# arbiter4_rr

### config.mk
export PLATFORM = sky130hd
export DESIGN_NAME = arbiter4_rr
export DESIGN_NICKNAME = d
export VERILOG_FILES = /design/src/rtl/arbiter4_rr_pkg.sv /design/src/rtl/arbiter4_rr_encoder4_3.sv /design/src/rtl/arbiter4_rr.sv
export SDC_FILE = /design/constraint.sdc
export NUM_CORES = 1
export LEC_CHECK = 0
export CORE_MARGIN = 3
export CORE_UTILIZATION = 39
export DETAILED_ROUTE_END_ITERATION = 10
export GPL_ROUTABILITY_DRIVEN = 0
export GPL_TIMING_DRIVEN = 1
export PLACE_DENSITY = 0.58
export SYNTH_ARGS = -nofsm -noshare
export SYNTH_HDL_FRONTEND = slang
export SYNTH_SLANG_ARGS = --single-unit
### constraint.sdc
create_clock -name clk -period 3.8 [get_ports clk]
set_clock_uncertainty 0.15 [all_clocks]
set_input_delay 0.57 -clock clk [delete_from_list [all_inputs] [get_ports clk]]
set_output_delay 0.57 -clock clk [all_outputs]
set_load 0.05 [all_outputs]
### src/rtl/arbiter4_rr_pkg.sv
// Shared types and helpers for the four-requester round-robin arbiter.
package arbiter4_rr_pkg;

    typedef enum logic [2:0] {
        ST_IDLE    = 3'b001,
        ST_GRANT   = 3'b010,
        ST_RELEASE = 3'b100
    } state_t;

    localparam logic [2:0] GRANT_NONE = 3'd0;

    // Encoded owner (k+1) back to a one-hot grant vector; 0 means no grant.
    function automatic logic [3:0] id_to_onehot(input logic [2:0] id);
        case (id)
            3'd1:    return 4'b0001;
            3'd2:    return 4'b0010;
            3'd3:    return 4'b0100;
            3'd4:    return 4'b1000;
            default: return 4'b0000;
        endcase
    endfunction

endpackage

### src/rtl/arbiter4_rr_encoder4_3.sv
// MSB-first 4-bit priority encoder: bit k set and no higher bit set -> k+1, none -> 0.
module encoder4_3 (
    input  logic [3:0] value,
    output logic [2:0] code
);

    // Highest set bit wins.
    always_comb begin
        if (value[3]) begin
            code = 3'd4;
        end else if (value[2]) begin
            code = 3'd3;
        end else if (value[1]) begin
            code = 3'd2;
        end else if (value[0]) begin
            code = 3'd1;
        end else begin
            code = 3'd0;
        end
    end

endmodule

### src/rtl/arbiter4_rr.sv
// Four-requester round-robin arbiter with grant hold, one dead cycle between
// owners and an optional hold-time timeout.
module arbiter4_rr
    import arbiter4_rr_pkg::*;
#(
    parameter int unsigned TIMEOUT = 255,
    parameter int unsigned CNT_W   = 8
) (
    input  logic       clk,
    input  logic       reset_n,
    input  logic [3:0] req,
    output logic [3:0] grant,
    output logic [2:0] grant_id,
    output logic       busy,
    output logic       timeout
);

    localparam bit TIMEOUT_EN = (TIMEOUT != 32'd0);
    localparam logic [CNT_W-1:0] HOLD_LAST =
        (TIMEOUT == 32'd0) ? '0 : CNT_W'(TIMEOUT - 32'd1);

    state_t           state_r;
    logic [2:0]       ptr_r;
    logic [CNT_W-1:0] hold_cnt_r;

    logic [3:0] mask_s;
    logic [3:0] masked_req_s;
    logic [2:0] masked_code_s;
    logic [2:0] plain_code_s;
    logic [2:0] pick_id_s;
    logic       owner_req_s;
    logic       hold_expired_s;

    // Only requesters strictly below the last owner are eligible first.
    always_comb begin
        case (ptr_r)
            3'd2:    mask_s = 4'b0001;
            3'd3:    mask_s = 4'b0011;
            3'd4:    mask_s = 4'b0111;
            default: mask_s = 4'b0000;
        endcase
    end

    assign masked_req_s = req & mask_s;

    encoder4_3 u_enc_masked (
        .value (masked_req_s),
        .code  (masked_code_s)
    );

    encoder4_3 u_enc_plain (
        .value (req),
        .code  (plain_code_s)
    );

    // Fall back to the unmasked pick to wrap around to bit 3.
    always_comb begin
        if (masked_req_s != 4'b0000) begin
            pick_id_s = masked_code_s;
        end else begin
            pick_id_s = plain_code_s;
        end
    end

    assign owner_req_s    = (req & grant) != 4'b0000;
    assign hold_expired_s = TIMEOUT_EN && (hold_cnt_r == HOLD_LAST);

    // Arbiter state machine; all outputs are registered here.
    always_ff @(posedge clk or negedge reset_n) begin
        if (!reset_n) begin
            state_r    <= ST_IDLE;
            ptr_r      <= GRANT_NONE;
            hold_cnt_r <= '0;
            grant      <= 4'b0000;
            grant_id   <= GRANT_NONE;
            busy       <= 1'b0;
            timeout    <= 1'b0;
        end else begin
            timeout <= 1'b0;
            case (state_r)
                ST_IDLE, ST_RELEASE: begin
                    if (req != 4'b0000) begin
                        grant      <= id_to_onehot(pick_id_s);
                        grant_id   <= pick_id_s;
                        hold_cnt_r <= '0;
                        state_r    <= ST_GRANT;
                        busy       <= 1'b1;
                    end else begin
                        state_r <= ST_IDLE;
                        busy    <= 1'b0;
                    end
                end
                ST_GRANT: begin
                    if (!owner_req_s || hold_expired_s) begin
                        grant    <= 4'b0000;
                        grant_id <= GRANT_NONE;
                        ptr_r    <= grant_id;
                        state_r  <= ST_RELEASE;
                        busy     <= 1'b1;
                        timeout  <= owner_req_s;
                    end else begin
                        hold_cnt_r <= hold_cnt_r + CNT_W'(1);
                    end
                end
                default: begin
                    state_r  <= ST_IDLE;
                    grant    <= 4'b0000;
                    grant_id <= GRANT_NONE;
                    busy     <= 1'b0;
                end
            endcase
        end
    end

endmodule

arbiter4_rr/wire_density.png
Scale: 6 px per um. 12 x 12 tiles, from dark blue (low) to red (high), scaled to the fullest tile. Values are wire area over tile area, all layers added.
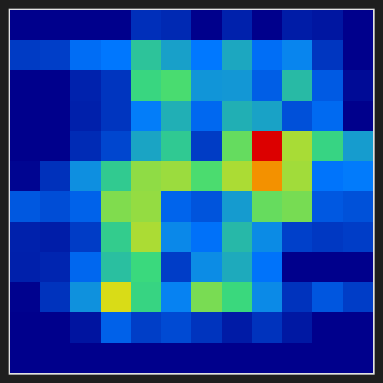
mean over tiles	0.099
nearly empty tiles	25%
tiles over half the peak	12%
fullest tile	0.46

arbiter4_rr/met3.png
Scale: 8 px per um.
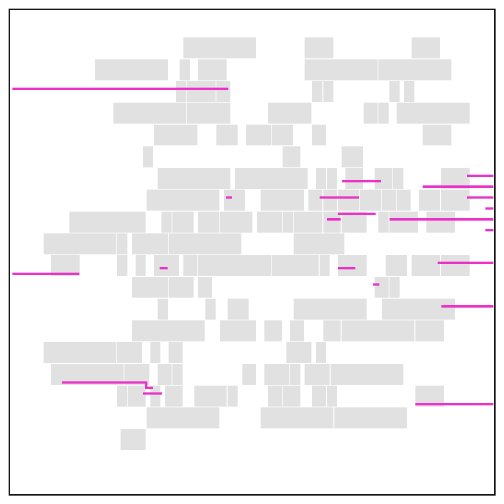
main direction	horizontal
longest straight run	26.7 um
share of all routed wire	5.1%

==> results.tsv <==
metric	value	unit
crit_type	reg -> out	
rows	19	
p_comb	500	uW
fp.dieH	60.5	um
ant_nets	0	
mux_area_share	3.89	%
hp-start	grant[1]	
drcViolationCount	0	
top_cell	dfrtp_1	
cts.htree.levels	1	
n_antenna_cell	0	
maxPowerGroup	combinational logic	
numPortBuffers	14	
setup_viol	0	
crit_path_top_delay_cell	clkdlybuf4s50_1	
worstMarginPinSlew	1030	ps
dp_cells	153	
hold_viol	0	
synthCells	109	
synth_flops	23	
power_frac_clock	11.4	%
postCtsSetupRepairBufs	0	
seq_cell_power	377	uW
area_growth	16.8	%
cts_tree	done	
grt_max_degree	24	
coreArea	2810	um2
rsz0062_at_grt	no	
status	finished clean	
path_cells	clkdlybuf4s50_1	
cp_num_cells	1	
syn_avg_cell_area	10.6	um2
max_stage_delay	820	ps
ioPinCount	15	
avgViaCountPerCell	5.41	
drt_wl_total	2.28	mm
yosysCellCount	109	
top_cell_area_share	47.5	%
r2r-start	hold_cnt_r[0]	
place_ws	1300	ps
warnings	27	
p_per_area	731	nW/um2
vdd_drop_max	0.000342	V
powerClk	113	uW
startpoint	grant_id[0]	
worstReg2RegEnd	ptr_r[2]	
ys_chip_area	1160	um2
power	990	uW
drive_above_1_share	11.1	%
layout_worst_path_cycle_share	59.1	%
cts_resized	0	
p_sw	441	uW
p_int	548	uW
slew_headroom	31.2	%
avgRoutedWirePerCell	14.5	um
die_w	60.5	um
lay_top_cells	dfrtp_1, nand2_1, clkdlybuf4s50_1	
hold_end	grant[1]	
crit_buf_inv	1	
path_clk_slew	130	ps
cts_sinks	23	
clock_path_buffers	2	
edf_count	0	
final_cells	157	
fmax	445	MHz
whs	371	ps
lay_top_count	dfrtp_1	
end_kind	primary output	
==> per-layer routing <==
layer	vias up	global-route usage, %	routed length (um)
met4	0	7.12	38
met5	-	0	0
met3	6	3.62	117
li1	418	-	-
met2	25	19.3	939
met1	400	21.4	1180
==> area by class of cell <==
type	count	area [um2]
Multi-Input combinational cell	81	556
Timing Repair Buffer	14	140
Sequential cell	23	577
Fill cell	262	1450
Clock inverter	1	5.00
Tap cell	31	38.8
Inverter	4	15.0
Clock buffer	3	22.5
==> flip-flops by register name (all words and copies together), names as in the netlist <==
name,flops
hold_cnt_r,8
grant,4
grant_id,3
ptr_r,3
state_r,3
busy,1
timeout,1

# sdram_to_udp_packet

sdram_to_udp_packet/wire_density.png
Scale: 2 px per um. 27 x 40 tiles, from dark blue (low) to red (high), scaled to the fullest tile. Values are wire area over tile area, all layers added.
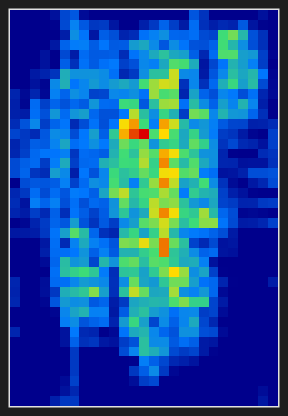
sdram_to_udp_packet/final_congestion.png
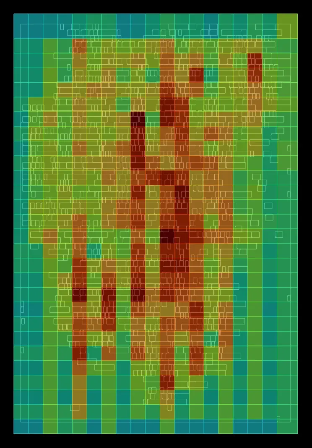
sdram_to_udp_packet/met2.png
Scale: 2 px per um.
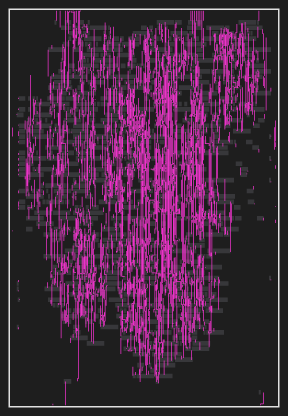
### src/rtl/udp_img_pkg.sv
// Shared constants, FSM encoding and header byte selection for the UDP image packetizer.
// The UDP_TX_TEST_PATTERN_EN build option is handled in udp_pixel_serializer and the top.
package udp_img_pkg;

  localparam logic [31:0] IMG_HEADER        = 32'hAA0055FF;
  localparam int unsigned IMG_HEADER_LEN    = 32;
  localparam int unsigned IMG_DATA_LEN      = 636;
  localparam int unsigned TOTAL_PACKET_LEN  = 668;
  localparam int unsigned PIXELS_PER_PACKET = 212;
  localparam int unsigned LAST_FRAMSEQ      = 1449;

  localparam int unsigned IMG_WIDTH   = 640;
  localparam int unsigned IMG_HEIGHT  = 480;
  localparam int unsigned PIXEL_COUNT = 307200;
  localparam int unsigned GAP_CYCLES  = 256;

  typedef enum logic [2:0] {
    StIdle,
    StRdReq,
    StGap,
    StArb,
    StHeader,
    StData
  } state_e;

  // Header is eight 32-bit fields sent LSB first; idx[4:2] picks the field, idx[1:0] the byte.
  function automatic logic [7:0] hdr_byte(input logic [4:0]  idx,
                                          input logic [31:0] total,
                                          input logic [31:0] offset,
                                          input logic [31:0] picseq,
                                          input logic [10:0] framseq);
    logic [31:0] field;
    unique case (idx[4:2])
      3'd0:    field = IMG_HEADER;
      3'd1:    field = 32'(IMG_WIDTH);
      3'd2:    field = 32'(IMG_HEIGHT);
      3'd3:    field = total;
      3'd4:    field = offset;
      3'd5:    field = picseq;
      3'd6:    field = {21'd0, framseq};
      default: field = 32'(IMG_DATA_LEN);
    endcase
    return field[{idx[1:0], 3'b000} +: 8];
  endfunction

endpackage

### src/rtl/udp_pixel_serializer.sv
// Pixel prefetch, next-pixel register and G,R,B byte shifter with zero padding past frame end.
// With UDP_TX_TEST_PATTERN_EN defined, pixels come from an 8-bar colour generator instead.
module udp_pixel_serializer
  import udp_img_pkg::*;
#(
  parameter int unsigned PixelCount = PIXEL_COUNT
) (
  input  logic        clk_i,
  input  logic        reset_ni,
  input  logic        clear_i,
  input  logic        hdr_i,
  input  logic        dat_i,
  input  logic [9:0]  byte_cnt_i,
  output logic        read_en_o,
  input  logic [31:0] read_data_i,
  output logic [7:0]  byte_o
);

  logic [18:0] pix_cnt_q;
  logic [1:0]  phase_q;
  logic [23:0] nxt_q;
  logic [23:0] sh_q;
  logic        strobe, load, fetch;

  // Fetch pixel k while pixel k-1 starts; the first pixel of a packet is fetched at header byte 28.
  assign strobe = (hdr_i && byte_cnt_i == 10'd28) ||
                  (dat_i && phase_q == 2'd0 && byte_cnt_i < 10'(TOTAL_PACKET_LEN - 3));
  assign load   = (hdr_i && byte_cnt_i == 10'(IMG_HEADER_LEN - 1)) ||
                  (dat_i && phase_q == 2'd2);
  assign fetch  = strobe && (pix_cnt_q < 19'(PixelCount));
  assign byte_o = sh_q[23:16];

  always_ff @(posedge clk_i or negedge reset_ni) begin
    if (!reset_ni) begin
      pix_cnt_q <= '0;
      phase_q   <= '0;
      sh_q      <= '0;
    end else begin
      if (clear_i)    pix_cnt_q <= '0;
      else if (fetch) pix_cnt_q <= pix_cnt_q + 19'd1;
      if (!dat_i)                phase_q <= 2'd0;
      else if (phase_q == 2'd2)  phase_q <= 2'd0;
      else                       phase_q <= phase_q + 2'd1;
      if (load)       sh_q <= nxt_q;
      else if (dat_i) sh_q <= {sh_q[15:0], 8'h00};
    end
  end

`ifdef UDP_TX_TEST_PATTERN_EN
  logic [6:0] col_q;
  logic [2:0] bar_q;
  logic       unused_data;

  assign read_en_o   = 1'b0;
  assign unused_data = ^read_data_i;

  always_ff @(posedge clk_i or negedge reset_ni) begin
    if (!reset_ni) begin
      col_q <= '0;
      bar_q <= '0;
      nxt_q <= '0;
    end else begin
      if (clear_i) begin
        col_q <= '0;
        bar_q <= '0;
      end else if (fetch) begin
        col_q <= (col_q == 7'd79) ? 7'd0 : col_q + 7'd1;
        if (col_q == 7'd79) bar_q <= bar_q + 3'd1;
      end
      if (strobe) nxt_q <= fetch ? {{8{bar_q[1]}}, {8{bar_q[2]}}, {8{bar_q[0]}}} : 24'd0;
    end
  end
`else
  logic strobe_q, fetch_q;
  logic unused_lsb;

  assign read_en_o  = fetch;
  assign unused_lsb = ^read_data_i[7:0];

  always_ff @(posedge clk_i or negedge reset_ni) begin
    if (!reset_ni) begin
      strobe_q <= 1'b0;
      fetch_q  <= 1'b0;
      nxt_q    <= '0;
    end else begin
      strobe_q <= strobe;
      fetch_q  <= fetch;
      // Word arrives the clock after read_en; store it already in G,R,B wire order.
      if (strobe_q) begin
        nxt_q <= fetch_q ? {read_data_i[23:16], read_data_i[31:24], read_data_i[15:8]} : 24'd0;
      end
    end
  end
`endif

endmodule

### src/rtl/sdram_to_udp_packet.sv
// Frame-to-UDP packetizer: one frame becomes a run of 668-byte payloads (32-byte header + pixels).
// Define UDP_TX_TEST_PATTERN_EN to replace frame-buffer reads with an internal colour-bar source.
module sdram_to_udp_packet
  import udp_img_pkg::*;
#(
  parameter int unsigned PixelCount = PIXEL_COUNT,
  parameter int unsigned GapCycles  = GAP_CYCLES
) (
  input  logic        clk_i,
  input  logic        reset_ni,
  input  logic        frame_start_i,
  output logic        busy_o,
  output logic        read_req_o,
  input  logic        read_req_ack_i,
  output logic        read_en_o,
  input  logic [31:0] read_data_i,
  output logic        tx_req_o,
  input  logic        tx_grant_i,
  output logic        udp_tx_data_valid_o,
  output logic [7:0]  udp_tx_data_o,
  output logic [15:0] udp_tx_data_length_o
);

  localparam int unsigned LastFramseq =
      (PixelCount + PIXELS_PER_PACKET - 1) / PIXELS_PER_PACKET - 1;
  localparam logic [31:0] TotalBytes = 32'(PixelCount * 3);

  state_e      state_q, state_d;
  logic [15:0] gap_q, gap_d;
  logic [9:0]  byte_q, byte_d;
  logic [10:0] framseq_q, framseq_d;
  logic [31:0] offset_q, offset_d;
  logic [31:0] picseq_q, picseq_d;
  logic        clear;
  logic [7:0]  ser_byte;

  always_ff @(posedge clk_i or negedge reset_ni) begin
    if (!reset_ni) begin
      state_q   <= StIdle;
      gap_q     <= '0;
      byte_q    <= '0;
      framseq_q <= '0;
      offset_q  <= '0;
      picseq_q  <= '0;
    end else begin
      state_q   <= state_d;
      gap_q     <= gap_d;
      byte_q    <= byte_d;
      framseq_q <= framseq_d;
      offset_q  <= offset_d;
      picseq_q  <= picseq_d;
    end
  end

`ifdef UDP_TX_TEST_PATTERN_EN
  logic unused_ack;
  assign unused_ack = read_req_ack_i;
`endif

  always_comb begin
    state_d             = state_q;
    gap_d               = gap_q;
    byte_d              = byte_q;
    framseq_d           = framseq_q;
    offset_d            = offset_q;
    picseq_d            = picseq_q;
    clear               = 1'b0;
    read_req_o          = 1'b0;
    tx_req_o            = 1'b0;
    udp_tx_data_valid_o = 1'b0;
    udp_tx_data_o       = 8'h00;
    unique case (state_q)
      StIdle: begin
        if (frame_start_i) begin
          state_d   = StRdReq;
          clear     = 1'b1;
          framseq_d = '0;
          offset_d  = '0;
          gap_d     = '0;
        end
      end
      StRdReq: begin
`ifdef UDP_TX_TEST_PATTERN_EN
        state_d = StGap;
`else
        read_req_o = 1'b1;
        if (read_req_ack_i) state_d = StGap;
`endif
      end
      StGap: begin
        if (gap_q == 16'(GapCycles - 1)) begin
          gap_d   = '0;
          state_d = StArb;
        end else begin
          gap_d = gap_q + 16'd1;
        end
      end
      StArb: begin
        tx_req_o = 1'b1;
        if (tx_grant_i) begin
          state_d = StHeader;
          byte_d  = '0;
        end
      end
      StHeader: begin
        udp_tx_data_valid_o = 1'b1;
        udp_tx_data_o = hdr_byte(byte_q[4:0], TotalBytes, offset_q, picseq_q, framseq_q);
        byte_d = byte_q + 10'd1;
        if (byte_q == 10'(IMG_HEADER_LEN - 1)) state_d = StData;
      end
      StData: begin
        udp_tx_data_valid_o = 1'b1;
        udp_tx_data_o       = ser_byte;
        byte_d              = byte_q + 10'd1;
        if (byte_q == 10'(TOTAL_PACKET_LEN - 1)) begin
          byte_d = '0;
          if (framseq_q < 11'(LastFramseq)) begin
            framseq_d = framseq_q + 11'd1;
            offset_d  = offset_q + 32'(IMG_DATA_LEN);
            state_d   = StGap;
          end else begin
            picseq_d = picseq_q + 32'd1;
            state_d  = StIdle;
          end
        end
      end
      default: state_d = StIdle;
    endcase
    udp_tx_data_length_o = (tx_req_o || udp_tx_data_valid_o) ? 16'(TOTAL_PACKET_LEN) : 16'd0;
  end

  assign busy_o = (state_q != StIdle);

  udp_pixel_serializer #(
    .PixelCount (PixelCount)
  ) u_serializer (
    .clk_i       (clk_i),
    .reset_ni    (reset_ni),
    .clear_i     (clear),
    .hdr_i       (state_q == StHeader),
    .dat_i       (state_q == StData),
    .byte_cnt_i  (byte_q),
    .read_en_o   (read_en_o),
    .read_data_i (read_data_i),
    .byte_o      (ser_byte)
  );

endmodule

### config.mk
export PLATFORM = sky130hd
export DESIGN_NAME = sdram_to_udp_packet
export DESIGN_NICKNAME = d
export VERILOG_FILES = /design/src/rtl/udp_img_pkg.sv /design/src/rtl/udp_pixel_serializer.sv /design/src/rtl/sdram_to_udp_packet.sv
export SDC_FILE = /design/constraint.sdc
export NUM_CORES = 1
export LEC_CHECK = 0
export CAP_MARGIN = 20
export CORE_ASPECT_RATIO = 1.5
export CORE_MARGIN = 3
export CORE_UTILIZATION = 40
export DETAILED_ROUTE_END_ITERATION = 7
export PLACE_DENSITY = 0.7
export SYNTH_ARGS = -nofsm -noshare
export SYNTH_HDL_FRONTEND = slang
export SYNTH_HIERARCHICAL = 1
export SYNTH_SLANG_ARGS = --single-unit
### constraint.sdc
create_clock -name clk_i -period 7.6 [get_ports clk_i]
set_input_delay 1.52 -clock clk_i [delete_from_list [all_inputs] [get_ports clk_i]]
set_output_delay 1.52 -clock clk_i [all_outputs]
set_load 0.03 [all_outputs]
==> results.tsv <==
metric	value	unit
status	finished clean	
r2r-start	byte_q[1]	
seq_share	39.2	%
n_antenna_cell	0	
drt_wl_total	24.6	mm
globalRouteOverflowTotal	0	
layout_worst_path_cycle_share	71.1	%
ant_nets	0	
edf_count	0	
gp_congestion	0.926	
avgViaCountPerCell	5.68	
cts_buffers	17	
lay_top_count	dfrtp_1	
critPathCapture	read_en_o	
path_cells	nand2b_1 > inv_2 > nand2b_1 > inv_1 > nor2b_1 > nand4_1 > o32a_1 > buf_4 > nor2_1 > clkdlybuf4s50_1	
inverters	55	
final_area	11000	um2
power	2.88	mW
About sdram_to_udp_packet/wire_density.png:
densest ninth of the die	center
emptiest ninth of the die	lower right
fullest tile	0.74
nearly empty tiles	28%
mean over tiles	0.15
tiles over half the peak	9.4%

About sdram_to_udp_packet/final_congestion.png:
final core occ: 46.2%
met1 GRT Util: 23.6%

About sdram_to_udp_packet/met2.png:
nets with wire on the layer	897
share of all routed wire	50%
main direction	vertical

==> kinds of logic after synthesis <==
| family | synth area share (%) |
|---|---|
| multiplexers | 4.13 |
| flip-flops | 44.1 |
| AND-OR/OR-AND | 17.0 |
| XOR/XNOR | 4.37 |
| buffers and inverters | 6.52 |
| other | 0.0382 |
| AND/OR/NAND/NOR | 23.1 |
| adder cells (fa/ha/maj) | 0.764 |
==> worst register-to-register path: stages (launching register included) <==
cell	delay, ps
dfrtp_1	880
ha_1	420
nor4b_4	420
a41oi_4	250
nand4bb_1	750
or4_1	660
a21oi_1	150

# dac_handler

**src/rtl/dac_handler.sv**
```systemverilog
`default_nettype none
// ============================================================================
// Module      : dac_handler
// Description : Serialises 12-bit samples into 16-bit frames for an SPI-style
//               serial DAC (SYNC / SCLK / DIN). The frame layout, MSB first,
//               is {2'b00, PD_MODE, sample}. A one-entry pending buffer
//               absorbs a sample that arrives while a frame is in flight.
//               The newest sample always wins. Overwriting a buffered sample
//               sets the sticky overrun flag.
// Ports       : d_clk       - sample clock; all logic runs on its rising edge
//               not_rst     - synchronous, active-low reset
//               dac_data    - unsigned sample, taken when data_valid = 1
//               data_valid  - single-cycle "new sample" strobe
//               clr_overrun - synchronous clear of overrun; a set wins
//               d_in        - serial data to DAC DIN, MSB first
//               not_sync    - frame strobe, low for FRAME_W cycles per frame
//               busy        - high while a frame or its gap is in progress
//               overrun     - sticky, a pending sample was overwritten
// Revision    : 1.0 - initial release
// ============================================================================
module dac_handler #(
    parameter int         DATA_W   = 12,
    parameter int         FRAME_W  = 16,
    parameter logic [1:0] PD_MODE  = 2'b00,
    parameter int         SYNC_GAP = 1
) (
    input  logic              d_clk,
    input  logic              not_rst,
    input  logic [DATA_W-1:0] dac_data,
    input  logic              data_valid,
    input  logic              clr_overrun,
    output logic              d_in,
    output logic              not_sync,
    output logic              busy,
    output logic              overrun
);

    // ------------------------------------------------------------------------
    // Constants
    // ------------------------------------------------------------------------
    localparam int c_CNT_W = $clog2(FRAME_W);
    localparam int c_GAP_W = (SYNC_GAP > 1) ? $clog2(SYNC_GAP) : 1;
    localparam int c_PAD_W = FRAME_W - DATA_W - 2;

    localparam logic [c_CNT_W-1:0] c_BIT_FIRST = c_CNT_W'(FRAME_W - 1);
    localparam logic [c_GAP_W-1:0] c_GAP_FIRST = c_GAP_W'(SYNC_GAP - 1);

    typedef enum logic [1:0] {
        ST_IDLE  = 2'd0,
        ST_SHIFT = 2'd1,
        ST_GAP   = 2'd2
    } state_t;

    // ------------------------------------------------------------------------
    // State
    // ------------------------------------------------------------------------
    state_t              r_state;
    logic [FRAME_W-1:0]  r_shift;
    logic [c_CNT_W-1:0]  r_bit_cnt;
    logic [c_GAP_W-1:0]  r_gap_cnt;
    logic                r_pend_valid;
    logic [DATA_W-1:0]   r_pend_data;
    logic                r_overrun;
    logic                r_d_in;
    logic                r_not_sync;
    logic                r_busy;

    // ------------------------------------------------------------------------
    // Combinational helpers
    // ------------------------------------------------------------------------
    logic [FRAME_W-1:0]  w_frame_new;
    logic [FRAME_W-1:0]  w_frame_pend;
    logic                w_gap_last;
    logic                w_pend_write;
    logic                w_ovr_set;

    assign w_frame_new  = {{c_PAD_W{1'b0}}, PD_MODE, dac_data};
    assign w_frame_pend = {{c_PAD_W{1'b0}}, PD_MODE, r_pend_data};
    assign w_gap_last   = (r_state == ST_GAP) && (r_gap_cnt == '0);

    // A strobe during a frame lands in the pending buffer, except on the last
    // gap cycle, where it is loaded straight into the shift register instead.
    assign w_pend_write = data_valid &&
                          ((r_state == ST_SHIFT) ||
                           ((r_state == ST_GAP) && !w_gap_last));
    assign w_ovr_set    = w_pend_write && r_pend_valid;

    // ------------------------------------------------------------------------
    // FSM, datapath and registered outputs
    // ------------------------------------------------------------------------
    always_ff @(posedge d_clk) begin
        if (!not_rst) begin
            r_state      <= ST_IDLE;
            r_shift      <= '0;
            r_bit_cnt    <= '0;
            r_gap_cnt    <= '0;
            r_pend_valid <= 1'b0;
            r_pend_data  <= '0;
            r_overrun    <= 1'b0;
            r_d_in       <= 1'b0;
            r_not_sync   <= 1'b1;
            r_busy       <= 1'b0;
        end else begin
            // The outputs are a registered view of the current state. This
            // keeps DIN stable from one rising edge to the next, so the DAC
            // can sample it on the falling edge.
            r_d_in     <= (r_state == ST_SHIFT) ? r_shift[FRAME_W-1] : 1'b0;
            r_not_sync <= (r_state != ST_SHIFT);
            r_busy     <= (r_state != ST_IDLE);

            // Sticky overrun. A set in the same cycle as a clear wins.
            if (w_ovr_set) begin
                r_overrun <= 1'b1;
            end else if (clr_overrun) begin
                r_overrun <= 1'b0;
            end

            // Pending buffer. It is emptied on the last gap cycle, whether it
            // was consumed or was superseded by a newer strobe.
            if (w_pend_write) begin
                r_pend_valid <= 1'b1;
                r_pend_data  <= dac_data;
            end else if (w_gap_last) begin
                r_pend_valid <= 1'b0;
            end

            case (r_state)
                ST_IDLE: begin
                    if (data_valid) begin
                        r_shift   <= w_frame_new;
                        r_bit_cnt <= c_BIT_FIRST;
                        r_state   <= ST_SHIFT;
                    end
                end

                ST_SHIFT: begin
                    r_shift <= {r_shift[FRAME_W-2:0], 1'b0};
                    if (r_bit_cnt == '0) begin
                        r_gap_cnt <= c_GAP_FIRST;
                        r_state   <= ST_GAP;
                    end else begin
                        r_bit_cnt <= r_bit_cnt - 1'b1;
                    end
                end

                ST_GAP: begin
                    if (r_gap_cnt == '0) begin
                        if (data_valid) begin
                            r_shift   <= w_frame_new;
                            r_bit_cnt <= c_BIT_FIRST;
                            r_state   <= ST_SHIFT;
                        end else if (r_pend_valid) begin
                            r_shift   <= w_frame_pend;
                            r_bit_cnt <= c_BIT_FIRST;
                            r_state   <= ST_SHIFT;
                        end else begin
                            r_state   <= ST_IDLE;
                        end
                    end else begin
                        r_gap_cnt <= r_gap_cnt - 1'b1;
                    end
                end

                default: begin
                    r_state <= ST_IDLE;
                end
            endcase
        end
    end

    assign d_in     = r_d_in;
    assign not_sync = r_not_sync;
    assign busy     = r_busy;
    assign overrun  = r_overrun;

endmodule
`default_nettype wire

```
**config.mk**
```make
export PLATFORM = sky130hd
export DESIGN_NAME = dac_handler
export DESIGN_NICKNAME = d
export VERILOG_FILES = /design/src/rtl/dac_handler.sv
export SDC_FILE = /design/constraint.sdc
export NUM_CORES = 1
export LEC_CHECK = 0
export CAP_MARGIN = 15
export CORE_ASPECT_RATIO = 0.8
export CORE_MARGIN = 4
export CORE_UTILIZATION = 58
export CTS_BUF_LIST = sky130_fd_sc_hd__clkbuf_4 sky130_fd_sc_hd__clkbuf_8
export CTS_CLUSTER_DIAMETER = 40
export DETAILED_ROUTE_END_ITERATION = 8
export MAX_ROUTING_LAYER = met4
export PLACE_DENSITY_LB_ADDON = 0.25
export SYNTH_ARGS = -nofsm -noshare
export SYNTH_HDL_FRONTEND = slang
export SYNTH_SLANG_ARGS = --single-unit
export TNS_END_PERCENT = 5
```
**constraint.sdc**
```tcl
create_clock -name d_clk -period 1.9 [get_ports d_clk]
set_clock_uncertainty 0.05 [all_clocks]
set_input_delay 0.38 -clock d_clk [delete_from_list [all_inputs] [get_ports d_clk]]
set_output_delay 0.38 -clock d_clk [all_outputs]
set_load 0.05 [all_outputs]
```
dac_handler/final_congestion.png
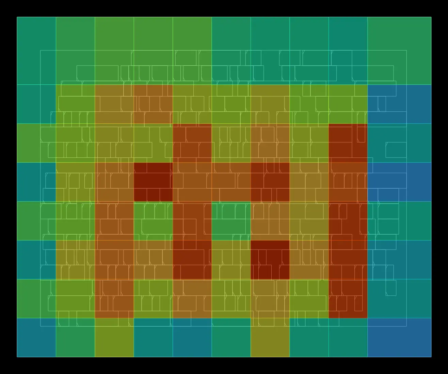
met2 Track Usage GR: 36.2%
met3 GRT Util: 5.21%

==> results.tsv <==
metric	value	unit
ys_types	40	
grt_max_degree	27	
power_frac_clock	28.0	%
coreArea	3180	um2
critPathCapture	busy	
hold_end	r_pend_data[4]	
post_dp_cell_area	2290	um2
place_hpwl	3.22	mm
ys_chip_area	1980	um2
final_cells	311	
synthAdderAreaFrac	3.15	%
grt_pass1_vias	1685	
worstReg2RegEnd	r_shift[12]	
startpoint	busy	
slew_violations	0	
lay_top_cells	nand2_1, dfxtp_1, a21oi_1	
globalRouteOverflowTotal	0	
r2r-start	r_state[0]	
cts_tree	done	
yosys.stat.seqShare	39.4	%
crit_path_top_delay_cell	clkdlybuf4s50_1	
status	finished clean	
layout_worst_path_cycle_share	96.4	%
crit_buf_inv	1	
holdCritPathClass	reg -> reg	
rsz0062_at_grt	no	
synth-main-ff-cell	dfxtp_1	
area_leaders	dfxtp_1, nand2_1, a21oi_1, a21bo_2, ha_1	
cts_buffers	5	
ioPinCount	20	
fp.dieH	60.3	um
n_antenna_cell	0	
cts_sinks	39	
comb_power_share	28.1	%
largest_registers	r_shift (16), r_pend_data (12), r_bit_cnt (4)	
drcViolationCount	0	
num_vias	1827	
synthCells	243	
max_stage_delay	800	ps
worst_setup_path_start_kind	flip-flop	
warnings	29	
avgRoutedWirePerCell	14.7	um
largest_reg_flops	16	
die_area	4420	um2
==> layout make-up <==
class | instances | area share [%]
clock buffers | 8 | 4.34
flip-flops and latches | 39 | 32.7
inverters | 7 | 1.10
repair buffers | 40 | 14.4
well taps | 40 | 2.09
multi-input cells | 177 | 45.4
==> metal layers <==
layer,global-route usage (%),vias to the layer above,share of wire (%)
li1,-,924,-
met1,31.3,848,48
met2,36.2,51,45
met3,5.21,4,6.1
met4,6.46,0,0.81
met5,-,-,0

# rgb_capture

rgb_capture/final_congestion.png
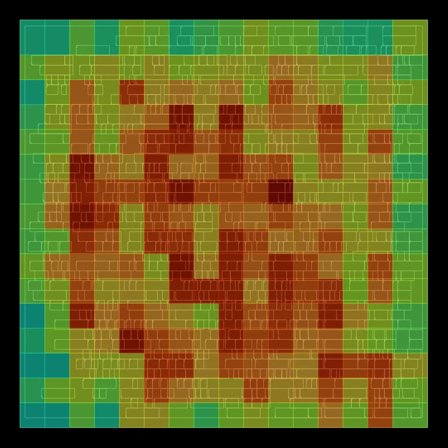
`src/rtl/rgb_capture.sv`:
```
// RGB video capture: samples the 24-bit parallel bus, packs active pixels into RAM words and
// writes whole frames into a ring of frame slots, tracking completed frames.
module rgb_capture #(
    parameter int unsigned RAM_ADDR_WIDTH       = 32,
    parameter int unsigned RAM_DATA_WIDTH       = 16,
    parameter int unsigned IMAGE_WIDTH          = 40,
    parameter int unsigned IMAGE_HEIGHT         = 48,
    parameter int unsigned IMAGE_IN_RAM         = 18,
    parameter int unsigned SLICES_BEFORE_STREAM = 1,
    parameter int unsigned PIXEL_FORMAT         = 0
) (
    input  logic                                rgb_clk,
    input  logic                                nrst,
    input  logic [23:0]                         rgb,
    input  logic                                hsync,
    input  logic                                vsync,
    input  logic                                rgb_enable,
    input  logic                                ring_mode,
    output logic [RAM_ADDR_WIDTH-1:0]           ram_addr,
    output logic [RAM_DATA_WIDTH-1:0]           ram_data,
    output logic                                write_enable,
    output logic                                stream_ready,
    output logic [$clog2(IMAGE_IN_RAM+1)-1:0]   frame_count,
    output logic                                frame_error
);

    localparam int unsigned ImageSize = IMAGE_WIDTH * IMAGE_HEIGHT;
    localparam int unsigned FcW       = $clog2(IMAGE_IN_RAM + 1);

    localparam logic [RAM_ADDR_WIDTH-1:0] ImgSize  = RAM_ADDR_WIDTH'(ImageSize);
    localparam logic [RAM_ADDR_WIDTH-1:0] LastBase =
        RAM_ADDR_WIDTH'(ImageSize * (IMAGE_IN_RAM - 1));
    localparam logic [FcW-1:0] FcMax    = FcW'(IMAGE_IN_RAM);
    localparam logic [FcW-1:0] FcStream = FcW'(SLICES_BEFORE_STREAM);

    typedef enum logic [1:0] {StIdle, StSync, StCapture, StFull} state_e;

    state_e                    r_state;
    logic                      r_vsync;
    logic                      r_ring;
    logic [RAM_ADDR_WIDTH-1:0] r_base;
    logic [RAM_ADDR_WIDTH-1:0] r_cnt;

    logic                      w_active;
    logic                      w_vs_rise;
    logic                      w_vs_fall;
    logic [FcW-1:0]            w_fc_next;
    logic [15:0]               w_pix16;
    logic                      w_unused_rgb;

    assign w_active     = hsync & vsync;
    assign w_vs_rise    = vsync & ~r_vsync;
    assign w_vs_fall    = ~vsync & r_vsync;
    assign w_fc_next    = (frame_count == FcMax) ? frame_count : frame_count + 1'b1;
    // Low colour bits are discarded by every packing format.
    assign w_unused_rgb = ^rgb;

    always_comb begin
        case (PIXEL_FORMAT)
            1:       w_pix16 = {1'b0, rgb[23:19], rgb[15:11], rgb[7:3]};
            2:       w_pix16 = {4'b0, rgb[23:20], rgb[15:12], rgb[7:4]};
            default: w_pix16 = {rgb[23:19], rgb[15:10], rgb[7:3]};
        endcase
    end

    always_ff @(posedge rgb_clk or negedge nrst) begin
        if (!nrst) begin
            r_state      <= StIdle;
            r_vsync      <= 1'b0;
            r_ring       <= 1'b0;
            r_base       <= '0;
            r_cnt        <= '0;
            ram_addr     <= '0;
            ram_data     <= '0;
            write_enable <= 1'b0;
            stream_ready <= 1'b0;
            frame_count  <= '0;
            frame_error  <= 1'b0;
        end else begin
            r_vsync      <= vsync;
            write_enable <= 1'b0;
            frame_error  <= 1'b0;
            // Disable beats everything, including a frame completing in the same cycle.
            if (!rgb_enable) begin
                r_state      <= StIdle;
                r_base       <= '0;
                r_cnt        <= '0;
                ram_addr     <= '0;
                ram_data     <= '0;
                stream_ready <= 1'b0;
                frame_count  <= '0;
            end else begin
                unique case (r_state)
                    StIdle: r_state <= StSync;
                    StSync: begin
                        if (w_vs_rise) begin
                            r_state  <= StCapture;
                            r_cnt    <= '0;
                            r_ring   <= ring_mode;
                            ram_addr <= r_base;
                        end
                    end
                    StCapture: begin
                        if (w_vs_fall) begin
                            if (r_cnt == ImgSize) begin
                                frame_count <= w_fc_next;
                                if (w_fc_next >= FcStream) stream_ready <= 1'b1;
                                if (r_base == LastBase) begin
                                    r_base  <= '0;
                                    r_state <= r_ring ? StSync : StFull;
                                end else begin
                                    r_base  <= r_base + ImgSize;
                                    r_state <= StSync;
                                end
                            end else begin
                                frame_error <= 1'b1;
                                r_state     <= StSync;
                            end
                        end else if (w_active && r_cnt != ImgSize) begin
                            write_enable <= 1'b1;
                            ram_addr     <= r_base + r_cnt;
                            ram_data     <= RAM_DATA_WIDTH'(w_pix16);
                            r_cnt        <= r_cnt + 1'b1;
                        end
                    end
                    StFull: r_state <= StFull;
                    default: r_state <= StIdle;
                endcase
            end
        end
    end

endmodule

```
`config.mk`:
```
export PLATFORM = sky130hd
export DESIGN_NAME = rgb_capture
export DESIGN_NICKNAME = d
export VERILOG_FILES = /design/src/rtl/rgb_capture.sv
export SDC_FILE = /design/constraint.sdc
export NUM_CORES = 1
export LEC_CHECK = 0
export ABC_CLOCK_PERIOD_IN_PS = 3400
export CORE_UTILIZATION = 57
export CTS_BUF_LIST = sky130_fd_sc_hd__clkbuf_16
export CTS_CLUSTER_SIZE = 40
export DETAILED_ROUTE_END_ITERATION = 8
export PLACE_DENSITY = 0.81
export SLEW_MARGIN = 15
export SYNTH_ARGS = -nofsm -noshare
export SYNTH_HDL_FRONTEND = slang
export SYNTH_SLANG_ARGS = --single-unit
```
`constraint.sdc`:
```
create_clock -name rgb_clk -period 3.4 [get_ports rgb_clk]
set_clock_uncertainty 0.15 [all_clocks]
set_input_delay 0.68 -clock rgb_clk [delete_from_list [all_inputs] [get_ports rgb_clk]]
set_output_delay 0.68 -clock rgb_clk [all_outputs]
set_load 0.005 [all_outputs]
```
==> results.tsv <==
metric	value	unit
status	finished clean	
largestClassByArea	logic gates	
cp.required	3570	ps
area_leaders	dfrtp_1, nand2_1, o21ai_0, ha_1, xor2_1	
path_clk_slew	50	ps
seq_cell_power	1.44	mW
synthAdderAreaFrac	5.15	%
syn_avg_cell_area	8.70	um2
cts_hold_buf	0	
area_growth	22.0	%
ff2ff_setup_slack	240	ps
warnings	36	
ys_types	61	
postCtsSetupRepairBufs	0	
fin_util	71.6	%
fillers	894	
yosysCellCount	810	
nonClockBufferCount	100	
hold_viol	0	
powerClk	1.80	mW
top_cell	dfrtp_1	
rsz0062_at_grt	no	
n_antenna_cell	0	
place_hpwl	13.7	mm
clkCellAreaFrac	6.85	%
dp_cells	1013	
leakage	3.70	nW
drive_above_1_share	7.02	%
finalNetCount	944	
Notes on rgb_capture/final_congestion.png above:
WL per Instance: 18.7 um
met2 Track Usage GR: 51.5%

==> critical path, stage by stage, from the launching register on <==
cell and delay [ps]:
dfrtp_1 450, nor4_1 520, nand4_1 290, or4_4 700, and2_4 280, nor2_8 290, nand2_1 160, o41ai_2 210
==> registers in the layout, indices dropped and copies added (netlist names) <==
| register | flops |
|---|---|
| ram_data | 16 |
| write_enable | 1 |
| stream_ready | 1 |
| r_ring | 1 |
| r_state | 2 |
| r_vsync | 1 |
| ram_addr | 32 |
| r_base | 25 |
| r_cnt | 32 |
| frame_error | 1 |
| frame_count | 5 |

# sram_serial_host

### src/rtl/sram_serial_host.sv
// Host-side controller for a serially loaded SRAM.
// A write shifts the word MSB first into an external SIPO, strobes the parallel
// load, then pulses w_en. A read holds r_en until data_valid or a timeout.
// Every command finishes with a single-cycle rsp_valid pulse.
module sram_serial_host #(
    parameter int COLS       = 8,
    parameter int ROWS       = 16,
    parameter int RD_TIMEOUT = 15,
    localparam int AW        = (ROWS > 1) ? $clog2(ROWS) : 1
) (
    input  logic            clk,
    input  logic            arst_n,
    input  logic            cmd_valid,
    output logic            cmd_ready,
    input  logic            cmd_write,
    input  logic [AW-1:0]   cmd_addr,
    input  logic [COLS-1:0] cmd_wdata,
    output logic            rsp_valid,
    output logic [COLS-1:0] rsp_rdata,
    output logic            rsp_err,
    output logic            serial_in,
    output logic            shift,
    output logic            load,
    output logic            w_en,
    output logic            r_en,
    output logic [AW-1:0]   addr,
    input  logic            data_valid,
    input  logic [COLS-1:0] data_out
);

    localparam int BW = (COLS > 1) ? $clog2(COLS) : 1;
    localparam int TW = (RD_TIMEOUT > 0) ? $clog2(RD_TIMEOUT + 1) : 1;

    typedef enum logic [2:0] {
        IDLE,
        SHIFT,
        LOAD,
        WRITE,
        READ,
        RESP
    } state_t;

    state_t          state;
    state_t          state_next;

    logic [AW-1:0]   addr_q;
    logic [COLS-1:0] sreg;
    logic [BW-1:0]   bit_cnt;
    logic [TW-1:0]   rd_cnt;
    logic [COLS-1:0] rdata_q;
    logic            err_q;

    logic            accept;
    logic            last_bit;
    logic            rd_timeout;

    assign accept     = (state == IDLE) && cmd_valid;
    assign last_bit   = (bit_cnt == BW'(COLS - 1));
    assign rd_timeout = (rd_cnt == TW'(RD_TIMEOUT));

    // State register
    always_ff @(posedge clk or negedge arst_n) begin
        if (!arst_n) begin
            state <= IDLE;
        end else begin
            state <= state_next;
        end
    end

    // Next-state decode and per-state strobes; everything defaults low
    always_comb begin
        state_next = state;
        cmd_ready  = 1'b0;
        rsp_valid  = 1'b0;
        shift      = 1'b0;
        load       = 1'b0;
        w_en       = 1'b0;
        r_en       = 1'b0;
        serial_in  = 1'b0;
        unique case (state)
            IDLE: begin
                cmd_ready = 1'b1;
                // The write/read choice is kept by the state path itself,
                // so no separate latched direction bit is needed.
                if (cmd_valid) begin
                    state_next = cmd_write ? SHIFT : READ;
                end
            end
            SHIFT: begin
                shift     = 1'b1;
                serial_in = sreg[COLS-1];
                if (last_bit) begin
                    state_next = LOAD;
                end
            end
            LOAD: begin
                load       = 1'b1;
                state_next = WRITE;
            end
            WRITE: begin
                w_en       = 1'b1;
                state_next = RESP;
            end
            READ: begin
                r_en = 1'b1;
                if (data_valid || rd_timeout) begin
                    state_next = RESP;
                end
            end
            RESP: begin
                rsp_valid  = 1'b1;
                state_next = IDLE;
            end
            default: begin
                state_next = IDLE;
            end
        endcase
    end

    // Command latch, bit/timeout counters and response registers
    always_ff @(posedge clk or negedge arst_n) begin
        if (!arst_n) begin
            addr_q  <= '0;
            sreg    <= '0;
            bit_cnt <= '0;
            rd_cnt  <= '0;
            rdata_q <= '0;
            err_q   <= 1'b0;
        end else begin
            if (accept) begin
                addr_q  <= cmd_addr;
                sreg    <= cmd_wdata;
                bit_cnt <= '0;
                rd_cnt  <= '0;
            end
            if (state == SHIFT) begin
                // Shifting left keeps the next outgoing bit at the MSB.
                sreg    <= {sreg[COLS-2:0], 1'b0};
                bit_cnt <= bit_cnt + BW'(1);
            end
            if (state == WRITE) begin
                rdata_q <= '0;
                err_q   <= 1'b0;
            end
            if (state == READ) begin
                rd_cnt <= rd_cnt + TW'(1);
                if (data_valid) begin
                    rdata_q <= data_out;
                    err_q   <= 1'b0;
                end else if (rd_timeout) begin
                    rdata_q <= '0;
                    err_q   <= 1'b1;
                end
            end
        end
    end

    assign addr      = addr_q;
    assign rsp_rdata = rdata_q;
    assign rsp_err   = err_q;

endmodule

### config.mk
export PLATFORM = sky130hd
export DESIGN_NAME = sram_serial_host
export DESIGN_NICKNAME = d
export VERILOG_FILES = /design/src/rtl/sram_serial_host.sv
export SDC_FILE = /design/constraint.sdc
export NUM_CORES = 1
export LEC_CHECK = 0
export ABC_CLOCK_PERIOD_IN_PS = 3500
export CAP_MARGIN = 20
export CORE_MARGIN = 2
export CORE_UTILIZATION = 40
export DETAILED_ROUTE_END_ITERATION = 6
export PLACE_DENSITY = 0.7
export SETUP_SLACK_MARGIN = 0.3
export SYNTH_ARGS = -nofsm -noshare
export SYNTH_HDL_FRONTEND = slang
export SYNTH_SLANG_ARGS = --single-unit
### constraint.sdc
create_clock -name clk -period 3.5 [get_ports clk]
set_clock_uncertainty 0.15 [all_clocks]
set_input_delay 0.7 -clock clk [delete_from_list [all_inputs] [get_ports clk]]
set_output_delay 0.7 -clock clk [all_outputs]
set_load 0.02 [all_outputs]
==> results.tsv <==
metric	value	unit
final_cells	244	
area_growth	35.2	%
ant_nets	0	
ys_types	34	
slew_violations	0	
period_needed	3060	ps
final_area	1980	um2
hold_viol	0	
layout_worst_path_cycle_share	87.5	%
swShare	40.5	%
synthAdderAreaFrac	2.57	%
end_kind	primary output	
drcViolationCount	0	
largestClassByArea	registers	
clk_latency	330	ps
fmax	326	MHz
worstReg2RegEnd	rsp_rdata[0]	
syn_avg_cell_area	9.38	um2
synth-compound-area-share	11.0	%
grt_pass1_vias	1160	
vdd_drop_max	0.000426	V
whs	341	ps
setup_viol	0	
postCtsSetupRepairBufs	0	
synth.logic.top_family	simple AND/OR/NAND/NOR gates	
cp.required	2650	ps
cts_sinks	31	
yosys_warnings	0	
status	finished clean	
gp_congestion	0.827	
busiest_layer	met2	
hold_end	sreg[6]	
maxPowerGroup	combinational logic	
finalNetCount	226	
simple_gate_area_share	27.7	%
num-multi-input-gates	109	
grt_pass1_wl	5.30	mm
grt_usage	16.6	%
grtUsageMet3	5.38	%
maxCapViolCount	0	
drtIter0Drc	37	
die_area	4160	um2
cts_buffers	5	
n_antenna_cell	0	
post_dp_cell_area	1910	um2
p_per_area	812	nW/um2
clkCellAreaFrac	2.85	%
comb_power_share	47.3	%
synth_flops	31	
warnings	26	
arrival	2210	ps
p_comb	759	uW
mux_area_share	0	%
path_clk_slew	90	ps
route.met2.wl	1.59	mm
area_leaders	dfrtp_1, nand2_1, nand3_1, o2bb2ai_1, ha_1	
top_layer_used	met4	
rsz0062_at_grt	no	
wl_met3	172	um
fin_setup_tns	0	ps
wl_met1	1.44	mm
worstRegToRegCells	4	
nClkBuffers	6	
power	1.61	mW
-- cells by family (layout without fill, tap and decap cells) --
family / Yosys count / in the layout
AND-OR/OR-AND: 23 / 23
adder cells (fa/ha/maj): 3 / 3
buffers and inverters: 16 / 58
flip-flops: 31 / 31
AND/OR/NAND/NOR: 83 / 83
-- state kept, by name, summed over array words and instances, names as in the netlist --
name       cells
rsp_rdata      8
sreg           8
addr           4
rd_cnt         4
bit_cnt        3
state          3
rsp_err        1
-- critical path: stages (launching register included) --
cell             delay [ps]
dfrtp_2                 490
or3b_4                  520
inv_4                   140
and2_1                  130
clkdlybuf4s50_1         590
sram_serial_host/met3.png
Scale: 8 px per um.
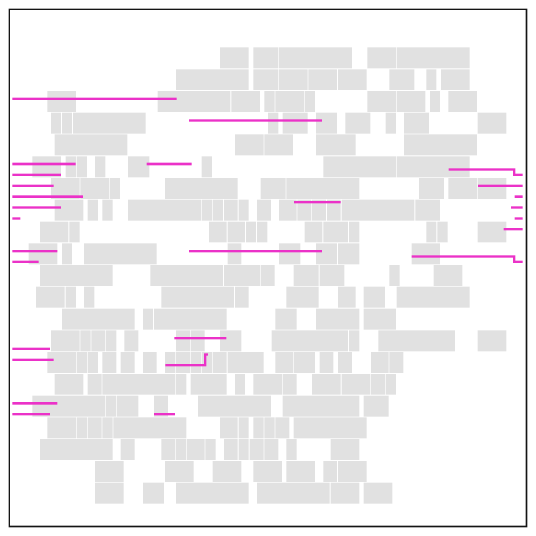
share of all routed wire	5.3%
main direction	horizontal
nets with wire on the layer	23
wire length on this layer	173 um


# dither_scheduler

==> config.mk <==
export PLATFORM = sky130hd
export DESIGN_NAME = dither_scheduler
export DESIGN_NICKNAME = d
export VERILOG_FILES = /design/src/rtl/dither_scheduler.sv
export SDC_FILE = /design/constraint.sdc
export NUM_CORES = 1
export LEC_CHECK = 0
export CAP_MARGIN = 30
export CORE_ASPECT_RATIO = 0.9
export CORE_MARGIN = 2
export CORE_UTILIZATION = 52
export CTS_CLUSTER_SIZE = 8
export DETAILED_ROUTE_END_ITERATION = 12
export PLACE_DENSITY = 0.73
export SYNTH_ARGS = -nofsm -noshare
export SYNTH_HDL_FRONTEND = slang
export SYNTH_SLANG_ARGS = --single-unit
==> constraint.sdc <==
create_clock -name clk -period 10 [get_ports clk]
set_input_delay 1 -clock clk [delete_from_list [all_inputs] [get_ports clk]]
set_output_delay 1 -clock clk [all_outputs]
set_load 0.02 [all_outputs]
==> src/rtl/dither_scheduler.sv <==
`default_nettype none
// +----------------------------------------------------------------------------+
// | dither_scheduler: raster-order Floyd-Steinberg sequencer over a dual-port   |
// | pixel SRAM. Optional macro DITHER_SATURATE_EN clamps updates to 0..255.     |
// | Revision: 1.0                                                               |
// +----------------------------------------------------------------------------+
module dither_scheduler #(
  parameter int IMAGEX   = 64,
  parameter int IMAGEY   = 64,
  parameter int RGB_SIZE = 8,
  parameter int THRESH   = 128,
  localparam int PIX_W   = $clog2(IMAGEX * IMAGEY)
) (
  input  logic                clk,
  input  logic                rst_n,
  input  logic                start,
  output logic                busy,
  output logic                done,
  output logic [PIX_W-1:0]    pixel_idx,
  output logic [15:0]         addr_a,
  output logic                rden_a,
  input  logic [RGB_SIZE-1:0] q_a,
  output logic [15:0]         addr_b,
  output logic                wren_b,
  output logic [RGB_SIZE-1:0] data_b
);

  localparam int XW = (IMAGEX > 1) ? $clog2(IMAGEX) : 1;
  localparam int YW = (IMAGEY > 1) ? $clog2(IMAGEY) : 1;
  localparam logic [XW-1:0] c_X_LAST = XW'(IMAGEX - 1);
  localparam logic [YW-1:0] c_Y_LAST = YW'(IMAGEY - 1);
  localparam logic [8:0]    c_THRESH = 9'(THRESH);

  if (RGB_SIZE != 8) begin : g_rgb_check
    $error("dither_scheduler supports only RGB_SIZE == 8");
  end

  typedef enum logic [2:0] {
    S_IDLE, S_RD_OLD, S_QUANT, S_E, S_SW, S_S, S_SE, S_DONE
  } state_t;

  state_t              r_state;
  logic [XW-1:0]       r_x;
  logic [YW-1:0]       r_y;
  logic [PIX_W-1:0]    r_p;
  logic signed [8:0]   r_err;

  logic [RGB_SIZE-1:0] w_new;
  logic signed [8:0]   w_err;
  logic [3:0]          w_weight;
  logic signed [12:0]  w_prod;
  logic [RGB_SIZE-1:0] w_upd;
  logic [15:0]         w_p16;
  logic                w_x_last, w_x_first, w_y_last;
  logic                w_ok_e, w_ok_sw, w_ok_s, w_ok_se;

  always_ff @(posedge clk or negedge rst_n) begin
    if (!rst_n) begin
      r_state <= S_IDLE;
      r_x     <= '0;
      r_y     <= '0;
      r_p     <= '0;
      r_err   <= '0;
    end else begin
      case (r_state)
        S_IDLE: begin
          if (start) begin
            r_state <= S_RD_OLD;
            r_x     <= '0;
            r_y     <= '0;
            r_p     <= '0;
          end
        end
        S_RD_OLD: r_state <= S_QUANT;
        S_QUANT: begin
          r_err   <= w_err;
          r_state <= S_E;
        end
        S_E:  r_state <= S_SW;
        S_SW: r_state <= S_S;
        S_S:  r_state <= S_SE;
        S_SE: begin
          if (w_x_last && w_y_last) begin
            r_state <= S_DONE;
          end else begin
            r_state <= S_RD_OLD;
            r_p     <= r_p + PIX_W'(1);
            if (w_x_last) begin
              r_x <= '0;
              r_y <= r_y + YW'(1);
            end else begin
              r_x <= r_x + XW'(1);
            end
          end
        end
        S_DONE:  r_state <= S_IDLE;
        default: r_state <= S_IDLE;
      endcase
    end
  end

  assign w_p16     = 16'(r_p);
  assign w_x_last  = (r_x == c_X_LAST);
  assign w_x_first = (r_x == '0);
  assign w_y_last  = (r_y == c_Y_LAST);
  assign w_ok_e    = !w_x_last;
  assign w_ok_sw   = !w_y_last && !w_x_first;
  assign w_ok_s    = !w_y_last;
  assign w_ok_se   = !w_y_last && !w_x_last;
  assign pixel_idx = r_p;

  assign w_new = ({1'b0, q_a} >= c_THRESH) ? {RGB_SIZE{1'b1}} : '0;
  assign w_err = $signed({1'b0, q_a}) - $signed({1'b0, w_new});

  always_comb begin
    w_weight = 4'd0;
    case (r_state)
      S_E:     w_weight = 4'd7;
      S_SW:    w_weight = 4'd3;
      S_S:     w_weight = 4'd5;
      S_SE:    w_weight = 4'd1;
      default: w_weight = 4'd0;
    endcase
  end

  // Low 13 bits of the product are identical for signed and unsigned operands.
  assign w_prod = {{4{r_err[8]}}, r_err} * {9'b0, w_weight};

`ifdef DITHER_SATURATE_EN
  logic [9:0] w_sum;
  always_comb begin
    w_sum = {2'b00, q_a} + 10'(w_prod >>> 4);
    if (w_sum[9])      w_upd = '0;
    else if (w_sum[8]) w_upd = '1;
    else               w_upd = w_sum[7:0];
  end
`else
  assign w_upd = q_a + 8'(w_prod >>> 4);
`endif

  always_comb begin
    busy   = 1'b0;
    done   = 1'b0;
    rden_a = 1'b0;
    addr_a = '0;
    wren_b = 1'b0;
    addr_b = '0;
    data_b = '0;
    case (r_state)
      S_RD_OLD: begin
        busy   = 1'b1;
        rden_a = 1'b1;
        addr_a = w_p16;
      end
      S_QUANT: begin
        busy   = 1'b1;
        wren_b = 1'b1;
        addr_b = w_p16;
        data_b = w_new;
        if (w_ok_e) begin
          rden_a = 1'b1;
          addr_a = w_p16 + 16'd1;
        end
      end
      S_E: begin
        busy = 1'b1;
        if (w_ok_e) begin
          wren_b = 1'b1;
          addr_b = w_p16 + 16'd1;
          data_b = w_upd;
        end
        if (w_ok_sw) begin
          rden_a = 1'b1;
          addr_a = w_p16 + 16'(IMAGEX - 1);
        end
      end
      S_SW: begin
        busy = 1'b1;
        if (w_ok_sw) begin
          wren_b = 1'b1;
          addr_b = w_p16 + 16'(IMAGEX - 1);
          data_b = w_upd;
        end
        if (w_ok_s) begin
          rden_a = 1'b1;
          addr_a = w_p16 + 16'(IMAGEX);
        end
      end
      S_S: begin
        busy = 1'b1;
        if (w_ok_s) begin
          wren_b = 1'b1;
          addr_b = w_p16 + 16'(IMAGEX);
          data_b = w_upd;
        end
        if (w_ok_se) begin
          rden_a = 1'b1;
          addr_a = w_p16 + 16'(IMAGEX + 1);
        end
      end
      S_SE: begin
        busy = 1'b1;
        if (w_ok_se) begin
          wren_b = 1'b1;
          addr_b = w_p16 + 16'(IMAGEX + 1);
          data_b = w_upd;
        end
      end
      S_DONE:  done = 1'b1;
      default: ;
    endcase
  end

endmodule
`default_nettype wire

==> results.tsv <==
metric	value	unit
status	finished clean	
power_frac_clock	8.1	%
maxCapViolCount	0	
layout_worst_path_cycle_share	71.0	%
worstRegToRegCells	9	
wl_met3	999	um
seq_cells	36	
p_sw	811	uW
synth-compound-area-share	26.9	%
finClkSkew	17.8	ps
largestClassByArea	logic gates	
wl_met1	6.43	mm
fp.dieH	94.9	um
ys_sh_xor	6.26	%
top_cell_area_share	18.9	%
cts_hold_buf	0	
crit_path_max_fanout	19	
cts_tree	done	
seq_share	16.6	%
setup_slack	2900	ps
yosysCellCount	619	
inverters	45	
ioPinCount	67	
cts_root_buffer	clkbuf_8	
finalNetCount	715	
arrival	6100	ps
grt_pass1_wl	23.7	mm
ys_chip_area	4780	um2
top_layer_used	met4	
nonClockBufferCount	61	
synthAdderAreaFrac	14.7	%
top_area_cell	dfrtp_1	
swShare	53.3	%
dr.pass1.iters	6	
largest_reg_flops	12	
holdCritPathClass	reg -> reg	
hp-start	r_err[0]	
grt_usage	29.5	%
end_kind	primary output	
place_hpwl	10.9	mm
syn_avg_cell_area	7.72	um2
yosys_warnings	0	
drt_wl_total	14.3	mm
==> power by group through the flow <==
stage	clock (mW)	combinational (mW)	sequential [mW]
2_1_floorplan	0	0.825	0.205
3_3_place_gp	0	1.13	0.239
3_5_place_dp	0	1.14	0.242
4_1_cts	0.124	1.15	0.239
5_1_grt	0.129	1.28	0.247
6_report	0.123	1.16	0.240
==> worst max-delay path: cells and delay by family, from the launching register on <==
family | cells | cell delay (ps)
AND-OR/OR-AND | 7 | 1710
adder cells (fa/ha/maj) | 4 | 1230
buffers and inverters | 4 | 950
flip-flops | 1 | 760
AND/OR/NAND/NOR | 4 | 650
XOR/XNOR | 3 | 480
dither_scheduler/final_congestion.png
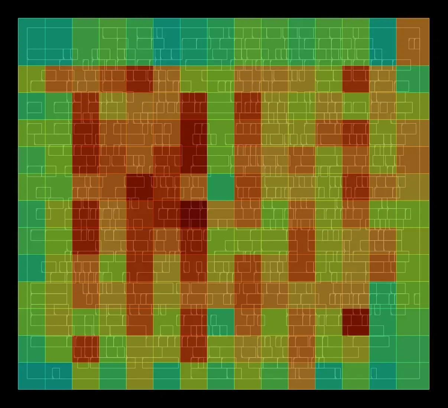
met3 GRT Util: 3.66%
WL per Instance: 18.5 um
met2 Track Usage GR: 49.8%
Most Used Layer, Global Route: met2


# switch_egress_reader

switch_egress_reader/pins.png
Scale: 4 px per um. Pins as bars across the die edge, other pins in gray.
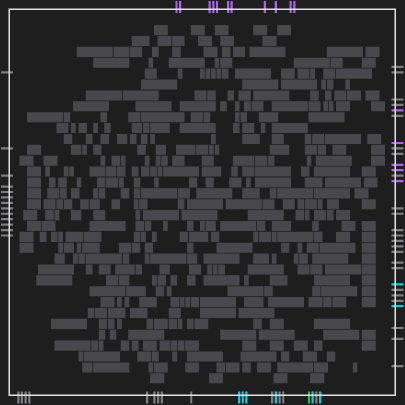
switch_egress_reader/wire_density.png
Scale: 4 px per um. 19 x 19 tiles, from dark blue (low) to red (high), scaled to the fullest tile. Values are wire area over tile area, all layers added.
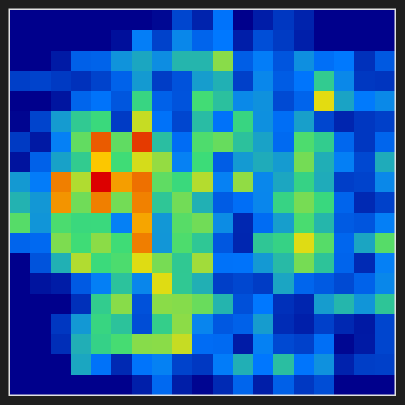
### src/rtl/switch_pkg.sv
// rtl/switch_pkg.sv - shared state encoding and frame constants for the switch egress path
package switch_pkg;

   localparam int PTR_LEN_W     = 12;
   localparam int MAX_FRAME_LEN = 1518;
   localparam int MIN_IFG_BYTES = 12;

   typedef enum logic [2:0] {
      EGR_IDLE,
      EGR_LOAD,
      EGR_DATA,
      EGR_DRAIN,
      EGR_IFG
   } egr_state_t;

endpackage

### src/rtl/egress_tx_pipe.sv
// rtl/egress_tx_pipe.sv - two-stage pipe aligning read flags with non-FWFT data and driving the tx byte stream
module egress_tx_pipe (
   input  logic       clk,
   input  logic       rstn,
   input  logic       i_rd,
   input  logic       i_first,
   input  logic       i_last,
   input  logic       i_drop,
   input  logic [7:0] i_data,
   output logic       o_tx_dv,
   output logic       o_tx_sof,
   output logic       o_tx_eof,
   output logic [7:0] o_tx_data,
   output logic       o_eof_next
);

   logic r_s1_rd;
   logic r_s1_first;
   logic r_s1_last;
   logic r_s1_drop;
   logic w_s1_send;

   // Stage 1 lines up with the FIFO data, which appears the cycle after the read.
   assign w_s1_send  = r_s1_rd & ~r_s1_drop;
   assign o_eof_next = w_s1_send & r_s1_last;

   always_ff @(posedge clk or negedge rstn) begin
      if (!rstn) begin
         r_s1_rd    <= 1'b0;
         r_s1_first <= 1'b0;
         r_s1_last  <= 1'b0;
         r_s1_drop  <= 1'b0;
      end else begin
         r_s1_rd    <= i_rd;
         r_s1_first <= i_first;
         r_s1_last  <= i_last;
         r_s1_drop  <= i_drop;
      end
   end

   always_ff @(posedge clk or negedge rstn) begin
      if (!rstn) begin
         o_tx_dv   <= 1'b0;
         o_tx_sof  <= 1'b0;
         o_tx_eof  <= 1'b0;
         o_tx_data <= 8'h00;
      end else begin
         o_tx_dv   <= w_s1_send;
         o_tx_sof  <= w_s1_send & r_s1_first;
         o_tx_eof  <= o_eof_next;
         o_tx_data <= w_s1_send ? i_data : 8'h00;
      end
   end

endmodule

### src/rtl/switch_egress_reader.sv
// rtl/switch_egress_reader.sv - per-port egress reader replaying queued frames as a registered tx byte stream
module switch_egress_reader
   import switch_pkg::*;
#(
   parameter int LEN_W      = PTR_LEN_W,
   parameter int MAX_LEN    = MAX_FRAME_LEN,
   parameter int IFG_CYCLES = MIN_IFG_BYTES - 2,
   parameter int CNT_W      = 16
) (
   input  logic             clk,
   input  logic             rstn,
   input  logic             port_en,
   input  logic             ptr_fifo_empty,
   input  logic [15:0]      ptr_fifo_dout,
   output logic             ptr_fifo_rd,
   input  logic [7:0]       data_fifo_dout,
   output logic             data_fifo_rd,
   output logic             tx_dv,
   output logic             tx_sof,
   output logic             tx_eof,
   output logic [7:0]       tx_data,
   output logic             busy,
   output logic [CNT_W-1:0] frame_cnt,
   output logic [CNT_W-1:0] err_cnt
);

   localparam logic [LEN_W-1:0] MAX_LEN_V = LEN_W'(MAX_LEN);
   localparam logic [7:0]       IFG_V     = 8'(IFG_CYCLES);

   egr_state_t       r_state;
   egr_state_t       w_next_state;
   logic [LEN_W-1:0] r_remaining;
   logic [7:0]       r_ifg_cnt;
   logic             r_first;
   logic             r_armed;
   logic [CNT_W-1:0] r_frame_cnt;
   logic [CNT_W-1:0] r_err_cnt;

   logic [LEN_W-1:0] w_len;
   logic             w_len_zero;
   logic             w_len_big;
   logic             w_bad_desc;
   logic             w_last_rd;
   logic             w_drop;
   logic             w_eof_next;
   logic             w_unused_ptr_hi;

   assign w_len           = ptr_fifo_dout[LEN_W-1:0];
   assign w_unused_ptr_hi = ^ptr_fifo_dout[15:LEN_W];
   assign w_len_zero      = (w_len == '0);
   assign w_len_big       = (w_len > MAX_LEN_V);
   assign w_bad_desc      = w_len_zero | w_len_big;
   assign w_last_rd       = (r_remaining == LEN_W'(1));

   always_ff @(posedge clk or negedge rstn) begin
      if (!rstn) r_state <= EGR_IDLE;
      else       r_state <= w_next_state;
   end

   always_comb begin
      w_next_state = r_state;
      case (r_state)
         EGR_IDLE:  if (ptr_fifo_rd) w_next_state = EGR_LOAD;
         EGR_LOAD: begin
            if (w_len_zero)     w_next_state = EGR_IFG;
            else if (w_len_big) w_next_state = EGR_DRAIN;
            else                w_next_state = EGR_DATA;
         end
         EGR_DATA,
         EGR_DRAIN: if (w_last_rd) w_next_state = EGR_IFG;
         EGR_IFG:   if (r_ifg_cnt == 8'd1) w_next_state = EGR_IDLE;
         default:   w_next_state = EGR_IDLE;
      endcase
   end

   // r_armed keeps the pointer pop low while reset is held and for the first cycle after release.
   always_comb begin
      ptr_fifo_rd  = 1'b0;
      data_fifo_rd = 1'b0;
      w_drop       = 1'b0;
      busy         = (r_state != EGR_IDLE);
      case (r_state)
         EGR_IDLE:  ptr_fifo_rd = r_armed & port_en & ~ptr_fifo_empty;
         EGR_DATA:  data_fifo_rd = 1'b1;
         EGR_DRAIN: begin
            data_fifo_rd = 1'b1;
            w_drop       = 1'b1;
         end
         default: ;
      endcase
   end

   always_ff @(posedge clk or negedge rstn) begin
      if (!rstn) begin
         r_remaining <= '0;
         r_ifg_cnt   <= 8'd0;
         r_first     <= 1'b0;
         r_armed     <= 1'b0;
      end else begin
         r_armed <= 1'b1;
         case (r_state)
            EGR_LOAD: begin
               r_remaining <= w_len;
               r_first     <= 1'b1;
               if (w_len_zero) r_ifg_cnt <= IFG_V;
            end
            EGR_DATA,
            EGR_DRAIN: begin
               r_remaining <= r_remaining - LEN_W'(1);
               r_first     <= 1'b0;
               if (w_last_rd) r_ifg_cnt <= IFG_V;
            end
            EGR_IFG: r_ifg_cnt <= r_ifg_cnt - 8'd1;
            default: ;
         endcase
      end
   end

   // frame_cnt steps on the same edge that raises tx_eof.
   always_ff @(posedge clk or negedge rstn) begin
      if (!rstn) begin
         r_frame_cnt <= '0;
         r_err_cnt   <= '0;
      end else begin
         if (w_eof_next) r_frame_cnt <= r_frame_cnt + CNT_W'(1);
         if ((r_state == EGR_LOAD) && w_bad_desc) r_err_cnt <= r_err_cnt + CNT_W'(1);
      end
   end

   assign frame_cnt = r_frame_cnt;
   assign err_cnt   = r_err_cnt;

   egress_tx_pipe u_tx_pipe (
      .clk        (clk),
      .rstn       (rstn),
      .i_rd       (data_fifo_rd),
      .i_first    (r_first),
      .i_last     (w_last_rd),
      .i_drop     (w_drop),
      .i_data     (data_fifo_dout),
      .o_tx_dv    (tx_dv),
      .o_tx_sof   (tx_sof),
      .o_tx_eof   (tx_eof),
      .o_tx_data  (tx_data),
      .o_eof_next (w_eof_next)
   );

endmodule
### config.mk
export PLATFORM = sky130hd
export DESIGN_NAME = switch_egress_reader
export DESIGN_NICKNAME = d
export VERILOG_FILES = /design/src/rtl/switch_pkg.sv /design/src/rtl/egress_tx_pipe.sv /design/src/rtl/switch_egress_reader.sv
export SDC_FILE = /design/constraint.sdc
export NUM_CORES = 1
export LEC_CHECK = 0
export ABC_CLOCK_PERIOD_IN_PS = 3200
export CORE_MARGIN = 2
export CORE_UTILIZATION = 40
export DETAILED_ROUTE_END_ITERATION = 8
export PLACE_DENSITY = 0.61
export RECOVER_POWER = 25
export SLEW_MARGIN = 5
export SYNTH_ARGS = -nofsm -noshare
export SYNTH_HDL_FRONTEND = slang
export SYNTH_SLANG_ARGS = --single-unit
### constraint.sdc
create_clock -name clk -period 3.2 [get_ports clk]
set_clock_uncertainty 0.05 [all_clocks]
set_input_delay 0.8 -clock clk [delete_from_list [all_inputs] [get_ports clk]]
set_output_delay 0.8 -clock clk [all_outputs]
set_load 0.02 [all_outputs]
==> results.tsv <==
metric	value	unit
n_antenna_cell	0	
synth.logic.top_family	simple AND/OR/NAND/NOR gates	
ys_types	47	
fin_setup_tns	0	ps
drtIter0Drc	94	
edf_count	0	
slew_violations	0	
regArea	1800	um2
numPortBuffers	69	
postCtsSetupRepairBufs	0	
clkCellAreaFrac	4.49	%
worstReg2RegEnd	r_ifg_cnt[5]	
synthCells	328	
top_layer_used	met4	
critPathCapture	ptr_fifo_rd	
dr.pass1.iters	4	
cp_top_family	buffers and inverters	
fmax	328	MHz
globalRouteOverflowTotal	0	
crit_type	in -> out	
status	finished clean	
top_area_cell	dfrtp_1	
inverters	16	
p_int	1.94	mW
layout_worst_path_cycle_share	95.2	%
nClkBuffers	12	
warnings	32	
top_cell_area_share	53.0	%
seq_cell_power	1.31	mW
cts.htree.levels	3	
end_kind	primary output	
grt_use_met2	25.8	%
ant_nets	0	
arrival	2200	ps
seq_share	40.9	%
worstMarginPinSlew	1400	ps
post_dp_cell_area	4220	um2
area_growth	29.5	%
seq_cells	72	
setup_slack	153	ps
fp_util	41.3	%
powerClk	721	uW
max_stage_delay	670	ps
yosys.stat.seqShare	53.0	%
synthAdderAreaFrac	2.21	%
leakage	1.84	nW
coreArea	8220	um2
synth-compound-area-share	11.2	%
simple_gate_area_share	20.8	%
mux_area_share	1.84	%
Notes on switch_egress_reader/pins.png above:
color	port	pins	direction	edge
purple	`err_cnt`	16	output	11 top, 5 right
green	`tx_dv`	1	output	bottom
cyan	`data_fifo_dout`	8	input	6 bottom, 2 right

Notes on switch_egress_reader/wire_density.png above:
densest ninth of the die	middle left
tiles over half the peak	17%
mean over tiles	0.12
emptiest ninth of the die	upper left

layout by cell type (no fill, tap or decap), types with 7 or more instances in the layout:
cell type | netlist | routed
a21oi_1 | 22 | 22
dfrtp_1 | 72 | 72
nor4_1 | 7 | 7
xor2_1 | 13 | 13
xnor2_1 | 17 | 17
clkdlybuf4s50_1 | 0 | 68
nor3_1 | 8 | 8
a31oi_1 | 7 | 7
nor2_1 | 25 | 25
nand3_1 | 15 | 15
nand2_1 | 25 | 25
inv_1 | 16 | 16
clkbuf_8 | 0 | 10
o21ai_0 | 9 | 9

# tinker_exec_unit_flat

tinker_exec_unit_flat/wire_density.png
Scale: 1 px per um. 29 x 36 tiles, from dark blue (low) to red (high), scaled to the fullest tile. Values are wire area over tile area, all layers added.
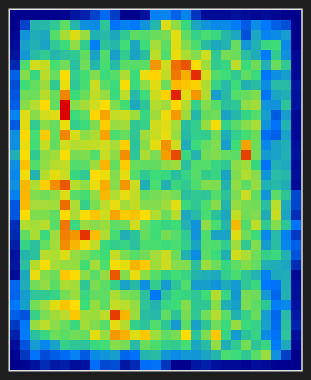
tinker_exec_unit_flat/pins.png
Scale: 1.5 px per um. Pins as bars across the die edge, other pins in gray.
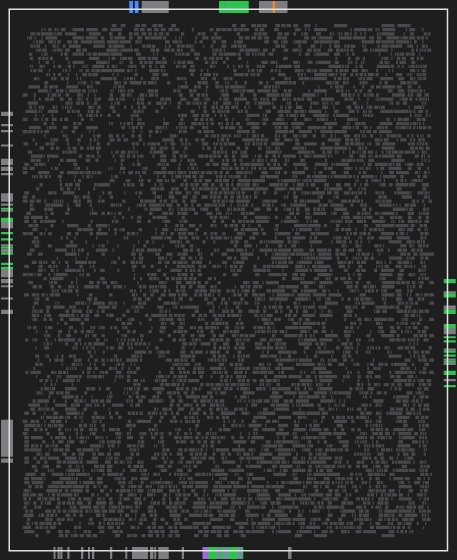
File: src/rtl/tinker_exec_unit_if.sv
// rtl/tinker_exec_unit_if.sv - issue/result handshake bundle for the Tinker execute unit
// master = issuing control FSM, slave = execute unit.
interface tinker_exec_unit_if #(
    parameter int WIDTH = 64,
    parameter int TAG_W = 5
);
    logic             in_valid;
    logic             in_ready;
    logic [3:0]       in_op;
    logic [WIDTH-1:0] in_a;
    logic [WIDTH-1:0] in_b;
    logic [TAG_W-1:0] in_tag;
    logic             out_valid;
    logic             out_ready;
    logic [WIDTH-1:0] out_result;
    logic [TAG_W-1:0] out_tag;
    logic             out_error;
    logic             busy;

    modport master (
        output in_valid, in_op, in_a, in_b, in_tag, out_ready,
        input  in_ready, out_valid, out_result, out_tag, out_error, busy
    );

    modport slave (
        input  in_valid, in_op, in_a, in_b, in_tag, out_ready,
        output in_ready, out_valid, out_result, out_tag, out_error, busy
    );
endinterface

File: src/rtl/tinker_exec_unit.sv
// rtl/tinker_exec_unit.sv - multi-cycle integer execute unit with tag pass-through
// Single-cycle ALU ops finish on accept; MUL/DIV iterate one bit per cycle.
module tinker_exec_unit #(
    parameter int WIDTH = 64,
    parameter int TAG_W = 5
) (
    input  logic              clk,
    input  logic              reset,
    tinker_exec_unit_if.slave bus
);
    localparam int SH_W = $clog2(WIDTH);

    localparam logic [3:0] OP_ADD = 4'd0;
    localparam logic [3:0] OP_SUB = 4'd1;
    localparam logic [3:0] OP_MUL = 4'd2;
    localparam logic [3:0] OP_DIV = 4'd3;
    localparam logic [3:0] OP_AND = 4'd4;
    localparam logic [3:0] OP_OR  = 4'd5;
    localparam logic [3:0] OP_XOR = 4'd6;
    localparam logic [3:0] OP_NOT = 4'd7;
    localparam logic [3:0] OP_SHR = 4'd8;
    localparam logic [3:0] OP_SHL = 4'd9;

    typedef enum logic [1:0] {
        S_IDLE = 2'd0,
        S_MUL  = 2'd1,
        S_DIV  = 2'd2,
        S_DONE = 2'd3
    } state_t;

    state_t           state_q, state_d;
    logic [WIDTH-1:0] a_q, a_d;
    logic [WIDTH-1:0] b_q, b_d;
    logic [WIDTH-1:0] acc_q, acc_d;
    logic [WIDTH-1:0] result_q, result_d;
    logic [SH_W-1:0]  cnt_q, cnt_d;
    logic [TAG_W-1:0] tag_q, tag_d;
    logic             error_q, error_d;

    logic             accept;
    logic             shift_oob;
    logic [SH_W-1:0]  shamt;
    logic [WIDTH-1:0] alu_result;
    logic             alu_error;
    logic             last_iter;
    logic [WIDTH-1:0] mul_acc_next;
    logic [WIDTH:0]   rem_shift;
    logic [WIDTH:0]   rem_sub;
    logic             div_ge;
    logic [WIDTH-1:0] rem_next;
    logic [WIDTH-1:0] quot_next;

    assign accept    = bus.in_valid && (state_q == S_IDLE);
    assign shift_oob = |bus.in_b[WIDTH-1:SH_W];
    assign shamt     = bus.in_b[SH_W-1:0];
    assign last_iter = (cnt_q == SH_W'(WIDTH - 1));

    // MUL: a_q shifts left and b_q right, so b_q[0] is always the current multiplier bit.
    assign mul_acc_next = b_q[0] ? (acc_q + a_q) : acc_q;

    // DIV: acc_q is the partial remainder, a_q shifts the dividend out and the quotient in.
    assign rem_shift = {acc_q, a_q[WIDTH-1]};
    assign rem_sub   = rem_shift - {1'b0, b_q};
    assign div_ge    = !rem_sub[WIDTH];
    assign rem_next  = div_ge ? rem_sub[WIDTH-1:0] : rem_shift[WIDTH-1:0];
    assign quot_next = {a_q[WIDTH-2:0], div_ge};

    always_comb begin
        alu_result = '0;
        alu_error  = 1'b0;
        case (bus.in_op)
            OP_ADD:         alu_result = bus.in_a + bus.in_b;
            OP_SUB:         alu_result = bus.in_a - bus.in_b;
            OP_AND:         alu_result = bus.in_a & bus.in_b;
            OP_OR:          alu_result = bus.in_a | bus.in_b;
            OP_XOR:         alu_result = bus.in_a ^ bus.in_b;
            OP_NOT:         alu_result = ~bus.in_a;
            OP_SHR:         alu_result = shift_oob ? '0 : (bus.in_a >> shamt);
            OP_SHL:         alu_result = shift_oob ? '0 : (bus.in_a << shamt);
            OP_MUL, OP_DIV: alu_result = '0;
            default:        alu_error  = 1'b1;
        endcase
    end

    always_comb begin
        state_d  = state_q;
        a_d      = a_q;
        b_d      = b_q;
        acc_d    = acc_q;
        result_d = result_q;
        cnt_d    = cnt_q;
        tag_d    = tag_q;
        error_d  = error_q;
        case (state_q)
            S_IDLE: begin
                if (accept) begin
                    a_d   = bus.in_a;
                    b_d   = bus.in_b;
                    tag_d = bus.in_tag;
                    acc_d = '0;
                    cnt_d = '0;
                    if (bus.in_op == OP_MUL) begin
                        error_d = 1'b0;
                        state_d = S_MUL;
                    end else if (bus.in_op == OP_DIV) begin
                        if (bus.in_b == '0) begin
                            result_d = '0;
                            error_d  = 1'b1;
                            state_d  = S_DONE;
                        end else begin
                            error_d = 1'b0;
                            state_d = S_DIV;
                        end
                    end else begin
                        result_d = alu_result;
                        error_d  = alu_error;
                        state_d  = S_DONE;
                    end
                end
            end
            S_MUL: begin
                acc_d = mul_acc_next;
                a_d   = a_q << 1;
                b_d   = b_q >> 1;
                cnt_d = cnt_q + SH_W'(1);
                if (last_iter) begin
                    result_d = mul_acc_next;
                    state_d  = S_DONE;
                end
            end
            S_DIV: begin
                acc_d = rem_next;
                a_d   = quot_next;
                cnt_d = cnt_q + SH_W'(1);
                if (last_iter) begin
                    result_d = quot_next;
                    state_d  = S_DONE;
                end
            end
            S_DONE: begin
                if (bus.out_ready) begin
                    state_d = S_IDLE;
                end
            end
            default: state_d = S_IDLE;
        endcase
    end

    always_ff @(posedge clk or negedge reset) begin
        if (!reset) begin
            state_q  <= S_IDLE;
            a_q      <= '0;
            b_q      <= '0;
            acc_q    <= '0;
            result_q <= '0;
            cnt_q    <= '0;
            tag_q    <= '0;
            error_q  <= 1'b0;
        end else begin
            state_q  <= state_d;
            a_q      <= a_d;
            b_q      <= b_d;
            acc_q    <= acc_d;
            result_q <= result_d;
            cnt_q    <= cnt_d;
            tag_q    <= tag_d;
            error_q  <= error_d;
        end
    end

    assign bus.in_ready   = (state_q == S_IDLE);
    assign bus.out_valid  = (state_q == S_DONE);
    assign bus.busy       = (state_q == S_MUL) || (state_q == S_DIV);
    assign bus.out_result = result_q;
    assign bus.out_tag    = tag_q;
    assign bus.out_error  = error_q;
endmodule

File: src/flat_wrapper.sv
// flat-port wrapper written by rule: the top's interface ports become plain ports
module tinker_exec_unit_flat 
#(
    parameter int WIDTH = 64,
    parameter int TAG_W = 5
)
  (clk, reset, bus_in_valid, bus_in_op, bus_in_a, bus_in_b, bus_in_tag, bus_out_ready, bus_in_ready, bus_out_valid, bus_out_result, bus_out_tag, bus_out_error, bus_busy);
  tinker_exec_unit_if #(.WIDTH(WIDTH), .TAG_W(TAG_W)) bus_i ();
  input  logic clk;
  input  logic reset;
  input wire logic [$bits(bus_i.in_valid)-1:0] bus_in_valid;
  input wire logic [$bits(bus_i.in_op)-1:0] bus_in_op;
  input wire logic [$bits(bus_i.in_a)-1:0] bus_in_a;
  input wire logic [$bits(bus_i.in_b)-1:0] bus_in_b;
  input wire logic [$bits(bus_i.in_tag)-1:0] bus_in_tag;
  input wire logic [$bits(bus_i.out_ready)-1:0] bus_out_ready;
  output wire logic [$bits(bus_i.in_ready)-1:0] bus_in_ready;
  output wire logic [$bits(bus_i.out_valid)-1:0] bus_out_valid;
  output wire logic [$bits(bus_i.out_result)-1:0] bus_out_result;
  output wire logic [$bits(bus_i.out_tag)-1:0] bus_out_tag;
  output wire logic [$bits(bus_i.out_error)-1:0] bus_out_error;
  output wire logic [$bits(bus_i.busy)-1:0] bus_busy;
  assign bus_i.in_valid = bus_in_valid;
  assign bus_i.in_op = bus_in_op;
  assign bus_i.in_a = bus_in_a;
  assign bus_i.in_b = bus_in_b;
  assign bus_i.in_tag = bus_in_tag;
  assign bus_i.out_ready = bus_out_ready;
  assign bus_in_ready = bus_i.in_ready;
  assign bus_out_valid = bus_i.out_valid;
  assign bus_out_result = bus_i.out_result;
  assign bus_out_tag = bus_i.out_tag;
  assign bus_out_error = bus_i.out_error;
  assign bus_busy = bus_i.busy;
  tinker_exec_unit #(.WIDTH(WIDTH), .TAG_W(TAG_W)) u_core (.clk(clk), .reset(reset), .bus(bus_i));
endmodule
File: config.mk
export PLATFORM = sky130hd
export DESIGN_NAME = tinker_exec_unit_flat
export DESIGN_NICKNAME = d
export VERILOG_FILES = /design/src/rtl/tinker_exec_unit_if.sv /design/src/rtl/tinker_exec_unit.sv /design/src/flat_wrapper.sv
export SDC_FILE = /design/constraint.sdc
export NUM_CORES = 2
export LEC_CHECK = 0
export CAP_MARGIN = 20
export CORE_ASPECT_RATIO = 1.25
export CORE_MARGIN = 8
export CORE_UTILIZATION = 40
export DETAILED_ROUTE_END_ITERATION = 16
export PLACE_DENSITY_LB_ADDON = 0.08
export SLEW_MARGIN = 25
export SYNTH_ARGS = -nofsm -noshare
export SYNTH_HDL_FRONTEND = slang
export SYNTH_SLANG_ARGS = --single-unit
File: constraint.sdc
create_clock -name clk -period 5 [get_ports clk]
set_input_delay 1 -clock clk [delete_from_list [all_inputs] [get_ports clk]]
set_output_delay 1 -clock clk [all_outputs]
set_load 0.02 [all_outputs]
==> results.tsv <==
metric	value	unit
simple_gate_area_share	15.5	%
yosysCellCount	4929	
cp.required	5460	ps
dr.pass1.iters	9	
synth-compound-area-share	28.9	%
regArea	6760	um2
place_hpwl	169	mm
drcViolationCount	0	
finalNetCount	6192	
grtUsageMet3	5.11	%
violations	setup timing	
mux_area_share	14.5	%
ys_types	97	
period_needed	5350	ps
syn_nets	5399	
cts_resized	105	
end_kind	flip-flop	
cts.htree.levels	1	
setup_viol	26	
arrival	5810	ps
maxPowerGroup	combinational logic	
edf_count	0	
power_frac_clock	10.3	%
inverters	306	
grt_pass1_wl	294	mm
rows	126	
status	finished, violations left	
r2r-start	u_core.a_q[63]	
die_area	105000	um2
swShare	52.8	%
yosys_warnings	0	
setup_slack	-355	ps
p_int	9.95	mW
tap_cells	1216	
grt_pass1_vias	42100	
About tinker_exec_unit_flat/wire_density.png:
fullest tile	0.70
nearly empty tiles	2.7%
densest ninth of the die	middle left
tiles over half the peak	50%
mean over tiles	0.33

About tinker_exec_unit_flat/pins.png:
color	port	pins	direction	edge
purple	`bus_in_tag`	5	input	bottom
green	`bus_out_result`	64	output	20 top, 19 bottom, 16 right, 9 left
blue	`bus_in_op`	4	input	top
orange	`bus_in_valid`	1	input	top
all pins by edge	64 top, 62 bottom, 62 left, 26 right

==> critical path, cell delays in order <==
cell,delay [ps]
buf_6,90
or4_4,570
or3_4,400
or4_4,480
nor2_4,180
buf_4,140
buf_6,100
buf_4,90
a41o_1,210
xnor2_1,130
ha_1,280
o21a_1,200
o22ai_2,170
nand3_2,120
a221o_1,360
or3b_4,420
o221ai_4,190
buf_4,160
o21ai_1,70
xnor2_1,120
a222oi_1,210
a31oi_1,120

# fetch_sequencer

fetch_sequencer/pins.png
Scale: 4 px per um. Pins as bars across the die edge, other pins in gray.
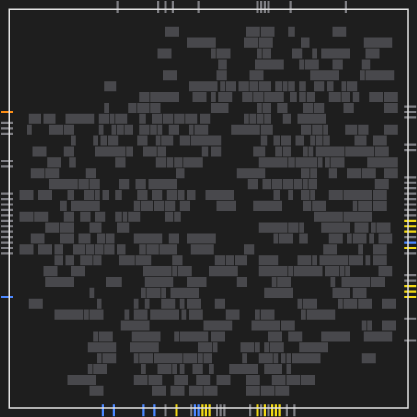
File: config.mk
export PLATFORM = sky130hd
export DESIGN_NAME = fetch_sequencer
export DESIGN_NICKNAME = d
export VERILOG_FILES = /design/src/rtl/cpu_pkg.sv /design/src/rtl/fetch_sequencer.sv
export SDC_FILE = /design/constraint.sdc
export NUM_CORES = 1
export LEC_CHECK = 0
export CORE_MARGIN = 2
export CORE_UTILIZATION = 30
export DETAILED_ROUTE_END_ITERATION = 12
export SKIP_LAST_GASP = 1
export SYNTH_ARGS = -nofsm -noshare
export SYNTH_HDL_FRONTEND = slang
export SYNTH_SLANG_ARGS = --single-unit
File: constraint.sdc
create_clock -name clk -period 1.86 [get_ports clk]
set_input_delay 0.279 -clock clk [delete_from_list [all_inputs] [get_ports clk]]
set_output_delay 0.279 -clock clk [all_outputs]
set_load 0.01 [all_outputs]
File: src/rtl/cpu_pkg.sv
// Shared CPU definitions: datapath widths, fetch FSM encoding, program terminator
// and the opcode map used by decode/execute.
package cpu_pkg;

  localparam int ADDR_W  = 8;
  localparam int INSTR_W = 16;

  localparam logic [2:0] FS_IDLE   = 3'd0;
  localparam logic [2:0] FS_FETCH  = 3'd1;
  localparam logic [2:0] FS_WAIT   = 3'd2;
  localparam logic [2:0] FS_HOLD   = 3'd3;
  localparam logic [2:0] FS_HALTED = 3'd4;

  typedef enum logic [2:0] {
    ST_IDLE   = FS_IDLE,
    ST_FETCH  = FS_FETCH,
    ST_WAIT   = FS_WAIT,
    ST_HOLD   = FS_HOLD,
    ST_HALTED = FS_HALTED
  } fetch_state_t;

  localparam logic [INSTR_W-1:0] END_OF_PROG = 16'h0000;

  localparam logic [3:0] OP_MOV = 4'b0001;
  localparam logic [3:0] OP_ADD = 4'b0010;
  localparam logic [3:0] OP_SUB = 4'b0011;
  localparam logic [3:0] OP_AND = 4'b0100;
  localparam logic [3:0] OP_OR  = 4'b0101;
  localparam logic [3:0] OP_CPL = 4'b0111;
  localparam logic [3:0] OP_SHL = 4'b1000;
  localparam logic [3:0] OP_MUL = 4'b1010;
  localparam logic [3:0] OP_MVI = 4'b1100;

endpackage

File: src/rtl/fetch_sequencer.sv
// Fetch controller for the synchronous program ROM: start to first instr_valid is 3 cycles,
// 1 word per 3 cycles; the word is held in HOLD until instr_ready, nothing is fetched meanwhile.
module fetch_sequencer
  import cpu_pkg::*;
#(
  parameter int                ADDR_W     = cpu_pkg::ADDR_W,
  parameter int                INSTR_W    = cpu_pkg::INSTR_W,
  parameter logic [ADDR_W-1:0] START_ADDR = '0
) (
  input  logic               clk,
  input  logic               rst_n,
  input  logic               start,
  input  logic               halt_req,
  input  logic               redirect_valid,
  input  logic [ADDR_W-1:0]  redirect_addr,
  output logic               rom_read,
  output logic [ADDR_W-1:0]  rom_addr,
  input  logic [INSTR_W-1:0] rom_data,
  output logic               instr_valid,
  input  logic               instr_ready,
  output logic [INSTR_W-1:0] instr_out,
  output logic [ADDR_W-1:0]  instr_pc,
  output logic               busy,
  output logic               halted,
  output logic [15:0]        retired_cnt
);

  fetch_state_t      state, state_nxt;
  logic [ADDR_W-1:0] pc;
  logic              halt_pend;
  logic              handshake;
  logic              word_is_end;

  assign rom_read    = (state == ST_FETCH);
  assign rom_addr    = pc;
  assign instr_valid = (state == ST_HOLD);
  assign busy        = (state == ST_FETCH) || (state == ST_WAIT) || (state == ST_HOLD);
  assign halted      = (state == ST_HALTED);
  assign handshake   = instr_valid && instr_ready;
  assign word_is_end = (rom_data == INSTR_W'(END_OF_PROG));

  always_comb begin
    state_nxt = state;
    case (state)
      ST_IDLE:   if (start) state_nxt = ST_FETCH;
      ST_FETCH:  state_nxt = redirect_valid ? ST_FETCH : ST_WAIT;
      ST_WAIT: begin
        if (redirect_valid)   state_nxt = ST_FETCH;
        else if (word_is_end) state_nxt = ST_HALTED;
        else                  state_nxt = ST_HOLD;
      end
      // A redirect wins over a pending halt; the halt waits for the next accepted word.
      ST_HOLD: begin
        if (redirect_valid) state_nxt = ST_FETCH;
        else if (handshake) state_nxt = halt_pend ? ST_HALTED : ST_FETCH;
      end
      ST_HALTED: if (start) state_nxt = ST_FETCH;
      default:   state_nxt = ST_IDLE;
    endcase
  end

  always_ff @(posedge clk) begin
    if (!rst_n) begin
      state       <= ST_IDLE;
      pc          <= START_ADDR;
      halt_pend   <= 1'b0;
      instr_out   <= '0;
      instr_pc    <= '0;
      retired_cnt <= '0;
    end else begin
      state <= state_nxt;

      if (handshake && (retired_cnt != 16'hFFFF))
        retired_cnt <= retired_cnt + 16'd1;

      if (busy && redirect_valid)
        pc <= redirect_addr;
      else if ((state == ST_IDLE) && start)
        pc <= START_ADDR;
      else if ((state == ST_WAIT) && !word_is_end) begin
        pc        <= pc + 1'b1;
        instr_out <= rom_data;
        instr_pc  <= pc;
      end

      if (state == ST_HALTED)
        halt_pend <= 1'b0;
      else if (busy && halt_req)
        halt_pend <= 1'b1;
    end
  end

endmodule

==> results.tsv <==
metric	value	unit
status	finished clean	
layout_worst_path_cycle_share	97.8	%
coreArea	8760	um2
maxCapViolCount	0	
setup_slack	40.3	ps
whs	374	ps
syn_area	2720	um2
final_area	3950	um2
cts_buffers	5	
ant_nets	0	
leakage	1.41	nW
post_dp_cell_area	3830	um2
drcViolationCount	0	
cp_num_cells	2	
top_cells_by_count	nand2_1, dfxtp_1, mux2i_1	
numPortBuffers	81	
simple_gate_area_share	27.1	%
postCtsSetupRepairBufs	0	
cp_top_family	buffers and inverters	
worstMarginPinSlew	414	ps
dp_cells	521	
grt_usage	15.2	%
finClkSkew	4.28	ps
worstRegToRegCells	4	
crit_path_max_fanout	6	
arrival	1540	ps
drtIter0Drc	99	
syn_avg_cell_area	8.49	um2
grt_pass1_vias	2564	
place_hpwl	5.51	mm
regArea	1040	um2
async_flop_share	0	%
cts_sinks	52	
clock_path_buffers	2	
syn_nets	353	
lay_top_cells	clkdlybuf4s50_1, nand2_1, dfxtp_1	
synthCells	321	
place_ws	-373	ps
top_cell	nand2_1	
slew_headroom	72.2	%
fillers	882	
wl_met1	3.65	mm
grt_max_degree	64	
Notes on fetch_sequencer/pins.png above:
color	port	pins	direction	edge
yellow	`rom_data`	16	input	9 bottom, 7 right
blue	`instr_pc`	8	output	6 bottom, 1 left, 1 right
orange	`rom_read`	1	output	left

[timing repair]
action                     in CTS  in global routing
gates cloned                    0                  0
setup endpoints to repair       8                 10
resized                         6                  6
[sequential cells by signal, indices dropped and copies added (netlist names)]
signal	count
state	3
halt_pend	1
rom_addr	8
instr_out	16
instr_pc	8
retired_cnt	16
[routing by layer]
layer,up-vias,track usage (%)
met1,1236,21.5
met4,0,4.43
met2,91,23.2
met5,-,0
met3,4,3.23
li1,1370,-
[where the power goes]
part	switching, mW	total, mW	internal, mW
logic	0.186	0.397	0.211
registers	0.0232	1.16	1.14
clock network	0.379	0.635	0.256
total	0.589	2.19	1.60

# cgra_clock_gate_ctrl

<file path="src/rtl/cgra_clock_gate_ctrl.sv">
// Per-tile clock-gate controller: gates a tile after a programmable idle period, ungates it on wake; outputs registered (1 edge).
// No backpressure; optional CGRA_CG_WAKE_STAGGER_EN limits wake grants to one round-robin tile per cycle.
module cgra_clock_gate_ctrl #(
  parameter int N_TILES  = 16,
  parameter int IDLE_W   = 8,
  parameter int WAKE_LAT = 2
) (
  input  logic               clk_i,
  input  logic               rst_i,
  input  logic               cfg_enable_i,
  input  logic [IDLE_W-1:0]  cfg_idle_thr_i,
  input  logic               test_en_i,
  input  logic [N_TILES-1:0] busy_i,
  input  logic [N_TILES-1:0] wake_req_i,
  output logic [N_TILES-1:0] clk_en_o,
  output logic [N_TILES-1:0] tile_ready_o,
  output logic               all_gated_o
);

  localparam logic [1:0] S_RUN   = 2'd0;
  localparam logic [1:0] S_COUNT = 2'd1;
  localparam logic [1:0] S_GATED = 2'd2;
  localparam logic [1:0] S_WAKE  = 2'd3;

  localparam int WCNT_W = (WAKE_LAT > 1) ? $clog2(WAKE_LAT) : 1;
  localparam logic [WCNT_W-1:0] WCNT_INIT = WCNT_W'(WAKE_LAT - 1);

  logic [1:0]         r_state [N_TILES];
  logic [IDLE_W-1:0]  r_cnt   [N_TILES];
  logic [WCNT_W-1:0]  r_wcnt  [N_TILES];
  logic [N_TILES-1:0] r_clk_en;
  logic [N_TILES-1:0] r_ready;
  logic               r_all_gated;

  logic [1:0]         w_state_nxt [N_TILES];
  logic [IDLE_W-1:0]  w_cnt_nxt   [N_TILES];
  logic [WCNT_W-1:0]  w_wcnt_nxt  [N_TILES];
  logic [N_TILES-1:0] w_idle;
  logic [N_TILES-1:0] w_pend;
  logic [N_TILES-1:0] w_grant;
  logic [N_TILES-1:0] w_gated_nxt;

  // A wake request also blocks idling, so a same-cycle gate/wake never gates the tile.
  assign w_idle = ~busy_i & ~wake_req_i;

  always_comb begin
    for (int i = 0; i < N_TILES; i++) begin
      w_pend[i] = (r_state[i] == S_GATED) && (wake_req_i[i] || !cfg_enable_i);
    end
  end

`ifdef CGRA_CG_WAKE_STAGGER_EN
  localparam int PTR_W = (N_TILES > 1) ? $clog2(N_TILES) : 1;

  logic [PTR_W-1:0] r_ptr;
  logic [PTR_W-1:0] w_ptr_nxt;
  logic             w_found;
  logic [PTR_W-1:0] w_idx;
  int               w_sum;

  always_comb begin
    w_grant   = '0;
    w_ptr_nxt = r_ptr;
    w_found   = 1'b0;
    w_idx     = '0;
    w_sum     = 0;
    for (int k = 0; k < N_TILES; k++) begin
      w_sum = int'(r_ptr) + k;
      if (w_sum >= N_TILES) w_sum = w_sum - N_TILES;
      w_idx = PTR_W'(w_sum);
      if (!w_found && w_pend[w_idx]) begin
        w_found        = 1'b1;
        w_grant[w_idx] = 1'b1;
        w_ptr_nxt      = (w_sum == N_TILES - 1) ? '0 : PTR_W'(w_sum + 1);
      end
    end
  end

  always_ff @(posedge clk_i or posedge rst_i) begin
    if (rst_i) begin
      r_ptr <= '0;
    end else if (w_found) begin
      r_ptr <= w_ptr_nxt;
    end
  end
`else
  assign w_grant = w_pend;
`endif

  always_comb begin
    for (int i = 0; i < N_TILES; i++) begin
      w_state_nxt[i] = r_state[i];
      w_cnt_nxt[i]   = r_cnt[i];
      w_wcnt_nxt[i]  = r_wcnt[i];
      case (r_state[i])
        S_RUN: begin
          if (cfg_enable_i && w_idle[i]) begin
            w_state_nxt[i] = S_COUNT;
            w_cnt_nxt[i]   = '0;
          end
        end
        S_COUNT: begin
          if (!w_idle[i] || !cfg_enable_i) begin
            w_state_nxt[i] = S_RUN;
            w_cnt_nxt[i]   = '0;
          end else if (r_cnt[i] >= cfg_idle_thr_i) begin
            w_state_nxt[i] = S_GATED;
            w_cnt_nxt[i]   = '0;
          end else begin
            w_cnt_nxt[i] = r_cnt[i] + IDLE_W'(1);
          end
        end
        S_GATED: begin
          if (w_grant[i]) begin
            w_state_nxt[i] = S_WAKE;
            w_wcnt_nxt[i]  = WCNT_INIT;
          end
        end
        S_WAKE: begin
          if (r_wcnt[i] == '0) begin
            w_state_nxt[i] = S_RUN;
          end else begin
            w_wcnt_nxt[i] = r_wcnt[i] - WCNT_W'(1);
          end
        end
        default: w_state_nxt[i] = S_RUN;
      endcase
      w_gated_nxt[i] = (w_state_nxt[i] == S_GATED);
    end
  end

  always_ff @(posedge clk_i or posedge rst_i) begin
    if (rst_i) begin
      for (int i = 0; i < N_TILES; i++) begin
        r_state[i] <= S_RUN;
        r_cnt[i]   <= '0;
        r_wcnt[i]  <= '0;
      end
      r_clk_en    <= '1;
      r_ready     <= '1;
      r_all_gated <= 1'b0;
    end else begin
      for (int i = 0; i < N_TILES; i++) begin
        r_state[i]  <= w_state_nxt[i];
        r_cnt[i]    <= w_cnt_nxt[i];
        r_wcnt[i]   <= w_wcnt_nxt[i];
        r_clk_en[i] <= (w_state_nxt[i] != S_GATED);
        r_ready[i]  <= (w_state_nxt[i] == S_RUN) || (w_state_nxt[i] == S_COUNT);
      end
      r_all_gated <= &w_gated_nxt;
    end
  end

  // Test override is combinational so scan sees running clocks without an edge.
  assign clk_en_o     = r_clk_en | {N_TILES{test_en_i}};
  assign tile_ready_o = r_ready;
  assign all_gated_o  = r_all_gated;

endmodule

</file>
<file path="config.mk">
export PLATFORM = sky130hd
export DESIGN_NAME = cgra_clock_gate_ctrl
export DESIGN_NICKNAME = d
export VERILOG_FILES = /design/src/rtl/cgra_clock_gate_ctrl.sv
export SDC_FILE = /design/constraint.sdc
export NUM_CORES = 1
export LEC_CHECK = 0
export ABC_AREA = 1
export CORE_ASPECT_RATIO = 0.75
export CORE_MARGIN = 1.5
export CORE_UTILIZATION = 45
export CTS_CLUSTER_SIZE = 40
export DETAILED_ROUTE_END_ITERATION = 6
export PLACE_DENSITY = 0.65
export SETUP_SLACK_MARGIN = 0.5
export SLEW_MARGIN = 20
export SYNTH_ARGS = -nofsm -noshare
export SYNTH_HDL_FRONTEND = slang
export SYNTH_SLANG_ARGS = --single-unit
</file>
<file path="constraint.sdc">
create_clock -name clk_i -period 6.5 [get_ports clk_i]
set_clock_uncertainty 0.15 [all_clocks]
set_input_delay 0.65 -clock clk_i [delete_from_list [all_inputs] [get_ports clk_i]]
set_output_delay 0.65 -clock clk_i [all_outputs]
set_load 0.05 [all_outputs]
</file>
cgra_clock_gate_ctrl/met2.png
Scale: 2 px per um.
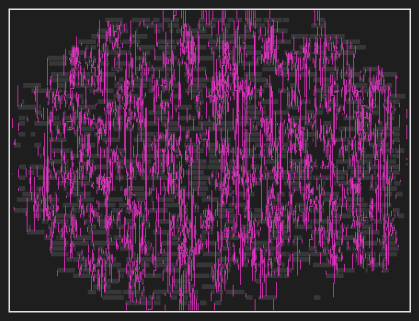
wire length on this layer	12800 um
nets with wire on the layer	1481
share of all routed wire	43%
main direction	vertical
longest straight run	68.2 um

==> results.tsv <==
metric	value	unit
globalRouteOverflowTotal	0	
p_int	2.50	mW
worstReg2RegEnd	all_gated_o	
fp.dieH	151	um
cts_sinks	209	
clock_path_buffers	3	
dr.pass1.iters	5	
ant_nets	0	
slew_violations	0	
largestClassByArea	logic gates	
drt_wl_total	29.9	mm
tap_cells	385	
nonClockBufferCount	80	
synth_flops	209	
finalNetCount	1930	
synth-main-ff-cell	dfrtp_1	
regMostFlops	r_cnt	
ys_chip_area	13100	um2
grt_max_degree	171	
seq_share	34.8	%
comb_power_share	18.5	%
path_common_cell	clkdlybuf4s50_1	
ff2ff_setup_slack	4000	ps
syn_area	13100	um2
slew_headroom	32.3	%
route.met2.wl	12.8	mm
seq_cells	209	
post_dp_cell_area	14300	um2
area_growth	16.0	%
whs	294	ps
top_cells_by_count	nand2_1, inv_1, nor2_1	
lay_top_count	nand2_1	
cts_root_buffer	clkbuf_16	
fp_util	46.2	%
n_antenna_cell	0	
synthCells	1641	
power_frac_clock	39.7	%
arrival	2710	ps
powerClk	1.42	mW
status	finished clean	
cts_buffers	23	
wl_met3	1.39	mm
grt_usage	20.6	%
top_area_cell	dfrtp_1	
end_kind	primary output	
ys_types	45	
fmax	285	MHz
drive_above_1_share	7.79	%
fin_util	53.6	%
nonClkBufAreaFrac	5.30	%
syn_nets	1829	
layout.area.comb	6840	um2
maxPowerGroup	registers	
[logic make-up (layout without fill, tap and decap cells)]
family                   count (synthesis)  count (layout)  synth area share [%]
AND-OR/OR-AND                          204             204                  8.62
XOR/XNOR                                62              62                  4.16
adder cells (fa/ha/maj)                144             144                  13.8
buffers and inverters                  246             364                  7.24
flip-flops                             209             209                  40.4
AND/OR/NAND/NOR                        776             776                  25.8
[worst max-delay path, delay by kind of cell]
kind,cells,cell delay (ps)
AND/OR/NAND/NOR,1,520
buffers and inverters,2,1540

# index_decoder

## src/rtl/index_decoder.sv

```systemverilog
// index_decoder: rebuilds request masks from framed streams of binary indices.
// Each accepted index is one-hot decoded and ORed into an accumulator; the
// final beat of a frame publishes the mask, a saturating beat count and a
// duplicate flag, which are held on the output handshake until consumed.

module index_decoder #(
    parameter int IDX_W = 2
) (
    input  logic                  clk,
    input  logic                  rst,
    input  logic                  in_valid,
    output logic                  in_ready,
    input  logic [IDX_W-1:0]      in_idx,
    input  logic                  in_last,
    output logic                  out_valid,
    input  logic                  out_ready,
    output logic [2**IDX_W-1:0]   out_mask,
    output logic [IDX_W:0]        out_count,
    output logic                  out_dup
);

    localparam int MASK_W = 2**IDX_W;
    localparam logic [IDX_W:0] CNT_MAX = '1;

    typedef enum logic {
        COLLECT = 1'b0,
        HOLD    = 1'b1
    } state_t;

    state_t              state;
    logic [MASK_W-1:0]   acc_mask;
    logic [IDX_W:0]      acc_cnt;
    logic                acc_dup;

    logic                accept;
    logic [MASK_W-1:0]   onehot;
    logic [MASK_W-1:0]   next_mask;
    logic [IDX_W:0]      next_cnt;
    logic                next_dup;

    // Handshake flags come straight from the state register, so no input
    // can reach in_ready or out_valid combinationally.
    assign in_ready  = (state == COLLECT);
    assign out_valid = (state == HOLD);
    assign accept    = in_valid & in_ready;

    // Post-update accumulator values for the beat currently offered; the
    // duplicate test looks at the mask before this beat is merged in.
    always_comb begin
        onehot    = {{(MASK_W-1){1'b0}}, 1'b1} << in_idx;
        next_mask = acc_mask | onehot;
        next_dup  = acc_dup | (|(acc_mask & onehot));
        next_cnt  = (acc_cnt == CNT_MAX) ? acc_cnt : acc_cnt + 1'b1;
    end

    // Frame collection and result hold; reset discards any partial frame
    // and drops a held result without a handshake.
    always_ff @(posedge clk or posedge rst) begin
        if (rst) begin
            state     <= COLLECT;
            acc_mask  <= '0;
            acc_cnt   <= '0;
            acc_dup   <= 1'b0;
            out_mask  <= '0;
            out_count <= '0;
            out_dup   <= 1'b0;
        end else begin
            case (state)
                COLLECT: begin
                    if (accept) begin
                        if (in_last) begin
                            out_mask  <= next_mask;
                            out_count <= next_cnt;
                            out_dup   <= next_dup;
                            acc_mask  <= '0;
                            acc_cnt   <= '0;
                            acc_dup   <= 1'b0;
                            state     <= HOLD;
                        end else begin
                            acc_mask  <= next_mask;
                            acc_cnt   <= next_cnt;
                            acc_dup   <= next_dup;
                        end
                    end
                end
                HOLD: begin
                    if (out_ready) begin
                        state <= COLLECT;
                    end
                end
                default: begin
                    state <= COLLECT;
                end
            endcase
        end
    end

endmodule

```

## config.mk

```make
export PLATFORM = sky130hd
export DESIGN_NAME = index_decoder
export DESIGN_NICKNAME = d
export VERILOG_FILES = /design/src/rtl/index_decoder.sv
export SDC_FILE = /design/constraint.sdc
export NUM_CORES = 1
export LEC_CHECK = 0
export CAP_MARGIN = 25
export CORE_MARGIN = 3
export CORE_UTILIZATION = 43
export CTS_CLUSTER_SIZE = 20
export DETAILED_ROUTE_END_ITERATION = 7
export PLACE_DENSITY = 0.72
export SETUP_SLACK_MARGIN = 0.02
export SYNTH_ARGS = -nofsm -noshare
export SYNTH_HDL_FRONTEND = slang
export SYNTH_SLANG_ARGS = --single-unit
```

## constraint.sdc

```tcl
create_clock -name clk -period 1.3 [get_ports clk]
set_input_delay 0.26 -clock clk [delete_from_list [all_inputs] [get_ports clk]]
set_output_delay 0.26 -clock clk [all_outputs]
set_load 0.01 [all_outputs]
```

index_decoder/pins.png
Scale: 10 px per um. Pins as bars across the die edge, other pins in gray.
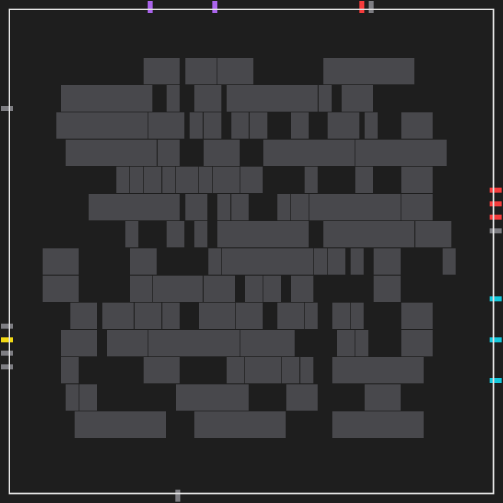
color	port	pins	direction	edge
cyan	`out_count`	3	output	right
red	`out_mask`	4	output	3 right, 1 top
yellow	`out_valid`	1	output	left
purple	`in_idx`	2	input	top

==> results.tsv <==
metric	value	unit
crit_path_max_fanout	2	
wl_met1	702	um
tap_cells	24	
synth.logic.top_family	simple AND/OR/NAND/NOR gates	
globalRouteOverflowTotal	0	
post_dp_cell_area	986	um2
finalNetCount	109	
powerClk	285	uW
top_cells_by_count	dfrtp_1, nor2_1, nand2_1	
vdd_drop_max	0.000704	V
top_layer_used	met3	
cts_root_buffer	clkbuf_4	
rsz0062_at_grt	yes	
edf_count	0	
grt_pass1_vias	538	
rows	14	
cp_num_cells	1	
dp_cells	119	
cts_buffers	3	
yosys.stat.seqShare	55.4	%
syn_area	768	um2
finClkSkew	1.31	ps
num_vias	609	
path_clk_slew	100	ps
cp_top_family	flip-flops	
nClkBuffers	3	
inverters	2	
worstRegToRegCells	5	
gp_congestion	0.833	
ioPinCount	17	
route.met2.wl	666	um
mux_area_share	3.91	%
area_growth	32.1	%
top_cell_area_share	55.4	%
grtUsageMet3	4.43	%
fp.dieH	48.3	um
status	finished clean	
setup_slack	68.4	ps
fp_util	48.2	%
synth_flops	17	
drtIter0Drc	8	
power_frac_clock	19.6	%
clock_path_buffers	2	
grt_use_met2	21.9	%
numPortBuffers	16	
syn_avg_cell_area	10.1	um2
index_decoder/wire_density.png
Scale: 8 px per um. 10 x 10 tiles, from dark blue (low) to red (high), scaled to the fullest tile. Values are wire area over tile area, all layers added.
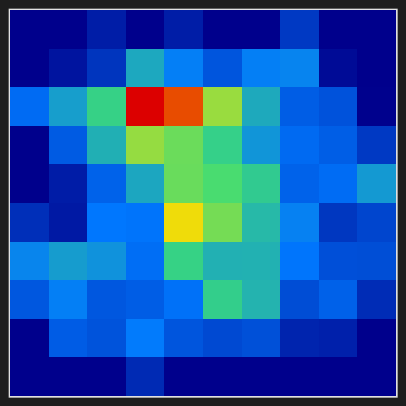
fullest tile	0.46
densest ninth of the die	center
mean over tiles	0.10

==> cells in the final DEF (no fill, tap or decap) <==
cell              n
a21oi_1           6
a22o_1            2
a31oi_1           1
a32o_1            1
and2_1            1
buf_12            1
buf_4             6
clkbuf_2          1
clkbuf_4          3
clkdlybuf4s15_1   2
clkdlybuf4s50_1   6
clkinv_2          1
dfrtp_1          17
dlygate4sd2_1     7
ha_2              1
inv_1             2
mux2i_1           3
nand2_1           8
nand2_2           1
nand3b_2          1
nor2_1           12
nor2b_1           3
nor2b_2           1
nor2b_4           1
o21ai_0           7
o21ai_1           4
xnor2_1           1

# gpu_mem_line_writer

gpu_mem_line_writer/met2.png
Scale: 2 px per um.
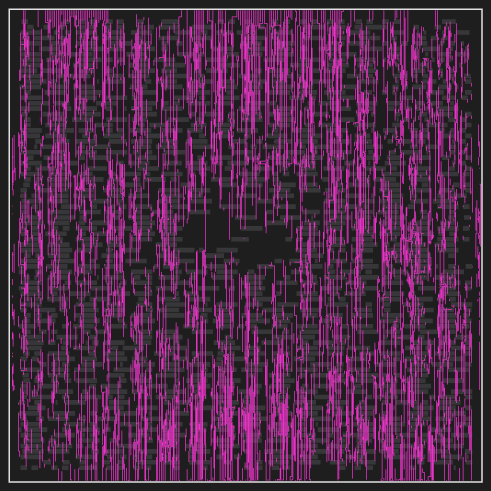
gpu_mem_line_writer/final_congestion.png
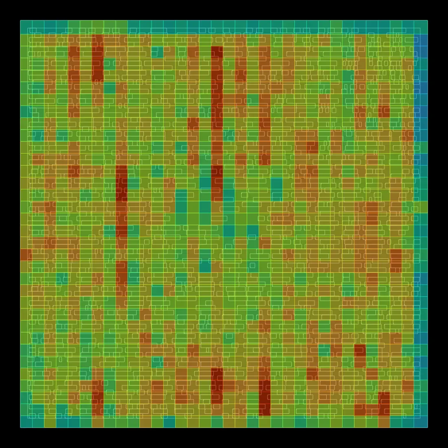
## config.mk

```make
export PLATFORM = sky130hd
export DESIGN_NAME = gpu_mem_line_writer
export DESIGN_NICKNAME = d
export VERILOG_FILES = /design/src/rtl/gpu_mem_pkg.sv /design/src/rtl/gpu_mem_line_fifo.sv /design/src/rtl/gpu_mem_line_writer.sv
export SDC_FILE = /design/constraint.sdc
export NUM_CORES = 1
export LEC_CHECK = 0
export CELL_PAD_IN_SITES_DETAIL_PLACEMENT = 2
export CELL_PAD_IN_SITES_GLOBAL_PLACEMENT = 2
export CORE_MARGIN = 4
export CORE_UTILIZATION = 43
export DETAILED_ROUTE_END_ITERATION = 8
export GPL_TIMING_DRIVEN = 1
export PLACE_DENSITY_LB_ADDON = 0.08
export RECOVER_POWER = 25
export SLEW_MARGIN = 10
export SYNTH_ARGS = -nofsm -noshare
export SYNTH_HDL_FRONTEND = slang
export SYNTH_SLANG_ARGS = --single-unit
```

## constraint.sdc

```tcl
create_clock -name clock -period 42.3 [get_ports clock]
set_input_delay 8.46 -clock clock [delete_from_list [all_inputs] [get_ports clock]]
set_output_delay 8.46 -clock clock [all_outputs]
set_load 0.05 [all_outputs]
```

## src/rtl/gpu_mem_pkg.sv

```systemverilog
// Shared types and sizing for the 32-byte line memory writer.
package gpu_mem_pkg;

    localparam int unsigned WORD_W     = 16;
    localparam int unsigned WORDS      = 16;
    localparam int unsigned BEAT_WORDS = 4;
    localparam int unsigned BEATS      = WORDS / BEAT_WORDS;
    localparam int unsigned FIFO_DEPTH = 2;
    localparam int unsigned ADDR_W     = 32;
    localparam int unsigned LINE_BYTES = 32;
    localparam int unsigned LINE_OFS_W = $clog2(LINE_BYTES);
    localparam int unsigned BEAT_BYTES = BEAT_WORDS * WORD_W / 8;
    localparam int unsigned BEAT_CNT_W = (BEATS > 1) ? $clog2(BEATS) : 1;
    localparam int unsigned LINE_W     = WORDS * WORD_W;
    localparam int unsigned BIT_IDX_W  = $clog2(LINE_W);
    localparam int unsigned DONE_W     = 16;

    // One combined line; word i sits at bits [i*WORD_W +: WORD_W].
    typedef logic [WORDS-1:0][WORD_W-1:0] line_t;

    // FIFO payload: line-aligned byte address plus the line itself.
    typedef struct packed {
        logic [ADDR_W-1:0] addr;
        line_t             line;
    } entry_t;

    typedef enum logic {
        IDLE = 1'b0,
        SEND = 1'b1
    } state_e;

endpackage

```

## src/rtl/gpu_mem_line_fifo.sv

```systemverilog
// Small line FIFO with registered occupancy count; no bypass paths.
module gpu_mem_line_fifo
    import gpu_mem_pkg::*;
#(
    parameter int unsigned DEPTH = FIFO_DEPTH
) (
    input  logic                         clock,
    input  logic                         reset,
    input  logic                         push_i,
    input  entry_t                       push_entry_i,
    input  logic                         pop_i,
    output entry_t                       head_o,
    output logic                         full_o,
    output logic                         empty_o,
    output logic [$clog2(DEPTH+1)-1:0]   count_o
);

    localparam int unsigned PTR_W = (DEPTH > 1) ? $clog2(DEPTH) : 1;
    localparam int unsigned CNT_W = $clog2(DEPTH + 1);

    entry_t             mem_q [DEPTH];
    logic [PTR_W-1:0]   wr_q, wr_d;
    logic [PTR_W-1:0]   rd_q, rd_d;
    logic [CNT_W-1:0]   count_q, count_d;

    // Pointer wrap modulo DEPTH and occupancy update.
    always_comb begin
        wr_d    = wr_q;
        rd_d    = rd_q;
        count_d = count_q;
        if (push_i) begin
            wr_d = (wr_q == PTR_W'(DEPTH - 1)) ? '0 : wr_q + PTR_W'(1);
        end
        if (pop_i) begin
            rd_d = (rd_q == PTR_W'(DEPTH - 1)) ? '0 : rd_q + PTR_W'(1);
        end
        case ({push_i, pop_i})
            2'b10:   count_d = count_q + CNT_W'(1);
            2'b01:   count_d = count_q - CNT_W'(1);
            default: count_d = count_q;
        endcase
    end

    // Control state; reset empties the queue.
    always_ff @(posedge clock) begin
        if (reset) begin
            wr_q    <= '0;
            rd_q    <= '0;
            count_q <= '0;
        end else begin
            wr_q    <= wr_d;
            rd_q    <= rd_d;
            count_q <= count_d;
        end
    end

    // Payload storage; contents are don't-care while the slot is empty.
    always_ff @(posedge clock) begin
        if (push_i) begin
            mem_q[wr_q] <= push_entry_i;
        end
    end

    assign head_o  = mem_q[rd_q];
    assign full_o  = (count_q == CNT_W'(DEPTH));
    assign empty_o = (count_q == '0);
    assign count_o = count_q;

endmodule

```

## src/rtl/gpu_mem_line_writer.sv

```systemverilog
// Buffers combined 32B lines and streams each as narrow memory write beats.
module gpu_mem_line_writer
    import gpu_mem_pkg::*;
(
    input  logic                         clock,
    input  logic                         reset,
    input  logic                         io_in_valid,
    output logic                         io_in_ready,
    input  logic [LINE_W-1:0]            io_in_data,
    input  logic [ADDR_W-1:0]            io_in_addr,
    output logic                         io_mem_valid,
    input  logic                         io_mem_ready,
    output logic [ADDR_W-1:0]            io_mem_addr,
    output logic [BEAT_WORDS*WORD_W-1:0] io_mem_data,
    output logic                         io_mem_last,
    output logic                         io_misaligned,
    output logic [DONE_W-1:0]            io_lines_done
);

    localparam int unsigned CNT_W = $clog2(FIFO_DEPTH + 1);

    logic                   push, pop, full, empty;
    logic                   beat_hs, last_beat;
    logic [CNT_W-1:0]       count;
    entry_t                 push_entry, head;
    logic [LINE_W-1:0]      head_flat;
    logic [BIT_IDX_W-1:0]   bit_base;

    state_e                 state_q, state_d;
    logic [BEAT_CNT_W-1:0]  beat_q, beat_d;
    logic                   misaligned_q;
    logic [DONE_W-1:0]      lines_done_q;

    assign io_in_ready     = !full;
    assign push            = io_in_valid && !full;
    assign push_entry.addr = {io_in_addr[ADDR_W-1:LINE_OFS_W], LINE_OFS_W'(0)};
    assign push_entry.line = line_t'(io_in_data);

    assign io_mem_valid = (state_q == SEND);
    assign beat_hs      = io_mem_valid && io_mem_ready;
    assign last_beat    = (beat_q == BEAT_CNT_W'(BEATS - 1));
    assign pop          = beat_hs && last_beat;

    gpu_mem_line_fifo #(
        .DEPTH(FIFO_DEPTH)
    ) u_fifo (
        .clock        (clock),
        .reset        (reset),
        .push_i       (push),
        .push_entry_i (push_entry),
        .pop_i        (pop),
        .head_o       (head),
        .full_o       (full),
        .empty_o      (empty),
        .count_o      (count)
    );

    // Output-side FSM and beat counter next-state.
    always_comb begin
        state_d = state_q;
        beat_d  = beat_q;
        case (state_q)
            IDLE: begin
                if (push || !empty) begin
                    state_d = SEND;
                end
            end
            SEND: begin
                if (beat_hs) begin
                    beat_d = last_beat ? '0 : beat_q + BEAT_CNT_W'(1);
                end
                if (pop && !push && (count == CNT_W'(1))) begin
                    state_d = IDLE;
                end
            end
            default: state_d = IDLE;
        endcase
    end

    // FSM, beat counter, misalign pulse and completed-line counter.
    always_ff @(posedge clock) begin
        if (reset) begin
            state_q      <= IDLE;
            beat_q       <= '0;
            misaligned_q <= 1'b0;
            lines_done_q <= '0;
        end else begin
            state_q      <= state_d;
            beat_q       <= beat_d;
            misaligned_q <= push && (io_in_addr[LINE_OFS_W-1:0] != '0);
            lines_done_q <= lines_done_q + DONE_W'(pop);
        end
    end

    // Beat mux: select words k*BEAT_WORDS.. of the head line.
    assign head_flat   = head.line;
    assign bit_base    = BIT_IDX_W'(beat_q) * BIT_IDX_W'(BEAT_WORDS * WORD_W);
    assign io_mem_data = head_flat[bit_base +: BEAT_WORDS*WORD_W];
    assign io_mem_addr = head.addr + ADDR_W'(beat_q) * ADDR_W'(BEAT_BYTES);
    assign io_mem_last = io_mem_valid && last_beat;

    assign io_misaligned = misaligned_q;
    assign io_lines_done = lines_done_q;

endmodule

```

==> results.tsv <==
metric	value	unit
status	finished clean	
wl_met1	21.3	mm
hold_end	io_lines_done[14]	
ys_sh_xor	0.472	%
period_needed	13040	ps
cts_tree	done	
synthCells	958	
layout.area.comb	4550	um2
drive_above_1_share	22.9	%
end_kind	primary output	
fin_setup_tns	0	ps
die_area	55500	um2
synthAdderAreaFrac	0.393	%
nonClkBufAreaFrac	14.2	%
finClkSkew	27.8	ps
crit_type	reg -> out	
max_stage_delay	780	ps
ant_nets	0	
arrival	4580	ps
r2r-start	u_fifo.count_o[0]	
grt_pass1_vias	13000	
gp_congestion	0.699	
n_antenna_cell	14	
critPathCapture	io_mem_data[53]	
place_ws	29760	ps
top_cell	edfxtp_1	
edf_count	566	
cts.htree.levels	2	
die_w	236	um
About gpu_mem_line_writer/met2.png:
main direction	vertical
wire length on this layer	31.9 mm

About gpu_mem_line_writer/final_congestion.png:
final core occ: 56.7%
WL per Instance: 27.6 um
met1 GRT Util: 23.9%
gr usage total: 20.7%
met3 GRT Util: 7.17%

## where the power goes
group	internal (mW)	total (mW)	switching, mW
combinational	0.0717	0.176	0.104
sequential	0.698	0.712	0.0142
clock	0.315	0.538	0.223
## state kept, by name, summed over array words and instances (netlist names), named ones only
register        flops
u_fifo.mem_q      566
io_lines_done      16
beat_q              2
u_fifo.count_o      2
io_mem_valid        1
io_misaligned       1
u_fifo.rd_q         1
u_fifo.wr_q         1

# timer_cmp_unit

`src/rtl/timer_pkg.sv`:
```
// Shared types and defaults for the timer/compare unit: FSM state encoding,
// default geometry and sticky-flag bit positions.
package timer_pkg;
  localparam int DEF_WIDTH = 16;
  localparam int DEF_NCH   = 2;
  localparam int DEF_PSC_W = 8;

  localparam int FLAG_PR   = 0;
  localparam int FLAG_CMP0 = 1;

  typedef enum logic [1:0] {
    IDLE = 2'd0,
    RUN  = 2'd1,
    DONE = 2'd2
  } tmr_state_t;
endpackage

```
`src/rtl/timer_prescaler.sv`:
```
// Clock prescaler: counts 0..psc while running and emits a tick on the
// terminal count; held at zero whenever the timer is not running.
module timer_prescaler #(
  parameter int PSC_W = 8
) (
  input  logic             clk,
  input  logic             rst_n,
  input  logic             run,
  input  logic [PSC_W-1:0] psc,
  output logic             tick
);
  logic [PSC_W-1:0] cnt;

  assign tick = run && (cnt == psc);

  always_ff @(posedge clk or negedge rst_n)
    if (!rst_n)            cnt <= '0;
    else if (!run || tick) cnt <= '0;
    else                   cnt <= cnt + 1'b1;
endmodule

```
`src/rtl/timer_cmp_unit.sv`:
```
// Prescaled up-counter with shadowed period/compare registers, NCH compare
// channels, sticky flags and one-shot mode. PWM outputs exist when TIMER_PWM_EN is defined.
module timer_cmp_unit
  import timer_pkg::*;
#(
  parameter int WIDTH = DEF_WIDTH,
  parameter int NCH   = DEF_NCH,
  parameter int PSC_W = DEF_PSC_W
) (
  input  logic               clk,
  input  logic               rst_n,
  input  logic               en,
  input  logic               one_shot,
  input  logic [PSC_W-1:0]   psc,
  input  logic               pr_we,
  input  logic [WIDTH-1:0]   pr_wdata,
  input  logic [NCH-1:0]     cmp_we,
  input  logic [NCH*WIDTH-1:0] cmp_wdata,
  input  logic [NCH:0]       flag_clr,
  output logic [WIDTH-1:0]   tmr,
  output logic               pr_match,
  output logic [NCH-1:0]     cmp_match,
  output logic [NCH:0]       flags,
  output logic               irq,
  output logic               busy,
  output logic [NCH-1:0]     pwm_out
);
  tmr_state_t state, st_n;
  logic os_lat, tick, pr_ev, run;
  logic [WIDTH-1:0] tmr_n, pr_sh, pr_act, pr_act_n;
  logic [NCH-1:0][WIDTH-1:0] cmp_wd, cmp_sh, cmp_act, cmp_sh_n, cmp_act_n;
  logic [NCH-1:0] cmp_hit;
  logic [NCH:0] fl_set;

  assign run    = (state == RUN);
  assign busy   = run;
  assign irq    = |flags;
  assign cmp_wd = cmp_wdata;

  timer_prescaler #(.PSC_W(PSC_W)) u_psc (
    .clk(clk), .rst_n(rst_n), .run(run), .psc(psc), .tick(tick)
  );

  always_comb begin
    pr_ev = tick && (tmr == pr_act);
    tmr_n = tmr;
    if (tick) tmr_n = pr_ev ? '0 : tmr + 1'b1;
    st_n = state;
    case (state)
      IDLE:    if (en) st_n = RUN;
      RUN:     if (!en) st_n = IDLE;
               else if (pr_ev && os_lat) st_n = DONE;
      DONE:    if (!en) st_n = IDLE;
      default: st_n = IDLE;
    endcase
    // Outside RUN a write lands in active directly; in RUN only the reload moves it.
    pr_act_n = pr_act;
    if (!run && pr_we) pr_act_n = pr_wdata;
    else if (pr_ev)    pr_act_n = pr_sh;
  end

  for (genvar i = 0; i < NCH; i++) begin : g_ch
    assign cmp_hit[i]   = tick && (tmr == cmp_act[i]);
    assign cmp_sh_n[i]  = cmp_we[i] ? cmp_wd[i] : cmp_sh[i];
    assign cmp_act_n[i] = (!run && cmp_we[i]) ? cmp_wd[i] :
                          pr_ev ? cmp_sh[i] : cmp_act[i];
  end

  assign fl_set[FLAG_PR]         = pr_ev;
  assign fl_set[FLAG_CMP0 +: NCH] = cmp_hit;

  always_ff @(posedge clk or negedge rst_n)
    if (!rst_n) begin
      state     <= IDLE;
      os_lat    <= 1'b0;
      tmr       <= '0;
      pr_sh     <= '1;
      pr_act    <= '1;
      cmp_sh    <= '0;
      cmp_act   <= '0;
      pr_match  <= 1'b0;
      cmp_match <= '0;
      flags     <= '0;
    end else begin
      state     <= st_n;
      if (state == IDLE && en) os_lat <= one_shot;
      tmr       <= tmr_n;
      if (pr_we) pr_sh <= pr_wdata;
      pr_act    <= pr_act_n;
      cmp_sh    <= cmp_sh_n;
      cmp_act   <= cmp_act_n;
      pr_match  <= pr_ev;
      cmp_match <= cmp_hit;
      flags     <= fl_set | (flags & ~flag_clr);
    end

`ifdef TIMER_PWM_EN
  // Evaluated on next-state values so pwm_out lines up with the visible tmr.
  logic [NCH-1:0] pwm_n;
  for (genvar i = 0; i < NCH; i++) begin : g_pwm
    assign pwm_n[i] = (st_n == RUN) && (tmr_n < cmp_act_n[i]);
  end

  always_ff @(posedge clk or negedge rst_n)
    if (!rst_n) pwm_out <= '0;
    else        pwm_out <= pwm_n;
`else
  assign pwm_out = '0;
`endif
endmodule

```
`config.mk`:
```
export PLATFORM = sky130hd
export DESIGN_NAME = timer_cmp_unit
export DESIGN_NICKNAME = d
export VERILOG_FILES = /design/src/rtl/timer_pkg.sv /design/src/rtl/timer_prescaler.sv /design/src/rtl/timer_cmp_unit.sv
export SDC_FILE = /design/constraint.sdc
export NUM_CORES = 1
export LEC_CHECK = 0
export CAP_MARGIN = 20
export CORE_MARGIN = 5
export CORE_UTILIZATION = 40
export CTS_CLUSTER_DIAMETER = 120
export DETAILED_ROUTE_END_ITERATION = 10
export HOLD_SLACK_MARGIN = 0.03
export SYNTH_ARGS = -nofsm -noshare
export SYNTH_HDL_FRONTEND = slang
export SYNTH_SLANG_ARGS = --single-unit
```
`constraint.sdc`:
```
create_clock -name clk -period 2.2 [get_ports clk]
set_input_delay 0.44 -clock clk [delete_from_list [all_inputs] [get_ports clk]]
set_output_delay 0.44 -clock clk [all_outputs]
set_load 0.02 [all_outputs]
```
timer_cmp_unit/pins.png
Scale: 3 px per um. Pins as bars across the die edge, other pins in gray.
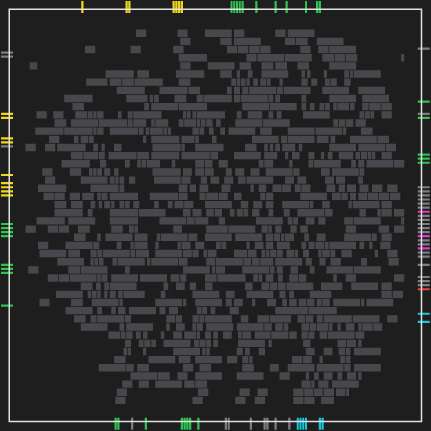
color	port	pins	direction	edge
yellow	`pr_wdata`	16	input	9 left, 7 top
green	`cmp_wdata`	32	input	11 top, 8 left, 8 bottom, 5 right
cyan	`psc`	8	input	6 bottom, 2 right
magenta	`flag_clr`	3	input	right
red	`pr_match`	1	output	right

timer_cmp_unit/final_congestion.png
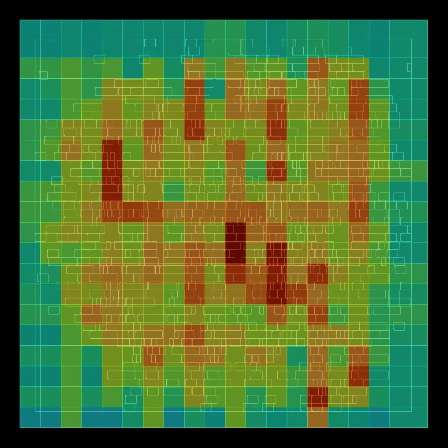
WL per Instance: 18.0 um
gr usage total: 19.4%
Most Used Layer, Global Route: met2

==> results.tsv <==
metric	value	unit
synth-compound-area-share	12.3	%
seq_cell_power	2.80	mW
cts_resized	4	
fin_setup_tns	0	ps
power	6.10	mW
status	finished clean	
nonClockBufferCount	142	
holdCritPathClass	in -> async	
largestClassByArea	registers	
fillers	1415	
rows	46	
p_comb	685	uW
regArea	3270	um2
vdd_drop_max	0.000543	V
area_growth	30.1	%
worst_setup_path_start_kind	flip-flop	
nClkBuffers	27	
setup_slack	52.7	ps
edf_count	0	
async_flop_share	100	%
powerClk	2.62	mW
simple_gate_area_share	13.4	%
r2r-start	u_psc.cnt[0]	
drive_above_1_share	24.6	%
cts_root_buffer	clkbuf_16	
layout.area.comb	2880	um2
tap_cells	216	
max_stage_delay	620	ps
avgViaCountPerCell	5.35	
layout_worst_path_cycle_share	97.6	%
synth.logic.top_family	simple AND/OR/NAND/NOR gates	
top_cell	dfrtp_1	
[worst max-delay path: cells and delay by family, from the launching register on]
kind,cells,cell delay (ps)
flip-flops,1,470
buffers and inverters,2,830
[routing by layer]
layer / routed length (um) / part of all wire, % / GRT usage (%)
met3: 1030 / 6.0 / 5.07
met2: 8220 / 48 / 30.9
met1: 7780 / 45 / 26.2
met5: 0 / 0 / 0
met4: 210 / 1.2 / 5.27
[registers in the layout, summed over array words and instances (netlist names)]
register,flops
cmp_act,32
cmp_match,2
cmp_sh,32
flags,3
os_lat,1
pr_act,16
pr_match,1
pr_sh,16
state,2
tmr,16
u_psc.cnt,8


## Gallery

Metal 2.
image #1
Scale: 3 px per um.
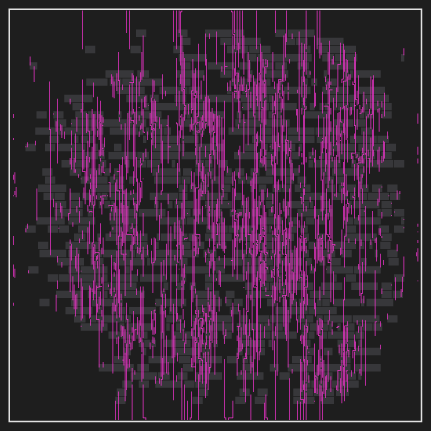
image #2
Scale: 8 px per um.
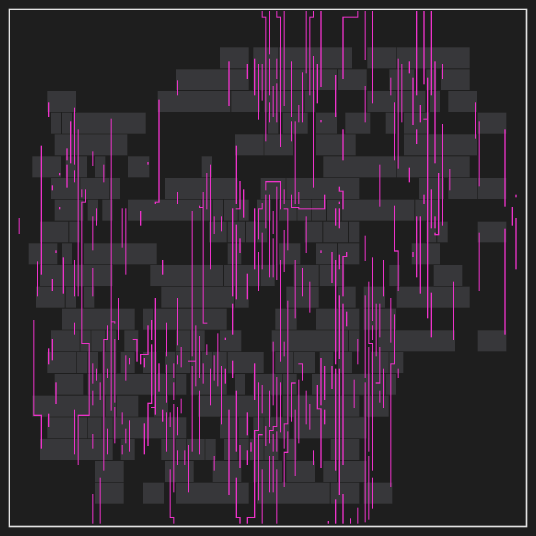
image #3
Scale: 4 px per um.
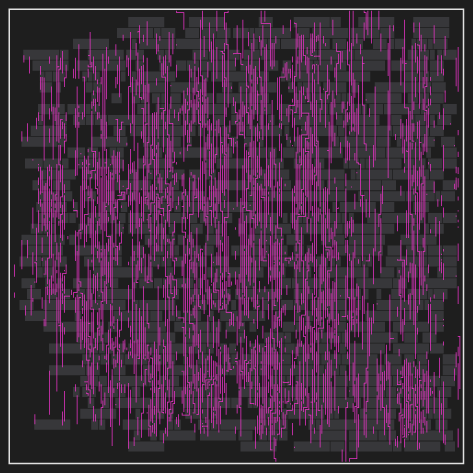
image #4
Scale: 10 px per um.
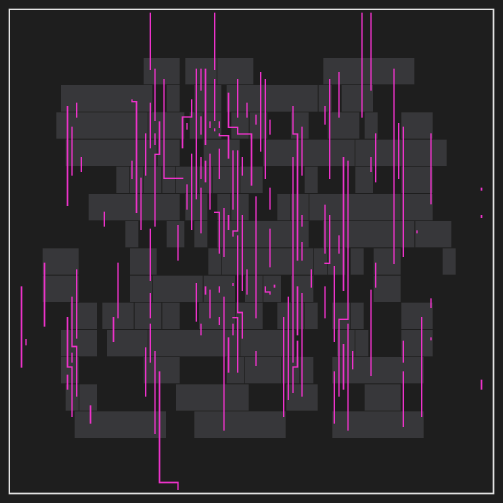
image #5
Scale: 4 px per um.
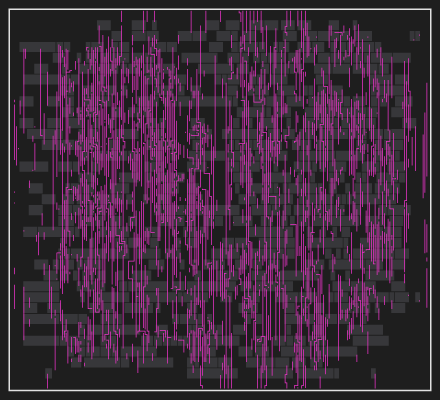
image #6
Scale: 6 px per um.
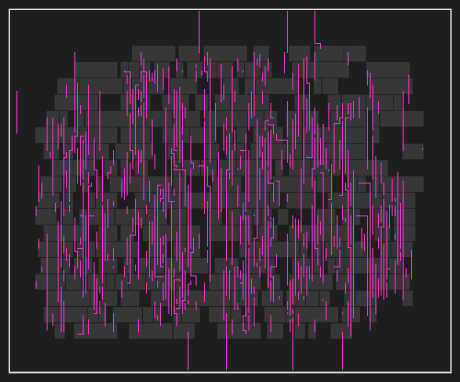
For index_decoder, see image #4.
For sram_serial_host, see image #2.
For timer_cmp_unit, see image #1.
For dac_handler, see image #6.
For rgb_capture, see image #3.
For dither_scheduler, see image #5.
The one with the largest die is image #1.
The one with the smallest die is image #4.


==> screenshots <==
M3 wires.
panel A
Scale: 4 px per um.
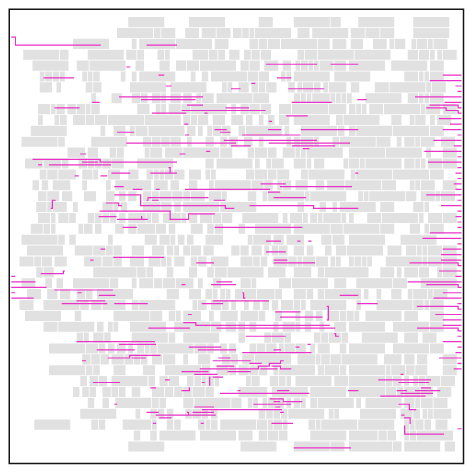
panel B
Scale: 2 px per um.
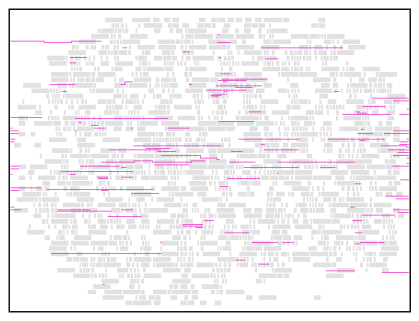
panel C
Scale: 4 px per um.
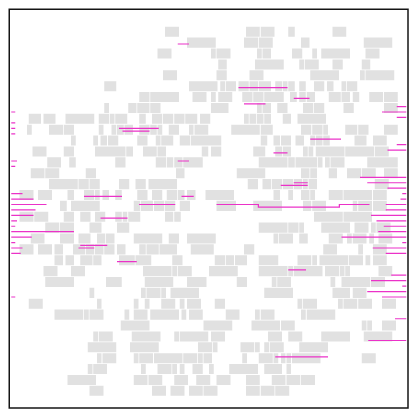
panel D
Scale: 4 px per um.
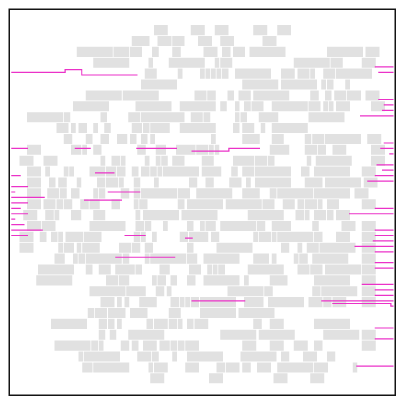
panel E
Scale: 6 px per um.
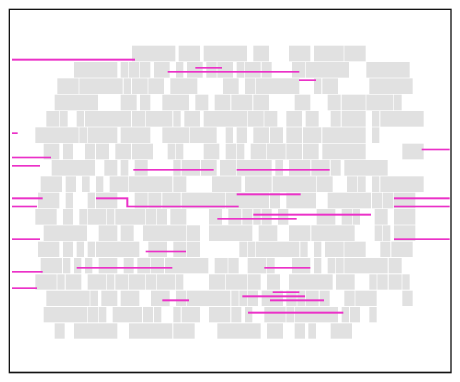
panel F
Scale: 4 px per um.
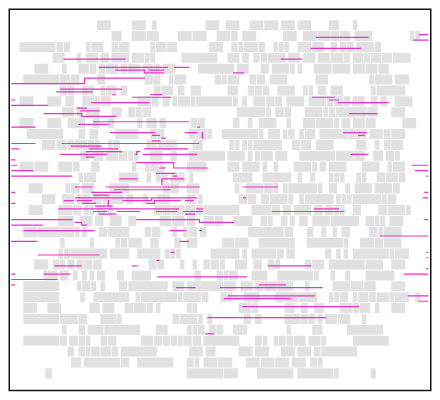
| from | picture |
|---|---|
| dither_scheduler | panel F |
| dac_handler | panel E |
| rgb_capture | panel A |
| fetch_sequencer | panel C |
| switch_egress_reader | panel D |
| cgra_clock_gate_ctrl | panel B |
- smallest die: panel E
- largest die: panel B

Power figures rest on the tool's default switching activity, not on a simulated workload.
